# ---- dac_sample_feeder ----
**src/rtl/dac_sample_feeder.sv**
```systemverilog
// Sample FIFO and rate adapter feeding the sigma-delta DAC; holds the last sample on underrun.
// Optional saturating underrun counter is built when DAC_FEEDER_UNDERRUN_CNT_EN is defined.
module dac_sample_feeder #(
  parameter int DATA_WIDTH  = 16,
  parameter int FIFO_DEPTH  = 16,
  parameter int PRIME_LEVEL = 8
) (
  input  logic                          clk,
  input  logic                          rst,
  input  logic [DATA_WIDTH-1:0]         s_data,
  input  logic                          s_valid,
  output logic                          s_ready,
  input  logic                          dac_ready,
  output logic [DATA_WIDTH-1:0]         dac_input,
  output logic [$clog2(FIFO_DEPTH):0]   level,
  output logic                          running,
  output logic                          underrun,
  output logic [15:0]                   underrun_count
);

  localparam int AW = $clog2(FIFO_DEPTH);
  localparam int LW = AW + 1;
  localparam logic [DATA_WIDTH-1:0] MIDSCALE = {1'b1, {(DATA_WIDTH-1){1'b0}}};
  localparam logic [LW-1:0] FULL_LEVEL  = LW'(FIFO_DEPTH);
  localparam logic [LW-1:0] PRIME_THRES = LW'(PRIME_LEVEL);

  typedef enum logic [0:0] {
    PRIME = 1'b0,
    RUN   = 1'b1
  } state_t;

  state_t                state_q, state_d;
  logic [DATA_WIDTH-1:0] mem_q [FIFO_DEPTH];
  logic [AW-1:0]         wr_ptr_q, wr_ptr_d;
  logic [AW-1:0]         rd_ptr_q, rd_ptr_d;
  logic [LW-1:0]         level_q, level_d;
  logic [DATA_WIDTH-1:0] dac_q, dac_d;
  logic                  underrun_q, underrun_d;
  logic                  push_s;
  logic                  pop_s;

  // Ready comes only from the registered occupancy, so a write is never dropped.
  assign s_ready = (level_q != FULL_LEVEL);
  assign push_s  = s_valid & s_ready;

  // Next-state, pop and underrun decisions; dac_ready is only honoured in RUN.
  always_comb begin
    state_d    = state_q;
    pop_s      = 1'b0;
    underrun_d = 1'b0;
    case (state_q)
      PRIME: begin
        if (level_q >= PRIME_THRES) begin
          state_d = RUN;
        end else begin
          state_d = PRIME;
        end
      end
      RUN: begin
        if (dac_ready) begin
          if (level_q != {LW{1'b0}}) begin
            pop_s = 1'b1;
          end else begin
            underrun_d = 1'b1;
            state_d    = PRIME;
          end
        end else begin
          state_d = RUN;
        end
      end
      default: begin
        state_d = PRIME;
      end
    endcase
  end

  // Pointer, occupancy and output-sample next values.
  always_comb begin
    wr_ptr_d = wr_ptr_q;
    rd_ptr_d = rd_ptr_q;
    level_d  = level_q;
    dac_d    = dac_q;
    if (push_s) begin
      wr_ptr_d = wr_ptr_q + AW'(1);
    end else begin
      wr_ptr_d = wr_ptr_q;
    end
    if (pop_s) begin
      rd_ptr_d = rd_ptr_q + AW'(1);
      dac_d    = mem_q[rd_ptr_q];
    end else begin
      rd_ptr_d = rd_ptr_q;
      dac_d    = dac_q;
    end
    case ({push_s, pop_s})
      2'b10:   level_d = level_q + LW'(1);
      2'b01:   level_d = level_q - LW'(1);
      default: level_d = level_q;
    endcase
  end

  // Control state register with synchronous reset.
  always_ff @(posedge clk) begin
    if (rst) begin
      state_q    <= PRIME;
      wr_ptr_q   <= {AW{1'b0}};
      rd_ptr_q   <= {AW{1'b0}};
      level_q    <= {LW{1'b0}};
      dac_q      <= MIDSCALE;
      underrun_q <= 1'b0;
    end else begin
      state_q    <= state_d;
      wr_ptr_q   <= wr_ptr_d;
      rd_ptr_q   <= rd_ptr_d;
      level_q    <= level_d;
      dac_q      <= dac_d;
      underrun_q <= underrun_d;
    end
  end

  // Sample storage; contents need no reset because the pointers define validity.
  always_ff @(posedge clk) begin
    if (push_s) begin
      mem_q[wr_ptr_q] <= s_data;
    end
  end

`ifdef DAC_FEEDER_UNDERRUN_CNT_EN
  logic [15:0] underrun_cnt_q;

  // Saturating count of underrun events, cleared only by reset.
  always_ff @(posedge clk) begin
    if (rst) begin
      underrun_cnt_q <= 16'h0000;
    end else if (underrun_d && (underrun_cnt_q != 16'hFFFF)) begin
      underrun_cnt_q <= underrun_cnt_q + 16'd1;
    end
  end

  assign underrun_count = underrun_cnt_q;
`else
  assign underrun_count = 16'h0000;
`endif

  assign dac_input = dac_q;
  assign level     = level_q;
  assign running   = (state_q == RUN);
  assign underrun  = underrun_q;

endmodule

```
**config.mk**
```make
export PLATFORM = sky130hd
export DESIGN_NAME = dac_sample_feeder
export DESIGN_NICKNAME = d
export VERILOG_FILES = /design/src/rtl/dac_sample_feeder.sv
export SDC_FILE = /design/constraint.sdc
export NUM_CORES = 1
export LEC_CHECK = 0
export CORE_MARGIN = 1
export CORE_UTILIZATION = 55
export CTS_CLUSTER_DIAMETER = 80
export DETAILED_ROUTE_END_ITERATION = 10
export DONT_BUFFER_PORTS = 1
export GPL_TIMING_DRIVEN = 0
export PLACE_DENSITY = 0.7
export REMOVE_ABC_BUFFERS = 1
export SLEW_MARGIN = 20
export SYNTH_ARGS = -nofsm -noshare
export SYNTH_HDL_FRONTEND = slang
export SYNTH_SLANG_ARGS = --single-unit
```
**constraint.sdc**
```tcl
create_clock -name clk -period 3.4 [get_ports clk]
set_clock_uncertainty 0.1 [all_clocks]
set_input_delay 1.02 -clock clk [delete_from_list [all_inputs] [get_ports clk]]
set_output_delay 1.02 -clock clk [all_outputs]
set_load 0.05 [all_outputs]
```
# ---- fetch_unit ----
--- config.mk ---
export PLATFORM = sky130hd
export DESIGN_NAME = fetch_unit
export DESIGN_NICKNAME = d
export VERILOG_FILES = /design/src/rtl/fetch_unit.sv
export SDC_FILE = /design/constraint.sdc
export NUM_CORES = 1
export LEC_CHECK = 0
export ABC_AREA = 1
export CORE_ASPECT_RATIO = 0.5
export CORE_MARGIN = 3
export CORE_UTILIZATION = 40
export DETAILED_ROUTE_END_ITERATION = 12
export HOLD_SLACK_MARGIN = 0.12
export PLACE_DENSITY = 0.74
export SETUP_SLACK_MARGIN = 0.4
export SYNTH_ARGS = -nofsm -noshare
export SYNTH_HDL_FRONTEND = slang
export SYNTH_SLANG_ARGS = --single-unit
--- constraint.sdc ---
create_clock -name clk -period 3.27 [get_ports clk]
set_input_delay 0.654 -clock clk [delete_from_list [all_inputs] [get_ports clk]]
set_output_delay 0.654 -clock clk [all_outputs]
set_load 0.03 [all_outputs]
--- src/rtl/fetch_unit.sv ---
// fetch_unit: instruction fetch stage of the 19-bit CPU.
// Holds the PC, handshakes with instruction memory (req held until ack),
// registers the fetched word and exposes its decode fields, and applies
// jump/branch/call/ret redirects when the held instruction is consumed.
// Optional return-address stack: define FETCH_RAS_EN to build it; without it
// call behaves as jump, ret redirects to target_in, and the RAS flags read 0.
module fetch_unit #(
  parameter int                ADDR_W    = 19,
  parameter int                RAS_DEPTH = 4,
  parameter logic [ADDR_W-1:0] RESET_PC  = {ADDR_W{1'b0}}
) (
  input  logic              clk,
  input  logic              rst,
  output logic              imem_req,
  output logic [ADDR_W-1:0] imem_addr,
  input  logic              imem_ack,
  input  logic [18:0]       imem_rdata,
  input  logic              stall,
  input  logic              jump_in,
  input  logic              branch_taken_in,
  input  logic              call_in,
  input  logic              ret_in,
  input  logic [ADDR_W-1:0] target_in,
  output logic              instr_valid,
  output logic [18:0]       instr,
  output logic [4:0]        opcode,
  output logic [3:0]        rd,
  output logic [3:0]        rs1,
  output logic [3:0]        rs2,
  output logic [ADDR_W-1:0] instr_pc,
  output logic              ras_ovf,
  output logic              ras_unf
);

  typedef enum logic [1:0] {
    IDLE  = 2'd0,
    FETCH = 2'd1,
    VALID = 2'd2
  } state_t;

  state_t            state_r;
  state_t            state_next_s;
  logic [ADDR_W-1:0] pc_r;
  logic [ADDR_W-1:0] pc_next_s;
  logic [ADDR_W-1:0] pc_inc_s;
  logic [ADDR_W-1:0] ret_target_s;
  logic [18:0]       instr_r;
  logic [ADDR_W-1:0] instr_pc_r;
  logic              valid_r;
  logic              req_r;
  logic              accept_s;
  logic              consume_s;

  // A fetched word is captured only while a request is outstanding.
  assign accept_s  = (state_r == FETCH) && imem_ack;
  // The held instruction leaves the stage when downstream is ready.
  assign consume_s = (state_r == VALID) && !stall;
  // PC arithmetic wraps silently at 2^ADDR_W.
  assign pc_inc_s  = pc_r + ADDR_W'(1'b1);

`ifdef FETCH_RAS_EN
  localparam int PTR_W = $clog2(RAS_DEPTH);
  localparam int CNT_W = PTR_W + 1;

  logic [ADDR_W-1:0] ras_mem_r [RAS_DEPTH];
  logic [PTR_W-1:0]  ras_ptr_r;
  logic [PTR_W-1:0]  ras_top_s;
  logic [CNT_W-1:0]  ras_cnt_r;
  logic              ras_empty_s;
  logic              ras_full_s;
  logic              ras_ovf_r;
  logic              ras_unf_r;
  logic              do_push_s;
  logic              do_pop_s;
  logic [ADDR_W-1:0] ret_addr_s;

  // ret outranks call, so a simultaneous call never pushes.
  assign do_pop_s    = consume_s && ret_in;
  assign do_push_s   = consume_s && !ret_in && call_in;
  assign ret_addr_s  = instr_pc_r + ADDR_W'(1'b1);
  // ras_ptr_r is the next free slot; the top entry sits just below it.
  assign ras_top_s   = ras_ptr_r - PTR_W'(1'b1);
  assign ras_empty_s = (ras_cnt_r == {CNT_W{1'b0}});
  assign ras_full_s  = (ras_cnt_r == CNT_W'(RAS_DEPTH));
  // An empty stack falls back to the supplied target.
  assign ret_target_s = ras_empty_s ? target_in : ras_mem_r[ras_top_s];
  assign ras_ovf     = ras_ovf_r;
  assign ras_unf     = ras_unf_r;

  // Circular return-address stack with valid-entry count and sticky flags.
  always_ff @(posedge clk or posedge rst) begin
    if (rst) begin
      for (int i = 0; i < RAS_DEPTH; i++) begin
        ras_mem_r[i] <= {ADDR_W{1'b0}};
      end
      ras_ptr_r <= {PTR_W{1'b0}};
      ras_cnt_r <= {CNT_W{1'b0}};
      ras_ovf_r <= 1'b0;
      ras_unf_r <= 1'b0;
    end else if (do_push_s) begin
      // When full the write lands on the oldest entry and the count stays put.
      ras_mem_r[ras_ptr_r] <= ret_addr_s;
      ras_ptr_r            <= ras_ptr_r + PTR_W'(1'b1);
      if (ras_full_s) begin
        ras_ovf_r <= 1'b1;
      end else begin
        ras_cnt_r <= ras_cnt_r + CNT_W'(1'b1);
      end
    end else if (do_pop_s) begin
      if (ras_empty_s) begin
        ras_unf_r <= 1'b1;
      end else begin
        ras_ptr_r <= ras_top_s;
        ras_cnt_r <= ras_cnt_r - CNT_W'(1'b1);
      end
    end else begin
      ras_ptr_r <= ras_ptr_r;
    end
  end
`else
  assign ret_target_s = target_in;
  assign ras_ovf      = 1'b0;
  assign ras_unf      = 1'b0;
`endif

  // Next-state and next-PC selection; redirects act only on consumption.
  always_comb begin
    state_next_s = state_r;
    pc_next_s    = pc_r;
    case (state_r)
      IDLE: begin
        state_next_s = FETCH;
      end
      FETCH: begin
        if (imem_ack) begin
          state_next_s = VALID;
          pc_next_s    = pc_inc_s;
        end else begin
          state_next_s = FETCH;
        end
      end
      VALID: begin
        if (!stall) begin
          state_next_s = FETCH;
          if (ret_in) begin
            pc_next_s = ret_target_s;
          end else if (call_in || jump_in || branch_taken_in) begin
            pc_next_s = target_in;
          end else begin
            pc_next_s = pc_r;
          end
        end else begin
          state_next_s = VALID;
        end
      end
      default: begin
        state_next_s = IDLE;
      end
    endcase
  end

  // State, PC and captured-instruction registers.
  always_ff @(posedge clk or posedge rst) begin
    if (rst) begin
      state_r    <= IDLE;
      pc_r       <= RESET_PC;
      req_r      <= 1'b0;
      valid_r    <= 1'b0;
      instr_r    <= 19'd0;
      instr_pc_r <= {ADDR_W{1'b0}};
    end else begin
      state_r <= state_next_s;
      pc_r    <= pc_next_s;
      req_r   <= (state_next_s == FETCH);
      if (accept_s) begin
        instr_r    <= imem_rdata;
        instr_pc_r <= pc_r;
        valid_r    <= 1'b1;
      end else if (consume_s) begin
        valid_r <= 1'b0;
      end else begin
        valid_r <= valid_r;
      end
    end
  end

  assign imem_req    = req_r;
  assign imem_addr   = pc_r;
  assign instr_valid = valid_r;
  assign instr       = instr_r;
  assign instr_pc    = instr_pc_r;
  assign opcode      = instr_r[18:14];
  assign rd          = instr_r[13:10];
  assign rs1         = instr_r[9:6];
  assign rs2         = instr_r[5:2];

endmodule

# ---- out_pixel_streamer ----
### config.mk
export PLATFORM = sky130hd
export DESIGN_NAME = out_pixel_streamer
export DESIGN_NICKNAME = d
export VERILOG_FILES = /design/src/rtl/io_pkg.sv /design/src/rtl/word_serializer.sv /design/src/rtl/out_pixel_streamer.sv
export SDC_FILE = /design/constraint.sdc
export NUM_CORES = 1
export LEC_CHECK = 0
export ABC_AREA = 0
export CORE_ASPECT_RATIO = 0.6
export CORE_MARGIN = 2
export CORE_UTILIZATION = 40
export CTS_CLUSTER_SIZE = 8
export DETAILED_ROUTE_END_ITERATION = 12
export PLACE_DENSITY = 0.75
export SLEW_MARGIN = 20
export SYNTH_ARGS = -nofsm -noshare
export SYNTH_HDL_FRONTEND = slang
export SYNTH_SLANG_ARGS = --single-unit
### constraint.sdc
create_clock -name clk -period 6.5 [get_ports clk]
set_input_delay 0.65 -clock clk [delete_from_list [all_inputs] [get_ports clk]]
set_output_delay 0.65 -clock clk [all_outputs]
set_load 0.01 [all_outputs]
### src/rtl/io_pkg.sv
`default_nettype none
// ============================================================================
//  Module   : io_pkg
//  Purpose  : Shared I/O definitions for the output-pixel streaming path:
//             stream FSM state encoding, output-segment placement and the
//             start-register address decoded by topMemory.
//  Ports    : none (package)
//  Revision : 1.0  initial release
// ============================================================================
package io_pkg;

    typedef enum logic [2:0] {
        IDLE = 3'd0,
        READ = 3'd1,
        WAIT = 3'd2,
        SEND = 3'd3,
        DONE = 3'd4
    } stream_state_t;

    localparam int OUT_BASE_ADDR = 24;
    localparam int OUT_DEPTH     = 10000;
    localparam int START_IO_ADDR = 180302;

    // Counter width for a count of n items; never narrower than one bit so
    // degenerate single-entry configurations still elaborate.
    function automatic int cnt_width(input int n);
        return (n > 1) ? $clog2(n) : 1;
    endfunction

endpackage
`default_nettype wire

### src/rtl/word_serializer.sv
`default_nettype none
// ============================================================================
//  Module   : word_serializer
//  Purpose  : Loads one PIXEL-bit word and presents it MSB byte first; each
//             shift moves the next byte up. A byte counter flags the last
//             byte of the word.
//  Ports    : clk, rst_n      clock, async active-low reset
//             clear           drop any held word (abort / end of transfer)
//             load, load_data capture a new word, byte counter to zero
//             shift           current byte consumed, advance to next byte
//             byte_out        byte currently at the top of the word
//             last_byte       byte_out is the final byte of the word
//  Revision : 1.0  initial release
// ============================================================================
module word_serializer
    import io_pkg::*;
#(
    parameter int PIXEL = 24
) (
    input  logic             clk,
    input  logic             rst_n,
    input  logic             clear,
    input  logic             load,
    input  logic [PIXEL-1:0] load_data,
    input  logic             shift,
    output logic [7:0]       byte_out,
    output logic             last_byte
);

    localparam int c_BYTES = PIXEL / 8;
    localparam int c_CNT_W = cnt_width(c_BYTES);

    localparam logic [c_CNT_W-1:0] c_LAST_BYTE = c_CNT_W'(c_BYTES - 1);
    localparam logic [c_CNT_W-1:0] c_ONE       = c_CNT_W'(1);

    logic [PIXEL-1:0]   r_shift;
    logic [c_CNT_W-1:0] r_byte_cnt;

    // clear beats load so an abort landing on the capture cycle leaves
    // nothing behind.
    always_ff @(posedge clk or negedge rst_n) begin
        if (!rst_n) begin
            r_shift    <= '0;
            r_byte_cnt <= '0;
        end else if (clear) begin
            r_shift    <= '0;
            r_byte_cnt <= '0;
        end else if (load) begin
            r_shift    <= load_data;
            r_byte_cnt <= '0;
        end else if (shift) begin
            r_shift    <= r_shift << 8;
            r_byte_cnt <= r_byte_cnt + c_ONE;
        end
    end

    assign byte_out  = r_shift[PIXEL-1 -: 8];
    assign last_byte = (r_byte_cnt == c_LAST_BYTE);

endmodule
`default_nettype wire

### src/rtl/out_pixel_streamer.sv
`default_nettype none
// ============================================================================
//  Module   : out_pixel_streamer
//  Purpose  : Drains the output-pixel segment BASE_ADDR..BASE_ADDR+DEPTH-1
//             over the dOutMem read port and serialises every word MSB byte
//             first onto a valid/ready byte stream for the host transmitter.
//  Ports    : clk, rst_n   clock, async active-low reset
//             start        one-cycle request to stream the whole segment
//             abort        stop immediately and return to idle
//             mem_addr     dOutMem read address (BASE_ADDR + word index)
//             mem_re       dOutMem read strobe, one cycle per word
//             mem_rd       dOutMem read data, valid the cycle after mem_re
//             m_data       stream byte
//             m_valid      m_data valid
//             m_ready      sink accepts the byte at a rising edge
//             busy         transfer in progress
//             done         one-cycle pulse after the last byte is accepted
//  Revision : 1.0  initial release
// ============================================================================
module out_pixel_streamer
    import io_pkg::*;
#(
    parameter int WIDTH     = 24,
    parameter int PIXEL     = 24,
    parameter int BASE_ADDR = OUT_BASE_ADDR,
    parameter int DEPTH     = OUT_DEPTH
) (
    input  logic             clk,
    input  logic             rst_n,
    input  logic             start,
    input  logic             abort,
    output logic [WIDTH-1:0] mem_addr,
    output logic             mem_re,
    input  logic [PIXEL-1:0] mem_rd,
    output logic [7:0]       m_data,
    output logic             m_valid,
    input  logic             m_ready,
    output logic             busy,
    output logic             done
);

    localparam int c_CNT_W = cnt_width(DEPTH);

    localparam logic [c_CNT_W-1:0] c_LAST_WORD = c_CNT_W'(DEPTH - 1);
    localparam logic [c_CNT_W-1:0] c_ONE       = c_CNT_W'(1);
    localparam logic [WIDTH-1:0]   c_BASE      = WIDTH'(BASE_ADDR);

    stream_state_t      r_state;
    logic [c_CNT_W-1:0] r_word_cnt;

    logic       w_handshake;
    logic       w_last_byte;
    logic [7:0] w_byte;

    // A byte is consumed only when not aborting; abort takes precedence over
    // a coincident handshake so no state advances on that edge.
    assign w_handshake = (r_state == SEND) && m_ready && !abort;

    always_ff @(posedge clk or negedge rst_n) begin
        if (!rst_n) begin
            r_state    <= IDLE;
            r_word_cnt <= '0;
        end else if (abort) begin
            r_state    <= IDLE;
            r_word_cnt <= '0;
        end else begin
            case (r_state)
                IDLE: begin
                    if (start) begin
                        r_state <= READ;
                    end
                end
                READ: r_state <= WAIT;
                WAIT: r_state <= SEND;
                SEND: begin
                    if (w_handshake && w_last_byte) begin
                        if (r_word_cnt == c_LAST_WORD) begin
                            r_state <= DONE;
                        end else begin
                            r_word_cnt <= r_word_cnt + c_ONE;
                            r_state    <= READ;
                        end
                    end
                end
                DONE: begin
                    r_word_cnt <= '0;
                    r_state    <= IDLE;
                end
                default: begin
                    r_state    <= IDLE;
                    r_word_cnt <= '0;
                end
            endcase
        end
    end

    // The word counter stays on the last word through DONE, so the address
    // never steps past the end of the segment.
    word_serializer #(
        .PIXEL (PIXEL)
    ) u_word_serializer (
        .clk       (clk),
        .rst_n     (rst_n),
        .clear     (abort || (r_state == DONE)),
        .load      (r_state == WAIT),
        .load_data (mem_rd),
        .shift     (w_handshake),
        .byte_out  (w_byte),
        .last_byte (w_last_byte)
    );

    // All stream outputs decode from registered state only, so m_valid has
    // no combinational path from m_ready and async reset clears them at once.
    assign mem_addr = c_BASE + WIDTH'(r_word_cnt);
    assign mem_re   = (r_state == READ);
    assign m_valid  = (r_state == SEND);
    assign m_data   = (r_state == SEND) ? w_byte : 8'h00;
    assign busy     = (r_state != IDLE);
    assign done     = (r_state == DONE);

endmodule
`default_nettype wire

Fig. 1: out_pixel_streamer, signal wires by layer
Scale: 4 px per µm.
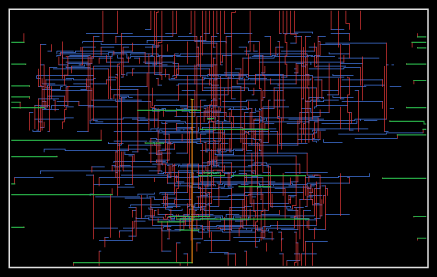
- met1: blue (wire length 2740 µm)
- met3: green (wire length 300 µm)
- met2: red (wire length 2300 µm)
- met4: orange (wire length 40.8 µm)
wire length per cell: 15.0 µm
All-Layer GR Usage: 16.5%
routed via count: 1884
total wire length: 5370 µm

==> flow_summary.yaml, out_pixel_streamer <==
# yosys + openroad results
synthesis:
  area_leaders: "dfrtp_1 45%, a22o_1 9.1%, mux2_2 7.9%"
  largest_area_cell: "dfrtp_1"
  syn_avg_cell_area_um2: 10.4
  async_flop_share_pct: 100
final_timing:
  whs_ns: 0.504
  tightest_slew_ns: 1.04
  setup_ws_ns: 3.53
final_layout:
  diodes: 0
  syn_to_final_growth_pct: 25.2
  lay_top_count: "clkdlybuf4s50_1"
power:
  seq-power_mw: 0.344
  vdd_ir_drop_max_mv: 0.108
worst_setup_path:
  reg2regPathDepth: 4
  cp.arrival_ns: 3.15
  max_stage_delay_ns: 0.93
floorplan:
  dieArea_um2: 6700
run_status:
  status: "finished, final reports clean"
clock_network:
  cts_root_buffer: "clkbuf_8"
-- out_pixel_streamer: area by class of cell --
class | instances | share of cell area [%]
multi-input cells | 165 | 39.5
flip-flops and latches | 43 | 35.6
repair buffers | 55 | 18.0
well taps | 80 | 3.31
clock buffers | 6 | 2.40
inverters | 6 | 0.744
clock inverters | 2 | 0.414
-- out_pixel_streamer: sequential cells by signal, indices dropped and copies added (netlist names) --
signal,cells
r_word_cnt,14
u_word_serializer.r_shift,24
u_word_serializer.r_byte_cnt,2
r_state,3
-- out_pixel_streamer: how the worst max path moves through the flow --
stage | endpoint | slack (ns) | depth (start not counted)
finish | u_word_serializer.r_shift[13] | 3.53 | 4
global route | u_word_serializer.r_shift[13] | 3.36 | 4
CTS | u_word_serializer.r_shift[13] | 3.55 | 4
detailed placement | u_word_serializer.r_shift[13] | 3.24 | 4
global placement | u_word_serializer.r_shift[19] | 3.33 | 4
floorplan | u_word_serializer.r_shift[12] | 4.46 | 6
-- out_pixel_streamer: layer usage --
metal  part of all wire (%)  GRT usage, %  routed length (µm)  vias up
met2                     43          22.8                2290       52
li1                       -             -                   -      912
met1                     51          25.0                2740      918
met4                   0.74          5.07                  40        0
met5                      0             0                   0        -
met3                    5.6          4.08                 300        2
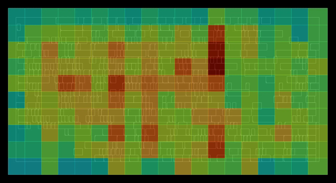
Fig. 2. Track usage over the die (fetch_unit).
met2 Use GR: 33.3%
met1 Use GR: 24.0%
GR peak layer: met2
GR met3 Demand/Resource: 5.17%

Fig. 3: fetch_unit, signal wires by layer
Scale: 4 px per µm.
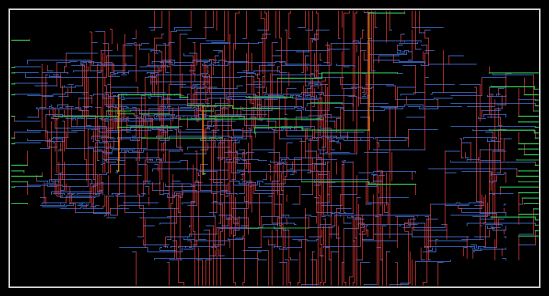
- met2: red (wire length 4170 µm)
- met1: blue (wire length 3610 µm)
- met3: green (wire length 459 µm)
- met4: orange (wire length 65.3 µm)

==> flow_summary.yaml, fetch_unit <==
# yosys + openroad results
run_status:
  status: "finished, final reports clean"
final_timing:
  hold_viol: 0
  tightest_slew_ns: 0.774
  layout_min_cycle_time_ns: 2.33
clock_network:
  insertion_delay_ns: 0.32
  htreeDepth: 3
routing:
  num_vias: 2887
  routed_wl_um: 8300
worst_setup_path:
  r2r_setup_slack_ns: 0.94
  max_stage_delay_ns: 0.45
  reg2reg_from: "state_r[0]"
  cp.depth: 10
  crit_buf_inv: 3
run:
  openroad.warnings: 29
final_layout:
  final_cell_count_no_fill: 625
power:
  power_mw: 5.36
grt:
  grt_pass1_wl_um: 14100
  grt_pass1_vias: 2862
synthesis:
  yosys_cells: 408
  edf_count: 0
floorplan:
  pin_count: 124
  initCoreUtil_pct: 42.4
[fetch_unit: cells in the final DEF (no fill, tap or decap), types with 5 or more instances in the layout]
master	count
clkbuf_16	9
clkdlybuf4s50_1	121
dfrtp_1	61
ha_1	5
inv_1	23
nand2_1	151
nand2_2	6
nand3_1	15
nand4_1	5
nor2_1	47
o21ai_0	21
o21ai_1	13
xor2_1	8
[fetch_unit: cell type report]
| cell class | count | area (µm²) | share of cell area (%) |
|---|---|---|---|
| clock buffer | 12 | 267 | 5.73 |
| clock inverter | 4 | 45.0 | 0.969 |
| inverter | 26 | 97.6 | 2.10 |
| multi-input combinational | 289 | 1340 | 28.8 |
| sequential | 61 | 1530 | 32.8 |
| tap | 108 | 135 | 2.91 |
| timing repair buffer | 125 | 1240 | 26.7 |
[fetch_unit: registers in the layout, summed over array words and instances, names as in the netlist]
signal,count
imem_addr,19
instr,19
instr_pc,19
state_r,2
imem_req,1
instr_valid,1
[fetch_unit: power by group]
group	total, mW	switching [mW]	internal (mW)
Combinational	2.97	1.83	1.14
Sequential	1.43	0.323	1.10
Clock	0.969	0.322	0.647
Total	5.36	2.48	2.88
Fig. 4: dac_sample_feeder, signal wires by layer
Scale: 2 px per µm.
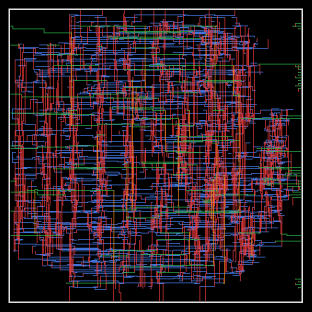
- met4: orange (wire length 636 µm)
- met2: red (wire length 10500 µm)
- met1: blue (wire length 9440 µm)
- met3: green (wire length 1760 µm)
wire length per cell: 23.4 µm
All-Layer GR Usage: 21.6%
total wire length: 22300 µm
routed via count: 5822

Fig. 5: dac_sample_feeder, zoomed window
Region (99, 26) to (119, 46) µm. Cells in grey, sequential cells in the stronger grey; small squares are vias.
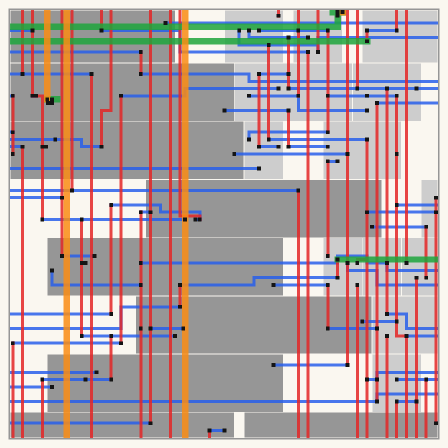
- met1: blue
- met2: red
- met4: orange
- met3: green
- netlist names of flops here include: `mem_q` (7)
- most frequent: edfxtp_1 (7), nand3_1 (2), mux2i_1 (2)
- cells with their middle in the window: 17
- sequential cells in the window: 7

==> flow_summary.yaml, dac_sample_feeder <==
# yosys + openroad results
final_layout:
  logic_area_um2: 2830
  layout_top_cells: "256 x edfxtp_1, 69 x mux2i_1, 43 x nor2_1"
  final_nets: 692
  stdcell_area_um2: 12700
  final_cell_count_no_fill: 954
  flops: 287
run_status:
  status: "finished, final reports clean"
clock_network:
  cts_root_buffer: "clkbuf_16"
  cts_tree: "built"
  insertion_delay_ns: 0.54
  hold_buffers: 0
floorplan:
  core-area_um2: 20200
  tap_cells: 270
  dieHeight_um: 146
  pin_count: 60
routing:
  highest_layer: "met4"
  met1_length_um: 9440
synthesis:
  compound_area_share_pct: 5.52
power:
  power_leader: "registers"
run:
  openroad.warnings: 29
final_timing:
  slew_headroom_pct: 32.1
grt:
  grt_pass1_vias: 5931
==> dac_sample_feeder: synthesized netlist by cell type (2+ instances only) <==
cell,instances
nor2_1,55
edfxtp_1,256
nand2b_1,3
buf_6,3
clkbuf_1,3
o22ai_1,30
o211ai_1,2
o21ai_0,2
xor2_1,5
mux2i_1,69
buf_2,22
ha_1,9
xnor2_1,4
buf_4,24
a21oi_1,5
nand2_1,10
a311oi_1,16
nand3_1,5
nor2b_1,5
nand3b_1,2
inv_1,7
mux4_2,31
nor3_1,7
or3_1,2
a211o_1,4
dfxtp_1,31
a22oi_1,16
==> dac_sample_feeder: cell families (layout without fill, tap and decap cells) <==
| kind of cell | count (synthesis) | count (layout) |
|---|---|---|
| compound gates | 86 | 86 |
| other cells | 1 | 16 |
| xor+xnor | 9 | 9 |
| buf+inv | 62 | 79 |
| flops | 287 | 287 |
| simple gates | 98 | 98 |
| fa+ha+maj | 9 | 9 |
| mux | 100 | 100 |
==> dac_sample_feeder: sequential cells by signal, summed over array words and instances (netlist names) <==
register	cells
dac_input	16
level	5
mem_q	256
rd_ptr_q	4
running	1
underrun	1
wr_ptr_q	4

## Gallery

Clock wires, drivers and flops.
shot_01.png
Scale: 3 px per µm.
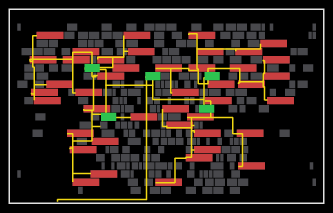
shot_02.png
Scale: 2 px per µm.
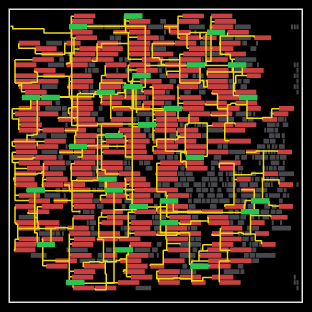
shot_03.png
Scale: 3 px per µm.
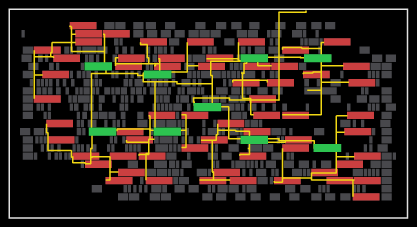
- shot_03.png = fetch_unit
- shot_02.png = dac_sample_feeder
- shot_01.png = out_pixel_streamer
The one with the most sequential cells is shot_02.png.
The one with the smallest die is shot_01.png.

Key to shot_01.png:
- cells driving clock nets: green (count 5)
- clock wires: yellow (length 541 µm)
- flip-flops: red (count 43)
- routed clock nets: 6


# ---- seven_segment_scan_alu ----
Fig. 6: seven_segment_scan_alu, register map, names as in the netlist
Scale: 8 px per µm. Other sequential cells in the stronger grey, the rest of the logic in the fainter grey.
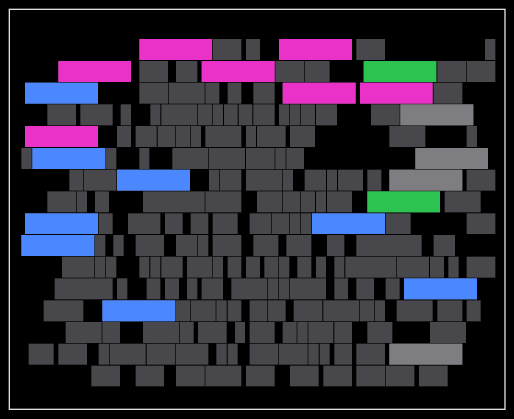

==> config.mk <==
export PLATFORM = sky130hd
export DESIGN_NAME = seven_segment_scan_alu
export DESIGN_NICKNAME = d
export VERILOG_FILES = /design/src/rtl/seg_pkg.sv /design/src/rtl/hex_to_seg.sv /design/src/rtl/seven_segment_scan_alu.sv
export SDC_FILE = /design/constraint.sdc
export NUM_CORES = 1
export LEC_CHECK = 0
export CORE_ASPECT_RATIO = 0.8
export CORE_UTILIZATION = 56
export DETAILED_ROUTE_END_ITERATION = 8
export GPL_ROUTABILITY_DRIVEN = 0
export PLACE_DENSITY = 0.87
export SLEW_MARGIN = 20
export SYNTH_ARGS = -nofsm -noshare
export SYNTH_HDL_FRONTEND = slang
export SYNTH_SLANG_ARGS = --single-unit
export TNS_END_PERCENT = 30
==> constraint.sdc <==
create_clock -name clk -period 4.8 [get_ports clk]
set_input_delay 0.48 -clock clk [delete_from_list [all_inputs] [get_ports clk]]
set_output_delay 0.48 -clock clk [all_outputs]
set_load 0.03 [all_outputs]
==> src/rtl/seg_pkg.sv <==
// Shared seven-segment definitions: bit order, hex glyph table and blank pattern.
// Segments are active-high with bit0 = a through bit6 = g.
package seg_pkg;

  typedef enum logic [2:0] {
    SEG_A = 3'd0,
    SEG_B = 3'd1,
    SEG_C = 3'd2,
    SEG_D = 3'd3,
    SEG_E = 3'd4,
    SEG_F = 3'd5,
    SEG_G = 3'd6
  } seg_bit_e;

  localparam logic [6:0] SEG_BLANK = 7'h00;

  // Entry n holds the glyph for hex digit n (index 15 is listed first).
  localparam logic [15:0][6:0] HEX_SEG = {
    7'h71, 7'h79, 7'h5E, 7'h39, 7'h7C, 7'h77, 7'h6F, 7'h7F,
    7'h07, 7'h7D, 7'h6D, 7'h66, 7'h4F, 7'h5B, 7'h06, 7'h3F
  };

endpackage

==> src/rtl/hex_to_seg.sv <==
// Combinational hex nibble to seven-segment glyph decoder.
module hex_to_seg
  import seg_pkg::*;
(
  input  logic [3:0] nibble_i,
  output logic [6:0] seg_o
);

  assign seg_o = HEX_SEG[nibble_i];

endmodule

==> src/rtl/seven_segment_scan_alu.sv <==
// Add/subtract unit with a registered result shown on a multiplexed
// DIGITS-digit seven-segment display driven by a free-running scan.
module seven_segment_scan_alu
  import seg_pkg::*;
#(
  parameter int WIDTH       = 8,
  parameter int REFRESH_DIV = 4,
  parameter bit BLANK_LZ    = 1'b0
) (
  input  logic               clk,
  input  logic               rst,
  input  logic [WIDTH-1:0]   a,
  input  logic [WIDTH-1:0]   b,
  input  logic               op,
  input  logic               load,
  output logic [6:0]         seg,
  output logic [WIDTH/4-1:0] an,
  output logic               over,
  output logic               frame
);

  localparam int DIGITS = WIDTH / 4;
  localparam int DIV_W  = (REFRESH_DIV > 1) ? $clog2(REFRESH_DIV) : 1;
  localparam int IDX_W  = (DIGITS > 1) ? $clog2(DIGITS) : 1;

  logic [WIDTH:0]    alu;
  logic [WIDTH-1:0]  res_q, res_d;
  logic              over_q, over_d;
  logic [DIV_W-1:0]  div_q, div_d;
  logic [IDX_W-1:0]  dig_q, dig_d;
  logic              div_wrap, dig_last;
  logic              frame_q, frame_d;
  logic [6:0]        seg_q, seg_d;
  logic [DIGITS-1:0] an_q, an_d;
  logic [3:0]        nibble;
  logic [6:0]        dec_seg;
  logic              blank;

  // The extra top bit is the carry for add and the borrow for subtract.
  always_comb begin
    alu    = op ? ({1'b0, a} - {1'b0, b}) : ({1'b0, a} + {1'b0, b});
    res_d  = res_q;
    over_d = over_q;
    if (load) begin
      res_d  = alu[WIDTH-1:0];
      over_d = alu[WIDTH];
    end
  end

  always_comb begin
    div_wrap = (div_q == DIV_W'(REFRESH_DIV - 1));
    dig_last = (dig_q == IDX_W'(DIGITS - 1));
    div_d    = div_wrap ? '0 : div_q + DIV_W'(1);
    dig_d    = dig_q;
    if (div_wrap) begin
      dig_d = dig_last ? '0 : dig_q + IDX_W'(1);
    end
    frame_d = div_wrap && dig_last;
  end

  // Display follows the post-update digit index and result of this edge.
  always_comb begin
    nibble = '0;
    blank  = 1'b0;
    an_d   = '0;
    for (int i = 0; i < DIGITS; i++) begin
      if (dig_d == IDX_W'(i)) begin
        nibble  = res_d[4*i +: 4];
        an_d[i] = 1'b1;
        blank   = BLANK_LZ && (i > 0) && ((res_d >> (4*i)) == '0);
      end
    end
    seg_d = blank ? SEG_BLANK : dec_seg;
  end

  hex_to_seg u_dec (
    .nibble_i (nibble),
    .seg_o    (dec_seg)
  );

  always_ff @(posedge clk or posedge rst) begin
    if (rst) begin
      res_q   <= '0;
      over_q  <= 1'b0;
      div_q   <= '0;
      dig_q   <= '0;
      frame_q <= 1'b0;
      seg_q   <= '0;
      an_q    <= '0;
    end else begin
      res_q   <= res_d;
      over_q  <= over_d;
      div_q   <= div_d;
      dig_q   <= dig_d;
      frame_q <= frame_d;
      seg_q   <= seg_d;
      an_q    <= an_d;
    end
  end

  assign seg   = seg_q;
  assign an    = an_q;
  assign over  = over_q;
  assign frame = frame_q;

endmodule
# ---- cpu_boot_loader_flat ----
==> src/rtl/cpu_boot_loader_pkg.sv <==
// Shared definitions for the boot loader: sequencer states, per-memory byte
// strides, output reset values and the word-index to byte-address helper.
package cpu_boot_loader_pkg;

  typedef enum logic [2:0] {
    ST_IDLE    = 3'd0,
    ST_LOAD_I  = 3'd1,
    ST_LOAD_D  = 3'd2,
    ST_RELEASE = 3'd3,
    ST_RUN     = 3'd4,
    ST_DONE    = 3'd5
  } state_e;

  localparam int unsigned IMEM_BYTES_PER_WORD = 4;
  localparam int unsigned DMEM_BYTES_PER_WORD = 8;

  localparam logic        RST_CPU_ARST_N = 1'b0;
  localparam logic        RST_WEN        = 1'b0;
  localparam logic        RST_ERR        = 1'b0;
  localparam logic [63:0] RST_ADDR       = '0;
  localparam logic [63:0] RST_WDATA      = '0;

  function automatic logic [63:0] byte_addr(input logic [31:0] idx,
                                            input int unsigned bpw);
    return 64'(idx) * 64'(bpw);
  endfunction

endpackage

==> src/rtl/cpu_boot_loader_if.sv <==
// Valid/ready word stream feeding the boot loader.
//   s_valid : source has a word
//   s_data  : 64-bit word (low 32 bits used for instruction words)
//   s_ready : loader accepts the word this cycle
interface cpu_boot_loader_if;
  logic        s_valid;
  logic [63:0] s_data;
  logic        s_ready;

  modport master (output s_valid, output s_data, input s_ready);
  modport slave  (input s_valid, input s_data, output s_ready);
endinterface

==> src/rtl/cpu_boot_loader_write_port.sv <==
// Registered write-port generator for the core's instruction and data
// memories. A transfer pulse produces a one-cycle strobe on the selected
// port in the following cycle, with address and data registered alongside.
//   xfer_i      : a stream word is accepted this cycle
//   dmem_sel_i  : 0 = instruction phase, 1 = data phase
//   cnt_i       : word index within the current phase
//   data_i      : accepted stream word
//   imem_*_o    : instruction memory write port (byte address, strobe, data)
//   dmem_*_o    : data memory write port (byte address, strobe, data)
module loader_write_port
  import cpu_boot_loader_pkg::*;
#(
  parameter int unsigned LEN_W = 11
) (
  input  logic             clk,
  input  logic             arst_n,
  input  logic             xfer_i,
  input  logic             dmem_sel_i,
  input  logic [LEN_W-1:0] cnt_i,
  input  logic [63:0]      data_i,
  output logic [63:0]      imem_addr_o,
  output logic             imem_wen_o,
  output logic [31:0]      imem_wdata_o,
  output logic [63:0]      dmem_addr_o,
  output logic             dmem_wen_o,
  output logic [63:0]      dmem_wdata_o
);

  logic [63:0] iaddr_q, daddr_q, ddata_q;
  logic [31:0] idata_q;
  logic        iwen_q, dwen_q;

  always_ff @(posedge clk or negedge arst_n) begin
    if (!arst_n) begin
      iaddr_q <= RST_ADDR;
      idata_q <= RST_WDATA[31:0];
      iwen_q  <= RST_WEN;
      daddr_q <= RST_ADDR;
      ddata_q <= RST_WDATA;
      dwen_q  <= RST_WEN;
    end else begin
      iwen_q <= xfer_i && !dmem_sel_i;
      dwen_q <= xfer_i && dmem_sel_i;
      if (xfer_i && !dmem_sel_i) begin
        iaddr_q <= byte_addr(32'(cnt_i), IMEM_BYTES_PER_WORD);
        idata_q <= data_i[31:0];
      end
      if (xfer_i && dmem_sel_i) begin
        daddr_q <= byte_addr(32'(cnt_i), DMEM_BYTES_PER_WORD);
        ddata_q <= data_i;
      end
    end
  end

  assign imem_addr_o  = iaddr_q;
  assign imem_wen_o   = iwen_q;
  assign imem_wdata_o = idata_q;
  assign dmem_addr_o  = daddr_q;
  assign dmem_wen_o   = dwen_q;
  assign dmem_wdata_o = ddata_q;

endmodule

==> src/rtl/cpu_boot_loader.sv <==
// Boot sequencer upstream of the RISC-V core: loads the instruction memory,
// then the data memory, from a valid/ready stream while holding the core in
// reset, then releases reset for one cycle and enables the core for a
// programmed number of cycles.
//   clk, arst_n            : clock, asynchronous active-low reset
//   start                  : begin a sequence (accepted in IDLE/DONE only)
//   imem_len, dmem_len     : words to load per memory, sampled on start
//   run_cycles             : cycles of core enable, sampled on start
//   s (slave)              : input word stream
//   addr/wen/ren/wdata_ext : instruction memory write port
//   *_ext_2                : data memory write port
//   cpu_arst_n, enable     : core reset and enable
//   busy, done, err        : status (err = length error, sticky)
module cpu_boot_loader
  import cpu_boot_loader_pkg::*;
#(
  parameter int unsigned IMEM_DEPTH = 512,
  parameter int unsigned DMEM_DEPTH = 1024,
  parameter int unsigned LEN_W      = 11
) (
  input  logic             clk,
  input  logic             arst_n,
  input  logic             start,
  input  logic [LEN_W-1:0] imem_len,
  input  logic [LEN_W-1:0] dmem_len,
  input  logic [31:0]      run_cycles,
  cpu_boot_loader_if.slave s,
  output logic [63:0]      addr_ext,
  output logic             wen_ext,
  output logic             ren_ext,
  output logic [31:0]      wdata_ext,
  output logic [63:0]      addr_ext_2,
  output logic             wen_ext_2,
  output logic             ren_ext_2,
  output logic [63:0]      wdata_ext_2,
  output logic             cpu_arst_n,
  output logic             enable,
  output logic             busy,
  output logic             done,
  output logic             err
);

  localparam logic [LEN_W-1:0] IMEM_MAX = LEN_W'(IMEM_DEPTH);
  localparam logic [LEN_W-1:0] DMEM_MAX = LEN_W'(DMEM_DEPTH);

  state_e           state_q, state_d;
  logic [LEN_W-1:0] cnt_q, cnt_d, ilen_q, ilen_d, dlen_q, dlen_d;
  logic [31:0]      run_q, run_d, rcnt_q, rcnt_d;
  logic             err_q, err_d, cpu_arst_n_q, cpu_arst_n_d;
  logic             xfer;

  assign s.s_ready = (state_q == ST_LOAD_I) || (state_q == ST_LOAD_D);
  assign xfer      = s.s_valid && s.s_ready;

  always_comb begin
    state_d      = state_q;
    cnt_d        = cnt_q;
    ilen_d       = ilen_q;
    dlen_d       = dlen_q;
    run_d        = run_q;
    rcnt_d       = rcnt_q;
    err_d        = err_q;
    cpu_arst_n_d = cpu_arst_n_q;
    case (state_q)
      ST_IDLE, ST_DONE: begin
        if (start) begin
          ilen_d       = imem_len;
          dlen_d       = dmem_len;
          run_d        = run_cycles;
          err_d        = 1'b0;
          cnt_d        = '0;
          cpu_arst_n_d = 1'b0;
          if (imem_len > IMEM_MAX || dmem_len > DMEM_MAX) begin
            err_d   = 1'b1;
            state_d = ST_DONE;
          end else if (imem_len != '0) begin
            state_d = ST_LOAD_I;
          end else if (dmem_len != '0) begin
            state_d = ST_LOAD_D;
          end else begin
            state_d = ST_RELEASE;
          end
        end
      end
      ST_LOAD_I: begin
        if (xfer) begin
          if (cnt_q == ilen_q - LEN_W'(1)) begin
            cnt_d   = '0;
            state_d = (dlen_q != '0) ? ST_LOAD_D : ST_RELEASE;
          end else begin
            cnt_d = cnt_q + LEN_W'(1);
          end
        end
      end
      ST_LOAD_D: begin
        if (xfer) begin
          if (cnt_q == dlen_q - LEN_W'(1)) begin
            cnt_d   = '0;
            state_d = ST_RELEASE;
          end else begin
            cnt_d = cnt_q + LEN_W'(1);
          end
        end
      end
      ST_RELEASE: begin
        rcnt_d  = run_q;
        state_d = (run_q == '0) ? ST_DONE : ST_RUN;
      end
      ST_RUN: begin
        if (rcnt_q == 32'd1) state_d = ST_DONE;
        else                 rcnt_d  = rcnt_q - 32'd1;
      end
      default: state_d = ST_IDLE;
    endcase
    // Core reset is held (not recomputed per state) so a length-error start
    // leaves it asserted while DONE after a good run keeps it released.
    if (state_d == ST_RELEASE) cpu_arst_n_d = 1'b1;
  end

  always_ff @(posedge clk or negedge arst_n) begin
    if (!arst_n) begin
      state_q      <= ST_IDLE;
      cnt_q        <= '0;
      ilen_q       <= '0;
      dlen_q       <= '0;
      run_q        <= '0;
      rcnt_q       <= '0;
      err_q        <= RST_ERR;
      cpu_arst_n_q <= RST_CPU_ARST_N;
    end else begin
      state_q      <= state_d;
      cnt_q        <= cnt_d;
      ilen_q       <= ilen_d;
      dlen_q       <= dlen_d;
      run_q        <= run_d;
      rcnt_q       <= rcnt_d;
      err_q        <= err_d;
      cpu_arst_n_q <= cpu_arst_n_d;
    end
  end

  loader_write_port #(.LEN_W(LEN_W)) u_wport (
    .clk         (clk),
    .arst_n      (arst_n),
    .xfer_i      (xfer),
    .dmem_sel_i  (state_q == ST_LOAD_D),
    .cnt_i       (cnt_q),
    .data_i      (s.s_data),
    .imem_addr_o (addr_ext),
    .imem_wen_o  (wen_ext),
    .imem_wdata_o(wdata_ext),
    .dmem_addr_o (addr_ext_2),
    .dmem_wen_o  (wen_ext_2),
    .dmem_wdata_o(wdata_ext_2)
  );

  assign ren_ext    = 1'b0;
  assign ren_ext_2  = 1'b0;
  assign cpu_arst_n = cpu_arst_n_q;
  assign enable     = (state_q == ST_RUN);
  assign busy       = (state_q != ST_IDLE) && (state_q != ST_DONE);
  assign done       = (state_q == ST_DONE);
  assign err        = err_q;

endmodule
==> src/flat_wrapper.sv <==
// flat-port wrapper written by rule: the top's interface ports become plain ports
module cpu_boot_loader_flat import cpu_boot_loader_pkg::*;
#(
  parameter int unsigned IMEM_DEPTH = 512,
  parameter int unsigned DMEM_DEPTH = 1024,
  parameter int unsigned LEN_W      = 11
)
  (clk, arst_n, start, imem_len, dmem_len, run_cycles, addr_ext, wen_ext, ren_ext, wdata_ext, addr_ext_2, wen_ext_2, ren_ext_2, wdata_ext_2, cpu_arst_n, enable, busy, done, err, s_s_valid, s_s_data, s_s_ready);
  cpu_boot_loader_if s_i ();
  input  logic clk;
  input  logic arst_n;
  input  logic start;
  input  logic [LEN_W-1:0] imem_len;
  input  logic [LEN_W-1:0] dmem_len;
  input  logic [31:0] run_cycles;
  output logic [63:0] addr_ext;
  output logic wen_ext;
  output logic ren_ext;
  output logic [31:0] wdata_ext;
  output logic [63:0] addr_ext_2;
  output logic wen_ext_2;
  output logic ren_ext_2;
  output logic [63:0] wdata_ext_2;
  output logic cpu_arst_n;
  output logic enable;
  output logic busy;
  output logic done;
  output logic err;
  input wire logic [$bits(s_i.s_valid)-1:0] s_s_valid;
  input wire logic [$bits(s_i.s_data)-1:0] s_s_data;
  output wire logic [$bits(s_i.s_ready)-1:0] s_s_ready;
  assign s_i.s_valid = s_s_valid;
  assign s_i.s_data = s_s_data;
  assign s_s_ready = s_i.s_ready;
  cpu_boot_loader #(.IMEM_DEPTH(IMEM_DEPTH), .DMEM_DEPTH(DMEM_DEPTH), .LEN_W(LEN_W)) u_core (.clk(clk), .arst_n(arst_n), .start(start), .imem_len(imem_len), .dmem_len(dmem_len), .run_cycles(run_cycles), .s(s_i), .addr_ext(addr_ext), .wen_ext(wen_ext), .ren_ext(ren_ext), .wdata_ext(wdata_ext), .addr_ext_2(addr_ext_2), .wen_ext_2(wen_ext_2), .ren_ext_2(ren_ext_2), .wdata_ext_2(wdata_ext_2), .cpu_arst_n(cpu_arst_n), .enable(enable), .busy(busy), .done(done), .err(err));
endmodule
==> config.mk <==
export PLATFORM = sky130hd
export DESIGN_NAME = cpu_boot_loader_flat
export DESIGN_NICKNAME = d
export VERILOG_FILES = /design/src/rtl/cpu_boot_loader_pkg.sv /design/src/rtl/cpu_boot_loader_if.sv /design/src/rtl/cpu_boot_loader_write_port.sv /design/src/rtl/cpu_boot_loader.sv /design/src/flat_wrapper.sv
export SDC_FILE = /design/constraint.sdc
export NUM_CORES = 1
export LEC_CHECK = 0
export CORE_AREA = 4 4 176 178
export DETAILED_ROUTE_END_ITERATION = 8
export DIE_AREA = 0 0 180 182
export GPL_TIMING_DRIVEN = 0
export PLACE_DENSITY = 0.67
export SLEW_MARGIN = 10
export SYNTH_ARGS = -nofsm -noshare
export SYNTH_HDL_FRONTEND = slang
export SYNTH_SLANG_ARGS = --single-unit
==> constraint.sdc <==
create_clock -name clk -period 4.65 [get_ports clk]
set_input_delay 1.395 -clock clk [delete_from_list [all_inputs] [get_ports clk]]
set_output_delay 1.395 -clock clk [all_outputs]
set_load 0.02 [all_outputs]
# ---- video_pattern_gen_flat ----
File: src/rtl/video_pattern_gen_if.sv
// Pixel-stream bundle for video_pattern_gen: frame configuration in, di/de/hs/vs style video out.
// master = the generator, slave = the consumer/config side.
interface video_pattern_gen_if #(
  parameter int DATA_WIDTH = 8
);
  logic                  enable;
  logic [1:0]            pattern_sel;
  logic [15:0]           x_size;
  logic [15:0]           y_size;
  logic [15:0]           hblank;
  logic [15:0]           vblank;
  logic [DATA_WIDTH-1:0] do_o;
  logic                  de_o;
  logic                  hs_o;
  logic                  vs_o;
  logic                  frame_done;

  modport master (
    input  enable, pattern_sel, x_size, y_size, hblank, vblank,
    output do_o, de_o, hs_o, vs_o, frame_done
  );

  modport slave (
    output enable, pattern_sel, x_size, y_size, hblank, vblank,
    input  do_o, de_o, hs_o, vs_o, frame_done
  );
endinterface

File: src/rtl/video_pattern_gen.sv
// Test-pattern video source with programmable geometry, blanking and de gapping.
// Build option VIDEO_PATTERN_GEN_LFSR_EN turns pattern 3 into LFSR noise instead of the centre line.
//
// state    | meaning
// S_IDLE   | no frame running; config shadows track the inputs
// S_ACTIVE | de_o=1, one pixel on do_o
// S_GAP    | de-low cadence clocks between pixels of a line
// S_HBLANK | hs_o=1 after each line
// S_VBLANK | vs_o=1 after the last line; frame_done on the final clock
module video_pattern_gen #(
  parameter int DE_I_PERIOD   = 0,
  parameter int LINE_SIZE_MAX = 1024,
  parameter int DATA_WIDTH    = 8
) (
  input  logic                clk,
  input  logic                rst,
  video_pattern_gen_if.master vid
);

  typedef enum logic [2:0] {
    S_IDLE,
    S_ACTIVE,
    S_GAP,
    S_HBLANK,
    S_VBLANK
  } state_t;

  localparam logic [15:0] LMAX     = 16'(LINE_SIZE_MAX);
  localparam int          GAP_INT  = (DE_I_PERIOD > 0) ? DE_I_PERIOD - 1 : 0;
  localparam logic [15:0] GAP_LOAD = 16'(GAP_INT);
  localparam logic [15:0] LFSR_SEED = 16'hACE1;

  state_t                r_state;
  logic [15:0]           r_x;
  logic [15:0]           r_y;
  logic [15:0]           r_cnt;
  logic [15:0]           r_xs;
  logic [15:0]           r_ys;
  logic [15:0]           r_hb;
  logic [15:0]           r_vb;
  logic [1:0]            r_sel;
  logic [DATA_WIDTH-1:0] r_do;
  logic                  r_de;
  logic                  r_hs;
  logic                  r_vs;
  logic                  r_fd;

  state_t                w_state_nxt;
  logic [15:0]           w_x_nxt;
  logic [15:0]           w_y_nxt;
  logic [15:0]           w_cnt_nxt;
  logic                  w_latch;
  logic                  w_frame_start;
  logic [15:0]           w_xs_in;
  logic                  w_cfg_ok;
  logic [15:0]           w_hb_eff;
  logic [15:0]           w_vb_eff;
  logic [15:0]           w_xs_nxt;
  logic [15:0]           w_ys_nxt;
  logic [15:0]           w_hb_nxt;
  logic [15:0]           w_vb_nxt;
  logic [1:0]            w_sel_nxt;
  logic [DATA_WIDTH-1:0] w_pix;
  logic [DATA_WIDTH-1:0] w_do_nxt;

  assign w_xs_in  = (vid.x_size > LMAX) ? LMAX : vid.x_size;
  assign w_cfg_ok = vid.enable && (vid.x_size != 16'd0) && (vid.y_size != 16'd0);
  assign w_hb_eff = (r_hb == 16'd0) ? 16'd1 : r_hb;
  assign w_vb_eff = (r_vb == 16'd0) ? 16'd1 : r_vb;

  always_comb begin
    w_state_nxt   = r_state;
    w_x_nxt       = r_x;
    w_y_nxt       = r_y;
    w_cnt_nxt     = r_cnt;
    w_latch       = 1'b0;
    w_frame_start = 1'b0;
    case (r_state)
      S_IDLE: begin
        w_latch = 1'b1;
        if (w_cfg_ok) begin
          w_state_nxt   = S_ACTIVE;
          w_x_nxt       = 16'd0;
          w_y_nxt       = 16'd0;
          w_frame_start = 1'b1;
        end
      end
      S_ACTIVE: begin
        if (r_x == r_xs - 16'd1) begin
          w_state_nxt = S_HBLANK;
          w_cnt_nxt   = w_hb_eff - 16'd1;
        end else begin
          w_x_nxt = r_x + 16'd1;
          if (DE_I_PERIOD > 0) begin
            w_state_nxt = S_GAP;
            w_cnt_nxt   = GAP_LOAD;
          end
        end
      end
      S_GAP: begin
        if (r_cnt == 16'd0) w_state_nxt = S_ACTIVE;
        else                w_cnt_nxt   = r_cnt - 16'd1;
      end
      S_HBLANK: begin
        if (r_cnt == 16'd0) begin
          w_x_nxt = 16'd0;
          if (r_y == r_ys - 16'd1) begin
            w_state_nxt = S_VBLANK;
            w_y_nxt     = 16'd0;
            w_cnt_nxt   = w_vb_eff - 16'd1;
          end else begin
            w_state_nxt = S_ACTIVE;
            w_y_nxt     = r_y + 16'd1;
          end
        end else begin
          w_cnt_nxt = r_cnt - 16'd1;
        end
      end
      S_VBLANK: begin
        if (r_cnt == 16'd0) begin
          w_latch = 1'b1;
          if (w_cfg_ok) begin
            w_state_nxt   = S_ACTIVE;
            w_x_nxt       = 16'd0;
            w_y_nxt       = 16'd0;
            w_frame_start = 1'b1;
          end else begin
            w_state_nxt = S_IDLE;
          end
        end else begin
          w_cnt_nxt = r_cnt - 16'd1;
        end
      end
      default: w_state_nxt = S_IDLE;
    endcase
  end

  // Shadows change only at frame boundaries; the first pixel already uses the new values.
  assign w_xs_nxt  = w_latch ? w_xs_in         : r_xs;
  assign w_ys_nxt  = w_latch ? vid.y_size      : r_ys;
  assign w_hb_nxt  = w_latch ? vid.hblank      : r_hb;
  assign w_vb_nxt  = w_latch ? vid.vblank      : r_vb;
  assign w_sel_nxt = w_latch ? vid.pattern_sel : r_sel;

`ifdef VIDEO_PATTERN_GEN_LFSR_EN
  logic [15:0] r_lfsr;
  logic [15:0] w_lfsr_nxt;

  // Holds the value on the most recent de clock; stepping on the next pixel gives "advance on de".
  always_comb begin
    w_lfsr_nxt = r_lfsr;
    if (w_frame_start)
      w_lfsr_nxt = LFSR_SEED;
    else if (w_state_nxt == S_ACTIVE)
      w_lfsr_nxt = {r_lfsr[0] ^ r_lfsr[2] ^ r_lfsr[3] ^ r_lfsr[5], r_lfsr[15:1]};
  end

  always_ff @(posedge clk or negedge rst) begin
    if (!rst) r_lfsr <= 16'd0;
    else      r_lfsr <= w_lfsr_nxt;
  end
`endif

  always_comb begin
    w_pix = '0;
    case (w_sel_nxt)
      2'd0: w_pix = w_x_nxt[DATA_WIDTH-1:0];
      2'd1: w_pix = w_y_nxt[DATA_WIDTH-1:0];
      2'd2: w_pix = {DATA_WIDTH{w_x_nxt[3] ^ w_y_nxt[3]}};
`ifdef VIDEO_PATTERN_GEN_LFSR_EN
      default: w_pix = w_lfsr_nxt[DATA_WIDTH-1:0];
`else
      default: w_pix = {DATA_WIDTH{w_x_nxt == (w_xs_nxt >> 1)}};
`endif
    endcase
  end

  always_comb begin
    w_do_nxt = '0;
    case (w_state_nxt)
      S_ACTIVE: w_do_nxt = w_pix;
      S_GAP:    w_do_nxt = r_do;
      default:  w_do_nxt = '0;
    endcase
  end

  always_ff @(posedge clk or negedge rst) begin
    if (!rst) begin
      r_state <= S_IDLE;
      r_x     <= 16'd0;
      r_y     <= 16'd0;
      r_cnt   <= 16'd0;
      r_xs    <= 16'd0;
      r_ys    <= 16'd0;
      r_hb    <= 16'd0;
      r_vb    <= 16'd0;
      r_sel   <= 2'd0;
      r_do    <= '0;
      r_de    <= 1'b0;
      r_hs    <= 1'b0;
      r_vs    <= 1'b0;
      r_fd    <= 1'b0;
    end else begin
      r_state <= w_state_nxt;
      r_x     <= w_x_nxt;
      r_y     <= w_y_nxt;
      r_cnt   <= w_cnt_nxt;
      r_xs    <= w_xs_nxt;
      r_ys    <= w_ys_nxt;
      r_hb    <= w_hb_nxt;
      r_vb    <= w_vb_nxt;
      r_sel   <= w_sel_nxt;
      r_do    <= w_do_nxt;
      r_de    <= (w_state_nxt == S_ACTIVE);
      r_hs    <= (w_state_nxt == S_HBLANK);
      r_vs    <= (w_state_nxt == S_VBLANK);
      r_fd    <= (w_state_nxt == S_VBLANK) && (w_cnt_nxt == 16'd0);
    end
  end

  assign vid.do_o       = r_do;
  assign vid.de_o       = r_de;
  assign vid.hs_o       = r_hs;
  assign vid.vs_o       = r_vs;
  assign vid.frame_done = r_fd;

endmodule
File: src/flat_wrapper.sv
// flat-port wrapper written by rule: the top's interface ports become plain ports
module video_pattern_gen_flat 
#(
  parameter int DE_I_PERIOD   = 0,
  parameter int LINE_SIZE_MAX = 1024,
  parameter int DATA_WIDTH    = 8
)
  (clk, rst, vid_enable, vid_pattern_sel, vid_x_size, vid_y_size, vid_hblank, vid_vblank, vid_do_o, vid_de_o, vid_hs_o, vid_vs_o, vid_frame_done);
  video_pattern_gen_if #(.DATA_WIDTH(DATA_WIDTH)) vid_i ();
  input  logic clk;
  input  logic rst;
  input wire logic [$bits(vid_i.enable)-1:0] vid_enable;
  input wire logic [$bits(vid_i.pattern_sel)-1:0] vid_pattern_sel;
  input wire logic [$bits(vid_i.x_size)-1:0] vid_x_size;
  input wire logic [$bits(vid_i.y_size)-1:0] vid_y_size;
  input wire logic [$bits(vid_i.hblank)-1:0] vid_hblank;
  input wire logic [$bits(vid_i.vblank)-1:0] vid_vblank;
  output wire logic [$bits(vid_i.do_o)-1:0] vid_do_o;
  output wire logic [$bits(vid_i.de_o)-1:0] vid_de_o;
  output wire logic [$bits(vid_i.hs_o)-1:0] vid_hs_o;
  output wire logic [$bits(vid_i.vs_o)-1:0] vid_vs_o;
  output wire logic [$bits(vid_i.frame_done)-1:0] vid_frame_done;
  assign vid_i.enable = vid_enable;
  assign vid_i.pattern_sel = vid_pattern_sel;
  assign vid_i.x_size = vid_x_size;
  assign vid_i.y_size = vid_y_size;
  assign vid_i.hblank = vid_hblank;
  assign vid_i.vblank = vid_vblank;
  assign vid_do_o = vid_i.do_o;
  assign vid_de_o = vid_i.de_o;
  assign vid_hs_o = vid_i.hs_o;
  assign vid_vs_o = vid_i.vs_o;
  assign vid_frame_done = vid_i.frame_done;
  video_pattern_gen #(.DE_I_PERIOD(DE_I_PERIOD), .LINE_SIZE_MAX(LINE_SIZE_MAX), .DATA_WIDTH(DATA_WIDTH)) u_core (.clk(clk), .rst(rst), .vid(vid_i));
endmodule
File: config.mk
export PLATFORM = sky130hd
export DESIGN_NAME = video_pattern_gen_flat
export DESIGN_NICKNAME = d
export VERILOG_FILES = /design/src/rtl/video_pattern_gen_if.sv /design/src/rtl/video_pattern_gen.sv /design/src/flat_wrapper.sv
export SDC_FILE = /design/constraint.sdc
export NUM_CORES = 1
export LEC_CHECK = 0
export ABC_CLOCK_PERIOD_IN_PS = 7800
export CORE_ASPECT_RATIO = 0.75
export CORE_MARGIN = 8
export CORE_UTILIZATION = 45
export DETAILED_ROUTE_END_ITERATION = 6
export GPL_ROUTABILITY_DRIVEN = 0
export GPL_TIMING_DRIVEN = 1
export HOLD_SLACK_MARGIN = 0.08
export MAX_ROUTING_LAYER = met4
export PLACE_DENSITY_LB_ADDON = 0.05
export SLEW_MARGIN = 20
export SYNTH_ARGS = -nofsm -noshare
export SYNTH_HDL_FRONTEND = slang
export SYNTH_SLANG_ARGS = --single-unit
export TNS_END_PERCENT = 5
File: constraint.sdc
create_clock -name clk -period 7.8 [get_ports clk]
set_clock_uncertainty 0.05 [all_clocks]
set_input_delay 1.56 -clock clk [delete_from_list [all_inputs] [get_ports clk]]
set_output_delay 1.56 -clock clk [all_outputs]
set_load 0.01 [all_outputs]
# ---- uart_tx_arbiter ----
$ cat src/rtl/uart_tx_arbiter.sv
// Two-requester round-robin front end for a UART transmitter: grants one byte at a time,
// strobes it into the transmitter and tracks the frame through the transmitter's busy flag.
module uart_tx_arbiter #(
    parameter int BUSY_TIMEOUT = 16,
    parameter int CNT_W        = 16
) (
    input  logic             i_clk,
    input  logic             i_rst_n,
    input  logic [1:0]       i_req,
    input  logic [7:0]       i_data0,
    input  logic [7:0]       i_data1,
    output logic [1:0]       o_ack,
    output logic [7:0]       o_P_DATA,
    output logic             o_Data_Valid,
    input  logic             i_busy,
    output logic             o_grant_id,
    output logic             o_active,
    output logic             o_err,
    output logic [CNT_W-1:0] o_frame_cnt,
    output logic [1:0]       o_dbg_state
);

    // Handshake: i_req[n] is held with i_data<n> stable until o_ack[n] pulses for one cycle;
    // that same cycle o_Data_Valid loads o_P_DATA into the transmitter, which answers with i_busy.
    typedef enum logic [1:0] {
        IDLE      = 2'd0,
        LOAD      = 2'd1,
        WAIT_BUSY = 2'd2,
        WAIT_DONE = 2'd3
    } state_t;

    localparam int TW = (BUSY_TIMEOUT < 2) ? 1 : $clog2(BUSY_TIMEOUT + 1);
    localparam logic [TW-1:0] TMO_LAST = TW'(BUSY_TIMEOUT - 1);

    state_t            state_q;
    logic [1:0]        ack_q;
    logic [7:0]        p_data_q;
    logic              dv_q;
    logic              gid_q;
    logic              active_q;
    logic              err_q;
    logic [CNT_W-1:0]  frame_cnt_q;
    logic [TW-1:0]     tmo_q;
    logic              last_gnt_q;

    logic              win_d;
    logic [7:0]        byte_d;

    // On a tie the requester that did not own the previous frame wins.
    always_comb begin
        win_d  = i_req[1] & (~i_req[0] | ~last_gnt_q);
        byte_d = win_d ? i_data1 : i_data0;
    end

    always_ff @(posedge i_clk or negedge i_rst_n) begin
        if (!i_rst_n) begin
            state_q     <= IDLE;
            ack_q       <= '0;
            p_data_q    <= '0;
            dv_q        <= 1'b0;
            gid_q       <= 1'b0;
            active_q    <= 1'b0;
            err_q       <= 1'b0;
            frame_cnt_q <= '0;
            tmo_q       <= '0;
            last_gnt_q  <= 1'b1;
        end else begin
            ack_q <= '0;
            dv_q  <= 1'b0;
            err_q <= 1'b0;
            case (state_q)
                IDLE: begin
                    if (!i_busy && (i_req != 2'b00)) begin
                        state_q  <= LOAD;
                        p_data_q <= byte_d;
                        gid_q    <= win_d;
                        dv_q     <= 1'b1;
                        ack_q    <= win_d ? 2'b10 : 2'b01;
                        active_q <= 1'b1;
                    end
                end
                LOAD: begin
                    state_q <= WAIT_BUSY;
                    tmo_q   <= '0;
                end
                WAIT_BUSY: begin
                    if (i_busy) begin
                        state_q <= WAIT_DONE;
                        tmo_q   <= '0;
                    end else if (tmo_q == TMO_LAST) begin
                        // Transmitter never took the byte: abandon the frame uncounted.
                        state_q    <= IDLE;
                        err_q      <= 1'b1;
                        active_q   <= 1'b0;
                        tmo_q      <= '0;
                        last_gnt_q <= gid_q;
                    end else begin
                        tmo_q <= tmo_q + TW'(1);
                    end
                end
                WAIT_DONE: begin
                    if (!i_busy) begin
                        state_q     <= IDLE;
                        active_q    <= 1'b0;
                        frame_cnt_q <= frame_cnt_q + CNT_W'(1);
                        last_gnt_q  <= gid_q;
                    end
                end
                default: state_q <= IDLE;
            endcase
        end
    end

    assign o_ack        = ack_q;
    assign o_P_DATA     = p_data_q;
    assign o_Data_Valid = dv_q;
    assign o_grant_id   = gid_q;
    assign o_active     = active_q;
    assign o_err        = err_q;
    assign o_frame_cnt  = frame_cnt_q;
    assign o_dbg_state  = state_q;

endmodule

$ cat config.mk
export PLATFORM = sky130hd
export DESIGN_NAME = uart_tx_arbiter
export DESIGN_NICKNAME = d
export VERILOG_FILES = /design/src/rtl/uart_tx_arbiter.sv
export SDC_FILE = /design/constraint.sdc
export NUM_CORES = 1
export LEC_CHECK = 0
export CAP_MARGIN = 20
export CORE_MARGIN = 5
export CORE_UTILIZATION = 35
export DETAILED_ROUTE_END_ITERATION = 10
export GPL_TIMING_DRIVEN = 0
export PLACE_DENSITY = 0.73
export REMOVE_ABC_BUFFERS = 1
export SYNTH_ARGS = -nofsm -noshare
export SYNTH_HDL_FRONTEND = slang
export SYNTH_SLANG_ARGS = --single-unit
export TNS_END_PERCENT = 20
$ cat constraint.sdc
create_clock -name i_clk -period 1.95 [get_ports i_clk]
set_input_delay 0.4875 -clock i_clk [delete_from_list [all_inputs] [get_ports i_clk]]
set_output_delay 0.4875 -clock i_clk [all_outputs]
set_load 0.02 [all_outputs]
Fig. 7: video_pattern_gen_flat, zoomed window
Region (127, 25) to (147, 45) µm. Cells in grey, sequential cells in the stronger grey; small squares are vias.
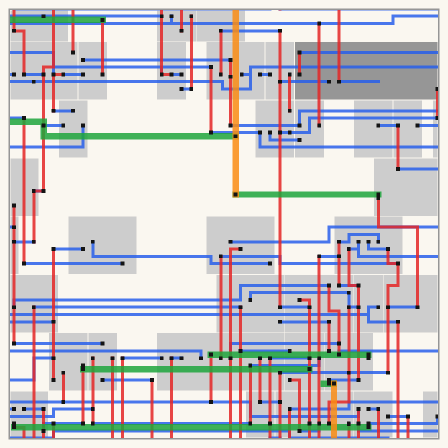
- met4: orange
- met1: blue
- met2: red
- met3: green
- most frequent: nand2_1 (5), xnor2_1 (4), nor2_1 (3)
- cells with their middle in the window: 30
- sequential cells in the window: 1
- netlist names of flops here include: `u_core.r_y` (1)

Fig. 8: video_pattern_gen_flat, clock wires, drivers and flops
Scale: 1.5 px per µm.
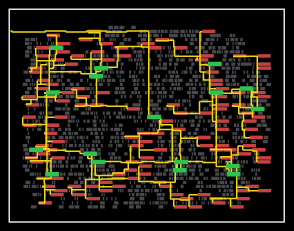
- cells driving clock nets: green (count 17)
- flip-flops: red (count 129)
- clock wires: yellow (length 2000 µm)
- flops lie: all over the die
- routed clock nets: 18

==> flow_summary.yaml, video_pattern_gen_flat <==
# yosys + openroad results
synthesis:
  topCombFamilyByArea: "simple AND/OR/NAND/NOR gates"
  edf_count: 0
  ys_top_cells_by_count: "244 x nand2_1, 129 x dfrtp_1, 74 x o21ai_0"
  xor_share_pct: 6.85
final_layout:
  top_area_cell_class: "logic gates"
  layout_top_cells: "244 x nand2_1, 129 x dfrtp_1, 79 x clkdlybuf4s50_1"
  bufAreaShareNonClock_pct: 8.10
  syn_to_final_growth_pct: 17.0
run:
  maxCapViolations: 0
worst_setup_path:
  cp-endpoint: "u_core.vid.do_o[7]"
  crit_buf_inv: 2
  r2r_end: "u_core.vid.do_o[7]"
  reg2reg_from: "u_core.r_state[0]"
  critPathCaptureType: "register"
floorplan:
  rows: 45
  die_w_um: 182
power:
  leakage_nw: 4.62
grt:
  grt_pass1_vias: 8747
run_status:
  status: "finished, final reports clean"
clock_network:
  clock_path_buffers: 2
  hold_buffers: 0
  htreeDepth: 4
routing:
  wl_met3_um: 2620
## video_pattern_gen_flat: metrics by stage
| step | instances | setup WS, ns |
|---|---|---|
| after global placement | 1495 | 1.65 |
| after global routing | 1526 | 2.00 |
| after CTS | 1526 | 2.11 |
| after floorplan | 1182 | 2.97 |
| after detailed placement | 1495 | 1.70 |
| final | 1526 | 2.21 |
## video_pattern_gen_flat: worst min-delay path by stage
stage / to / depth (start not counted) / from / slack [ns]
6_report: u_core.r_vb[15] / 2 / u_core.r_vb[15] / 0.45
5_1_grt: u_core.vid.do_o[5] / 2 / u_core.vid.do_o[5] / 0.48
4_1_cts: u_core.r_vb[15] / 2 / u_core.r_vb[15] / 0.45
3_5_place_dp: u_core.r_vb[15] / 2 / u_core.r_vb[15] / 0.44
3_3_place_gp: u_core.r_vb[15] / 2 / u_core.r_vb[15] / 0.44
2_1_floorplan: u_core.r_vb[15] / 2 / u_core.r_vb[15] / 0.41
## video_pattern_gen_flat: report_power, final
group / leakage, nW / internal [mW] / switching [mW]
sequential: 1.66 / 0.755 / 0.146
combinational: 2.68 / 0.263 / 0.306
clock: 0.281 / 0.491 / 0.296
total: 4.62 / 1.51 / 0.748
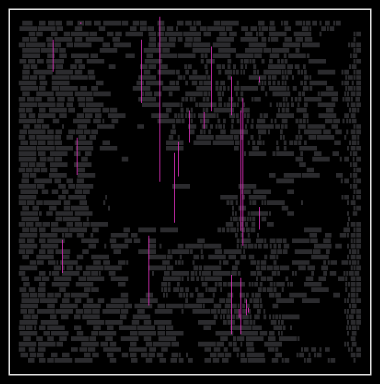
Fig. 9. M4 wires (cpu_boot_loader_flat).
Scale: 2 px per µm. Cells faint in the background.
- main direction: vertical
- longest straight run: 82.3 µm
- nets with wire on the layer: 14

Fig. 10: cpu_boot_loader_flat, zoomed window
Region (125, 36) to (145, 56) µm. Cells in grey, sequential cells in the stronger grey; small squares are vias.
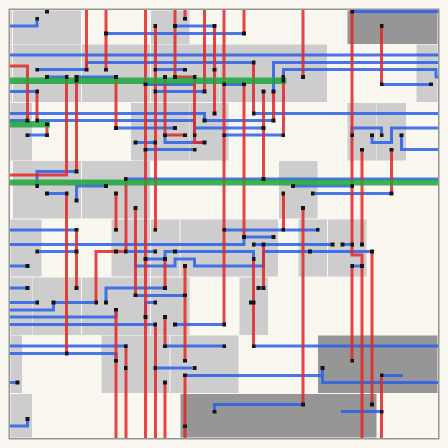
- met2: red
- met1: blue
- met3: green
- cells with their middle in the window: 28
- netlist names of flops here include: `u_core.dlen_q` (2)
- sequential cells in the window: 2
- most frequent: xnor2_1 (6), nor3_1 (3)

==> flow_summary.yaml, cpu_boot_loader_flat <==
# yosys + openroad results
routing:
  dr.pass1.iters: 8
  wl_met2_um: 14800
  viasPerCell: 4.88
  routed_wl_um: 31600
  num_vias: 8603
power:
  internal_power_mw: 4.41
  seq-power_mw: 2.89
  switching_share_pct: 31.5
final_timing:
  finalCritPeriodShare_pct: 95.2
  tightest_slew_ns: 0.910
  clock_skew_ns: 0.0196
clock_network:
  hold_buffers: 0
  clock_path_buffers: 3
  clkTransAtPathRegs_ns: 0.06
  cts_tree: "built"
worst_setup_path:
  cp_max_fo: 15
  r2r_setup_slack_ns: 1.61
floorplan:
  pin_count: 356
synthesis:
  syn_avg_cell_area_um2: 11.3
  largest_area_cell: "dfrtp_1"
  synth_top_flop_cell: "dfrtp_1"
final_layout:
  fill_cells: 2570
  bufAreaShareNonClock_pct: 23.3
run_status:
  status: "finished, final reports clean"
-- cpu_boot_loader_flat: synthesized netlist by cell type (2+ instances only) --
cell type / n
a211oi_1: 4
a21oi_1: 53
a22oi_1: 10
a311oi_1: 2
a31oi_1: 3
a32oi_1: 3
and3_1: 5
buf_1: 6
buf_2: 2
buf_4: 111
clkbuf_1: 38
dfrtp_1: 222
ha_1: 5
inv_1: 18
mux2_2: 169
mux2i_1: 2
nand2_1: 32
nand2b_1: 8
nand3_1: 13
nand3b_1: 3
nand4_1: 6
nand4b_1: 3
nor2_1: 61
nor2b_1: 3
nor3_1: 26
nor4_1: 17
nor4b_2: 2
o211ai_1: 2
o21a_1: 3
o21ai_0: 56
o21ai_1: 3
o22a_1: 2
o22ai_1: 6
o2bb2ai_1: 6
o31ai_1: 2
or3_1: 3
or4_1: 3
or4_4: 3
or4b_4: 2
xnor2_1: 21
xor2_1: 13
-- cpu_boot_loader_flat: critical path, delay by kind of cell, from the launching register on --
| family | cells | cell delay [ns] |
|---|---|---|
| buf+inv | 5 | 1.79 |
| flops | 1 | 0.32 |
| simple gates | 1 | 0.41 |
Fig. 11: seven_segment_scan_alu, clock wires, drivers and flops
Scale: 4 px per µm.
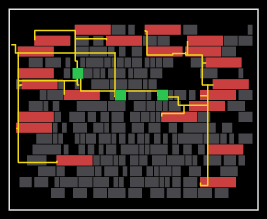
- clock wires: yellow (length 249 µm)
- flip-flops: red (count 21)
- cells driving clock nets: green (count 3)
- routed clock nets: 4

Notes on Fig. 6 above:
- `res_q`: blue (sequential cells 8)
- `seg`: magenta (sequential cells 7)
- `an`: green (sequential cells 2)

==> flow_summary.yaml, seven_segment_scan_alu <==
# yosys + openroad results
floorplan:
  die_w_um: 61.8
  initCoreUtil_pct: 62.0
  tap_cells: 36
  rows: 16
final_timing:
  drv_slew: 0
  rsz0062_at_grt: "no"
  layout_min_cycle_time_ns: 3.68
synthesis:
  synth_area_um2: 1600
  top_cell: "dfrtp_1"
  xor_share_pct: 6.56
final_layout:
  stdcell_area_um2: 1920
  diodes: 0
  syn_to_final_growth_pct: 20.2
  lay_top_count: "clkdlybuf4s50_1"
  layout_top_cells: "30 x clkdlybuf4s50_1, 21 x dfrtp_1, 20 x nor2_1"
power:
  power_mw: 0.646
worst_setup_path:
  cp-start-kind: "input pin"
  reg2regPathDepth: 10
  max_stage_delay_ns: 0.47
routing:
  num_vias: 1315
  ant_nets: 0
grt:
  grt_pass1_vias: 1328
  gr-usage-met1_pct: 32.7
run_status:
  status: "finished, final reports clean"
## seven_segment_scan_alu: report_power, final
group | total (mW) | internal [mW] | switching [mW]
logic | 0.332 | 0.146 | 0.186
clock network | 0.0827 | 0.0324 | 0.0503
registers | 0.231 | 0.217 | 0.0136
total | 0.646 | 0.395 | 0.250
## seven_segment_scan_alu: worst min-delay path by stage
stage / cells after the start / slack, ns / endpoint / from
3_3_place_gp: 1 / 0.41 / div_q[0] / div_q[0]
6_report: 1 / 0.44 / div_q[0] / div_q[0]
4_1_cts: 1 / 0.45 / div_q[0] / div_q[0]
5_1_grt: 1 / 0.49 / div_q[0] / div_q[0]
2_1_floorplan: 1 / 0.40 / div_q[0] / div_q[0]
3_5_place_dp: 1 / 0.43 / div_q[0] / div_q[0]
## seven_segment_scan_alu: flip-flops by register name, summed over array words and instances, names as in the netlist
register / cells
div_q: 2
res_q: 8
over: 1
seg: 7
frame: 1
an: 2
## seven_segment_scan_alu: worst register-to-register path: stages, from the launching register on
cell,delay [ns]
dfrtp_1,0.40
ha_1,0.22
ha_1,0.50
inv_2,0.14
a2111oi_0,0.36
or3_1,0.28
inv_1,0.12
ha_1,0.24
o21ai_0,0.15
o211ai_1,0.14
o21ai_1,0.10
Fig. 12: uart_tx_arbiter, register map, names as in the netlist
Scale: 6 px per µm. Other sequential cells in the stronger grey, the rest of the logic in the fainter grey.
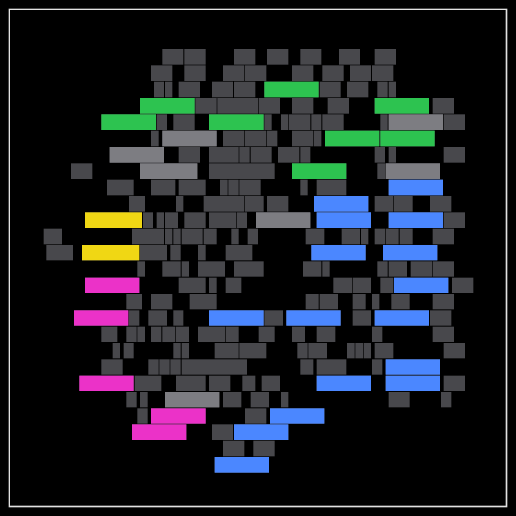
- `o_dbg_state`: yellow (sequential cells 2)
- `o_P_DATA`: green (sequential cells 8)
- `tmo_q`: magenta (sequential cells 5; where bottom left)
- `o_frame_cnt`: blue (sequential cells 16)
- not coloured: 7

==> flow_summary.yaml, uart_tx_arbiter <==
# yosys + openroad results
routing:
  dr.first_iter.drc_count: 27
worst_setup_path:
  cp.arrival_ns: 1.37
  cp_max_fo: 6
  critPathCaptureType: "output port"
placed_design:
  gp_congestion: 0.744
final_layout:
  lay_top_count: "clkdlybuf4s50_1"
grt:
  busiest_layer: "met2"
  grtUsageTotal_pct: 12.5
  grt_max_degree: 39
synthesis:
  area_leaders: "dfrtp_1 50%, mux2i_1 5.4%, xnor2_1 5.2%"
  topCombFamilyByArea: "simple AND/OR/NAND/NOR gates"
  seq_area_frac_synth_pct: 51.6
  compound_area_share_pct: 9.90
  yosys_cells: 168
  edf_count: 0
power:
  leakage_nw: 1.15
  power_mw: 3.26
  switching_share_pct: 35.0
  pwr-share-seq_pct: 35.6
clock_network:
  clock_path_buffers: 2
  clkTransAtPathRegs_ns: 0.08
  htreeDepth: 2
final_timing:
  setup_tns_ns: 0
  hold_viol: 0
run_status:
  status: "finished, final reports clean"
==> uart_tx_arbiter: area by class of cell <==
cell class | instances | area share [%]
Sequential cell | 38 | 37.1
Inverter | 6 | 0.875
Tap cell | 70 | 3.40
Clock inverter | 3 | 2.67
Multi-Input combinational cell | 119 | 33.1
Clock buffer | 5 | 2.67
Timing Repair Buffer | 52 | 20.2
==> uart_tx_arbiter: what timing repair did <==
item | 4_1_cts | 5_1_grt
setup endpoints to repair | 12 | 10
hold endpoints to repair | 0 | 0
pin swaps | 0 | 0
setup buffers | 0 | 0
gates resized | 2 | 5
==> uart_tx_arbiter: metal layers <==
layer  vias up  share of wire [%]
li1        697                  -
met1       686                 42
met2        28                 51
met3         8                4.5
met4         0                2.3
met5         -                  0
==> uart_tx_arbiter: power by group through the flow <==
| stage | combinational (mW) | clock, mW | sequential, mW |
|---|---|---|---|
| after floorplan | 0.587 | 0 | 1.35 |
| after global placement | 1.30 | 0 | 1.16 |
| after detailed placement | 1.33 | 0 | 1.16 |
| after CTS | 1.33 | 0.817 | 1.15 |
| after global routing | 1.44 | 0.859 | 1.19 |
| final | 1.30 | 0.796 | 1.16 |

==> layout pictures side by side <==
Track usage over the die.
image #1
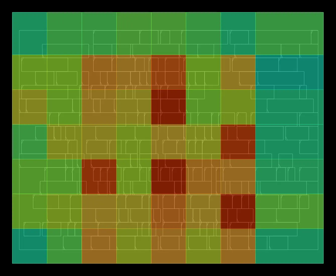
image #2
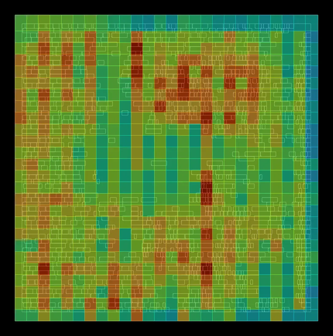
image #3
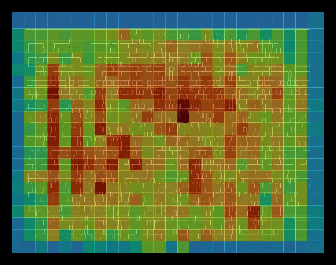
image #4
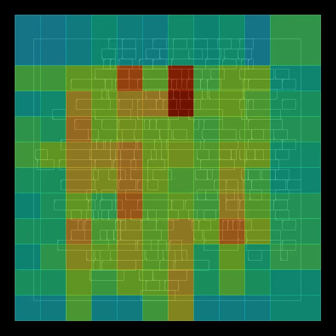
- image #2 = cpu_boot_loader_flat
- image #3 = video_pattern_gen_flat
- image #4 = uart_tx_arbiter
- image #1 = seven_segment_scan_alu



==> gallery <==
Signal wires by layer.
Plate I
Scale: 6 px per µm.
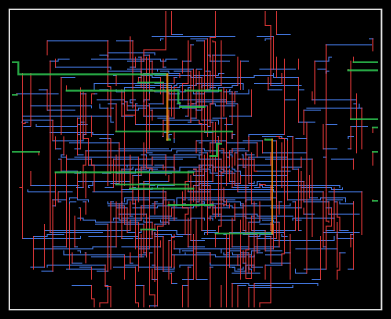
Plate II
Scale: 2 px per µm.
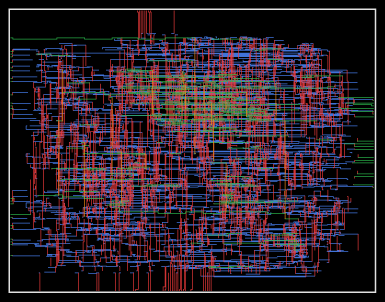
Plate III
Scale: 4 px per µm.
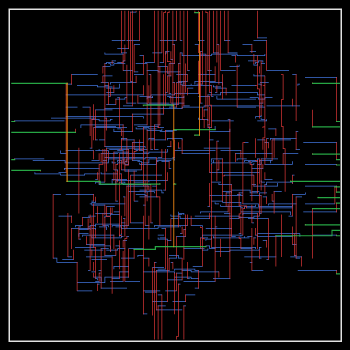
Plate IV
Scale: 2 px per µm.
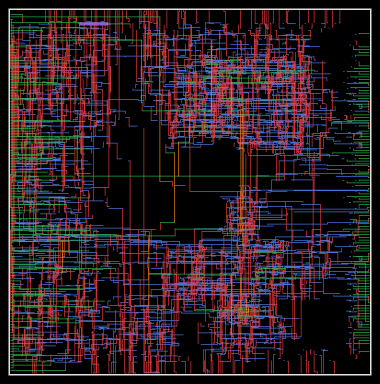
video_pattern_gen_flat is Plate II.
uart_tx_arbiter is Plate III.
seven_segment_scan_alu is Plate I.
cpu_boot_loader_flat is Plate IV.
The one with the smallest die is Plate I.


==> gallery <==
Zoomed window.
picture 1
Region (68, 6) to (88, 26) µm. Cells in grey, sequential cells in the stronger grey; small squares are vias.
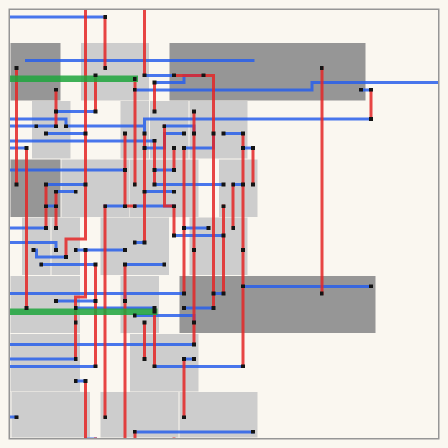
picture 2
Region (89, 7) to (109, 27) µm. Cells in grey, sequential cells in the stronger grey; small squares are vias.
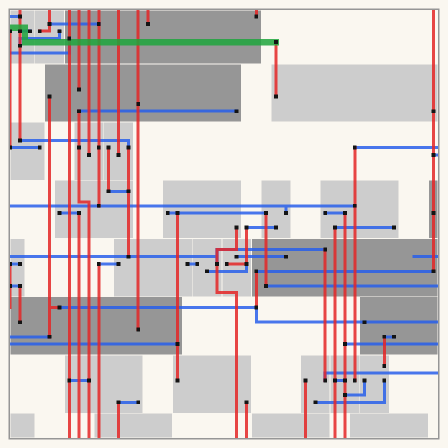
picture 3
Region (36, 2) to (56, 22) µm. Cells in grey, sequential cells in the stronger grey; small squares are vias.
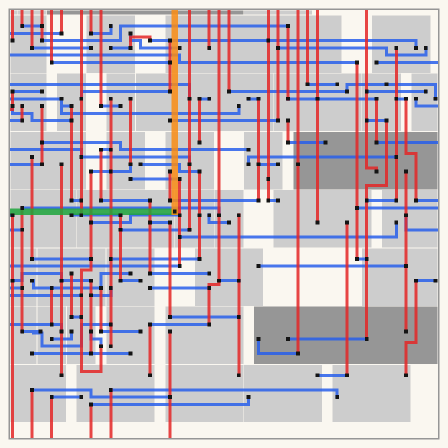
picture 4
Region (52, 11) to (72, 31) µm. Cells in grey, sequential cells in the stronger grey; small squares are vias.
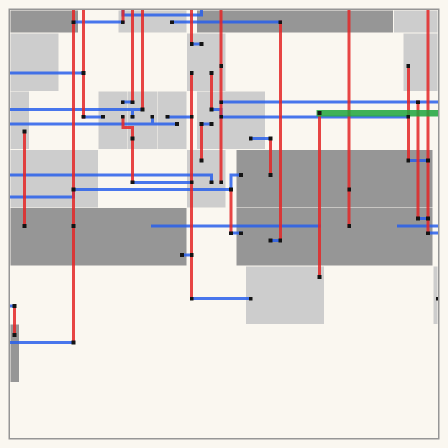
uart_tx_arbiter is picture 4.
fetch_unit is picture 2.
out_pixel_streamer is picture 1.
seven_segment_scan_alu is picture 3.

No activity file was given, so power comes from the tool's default toggle rates.
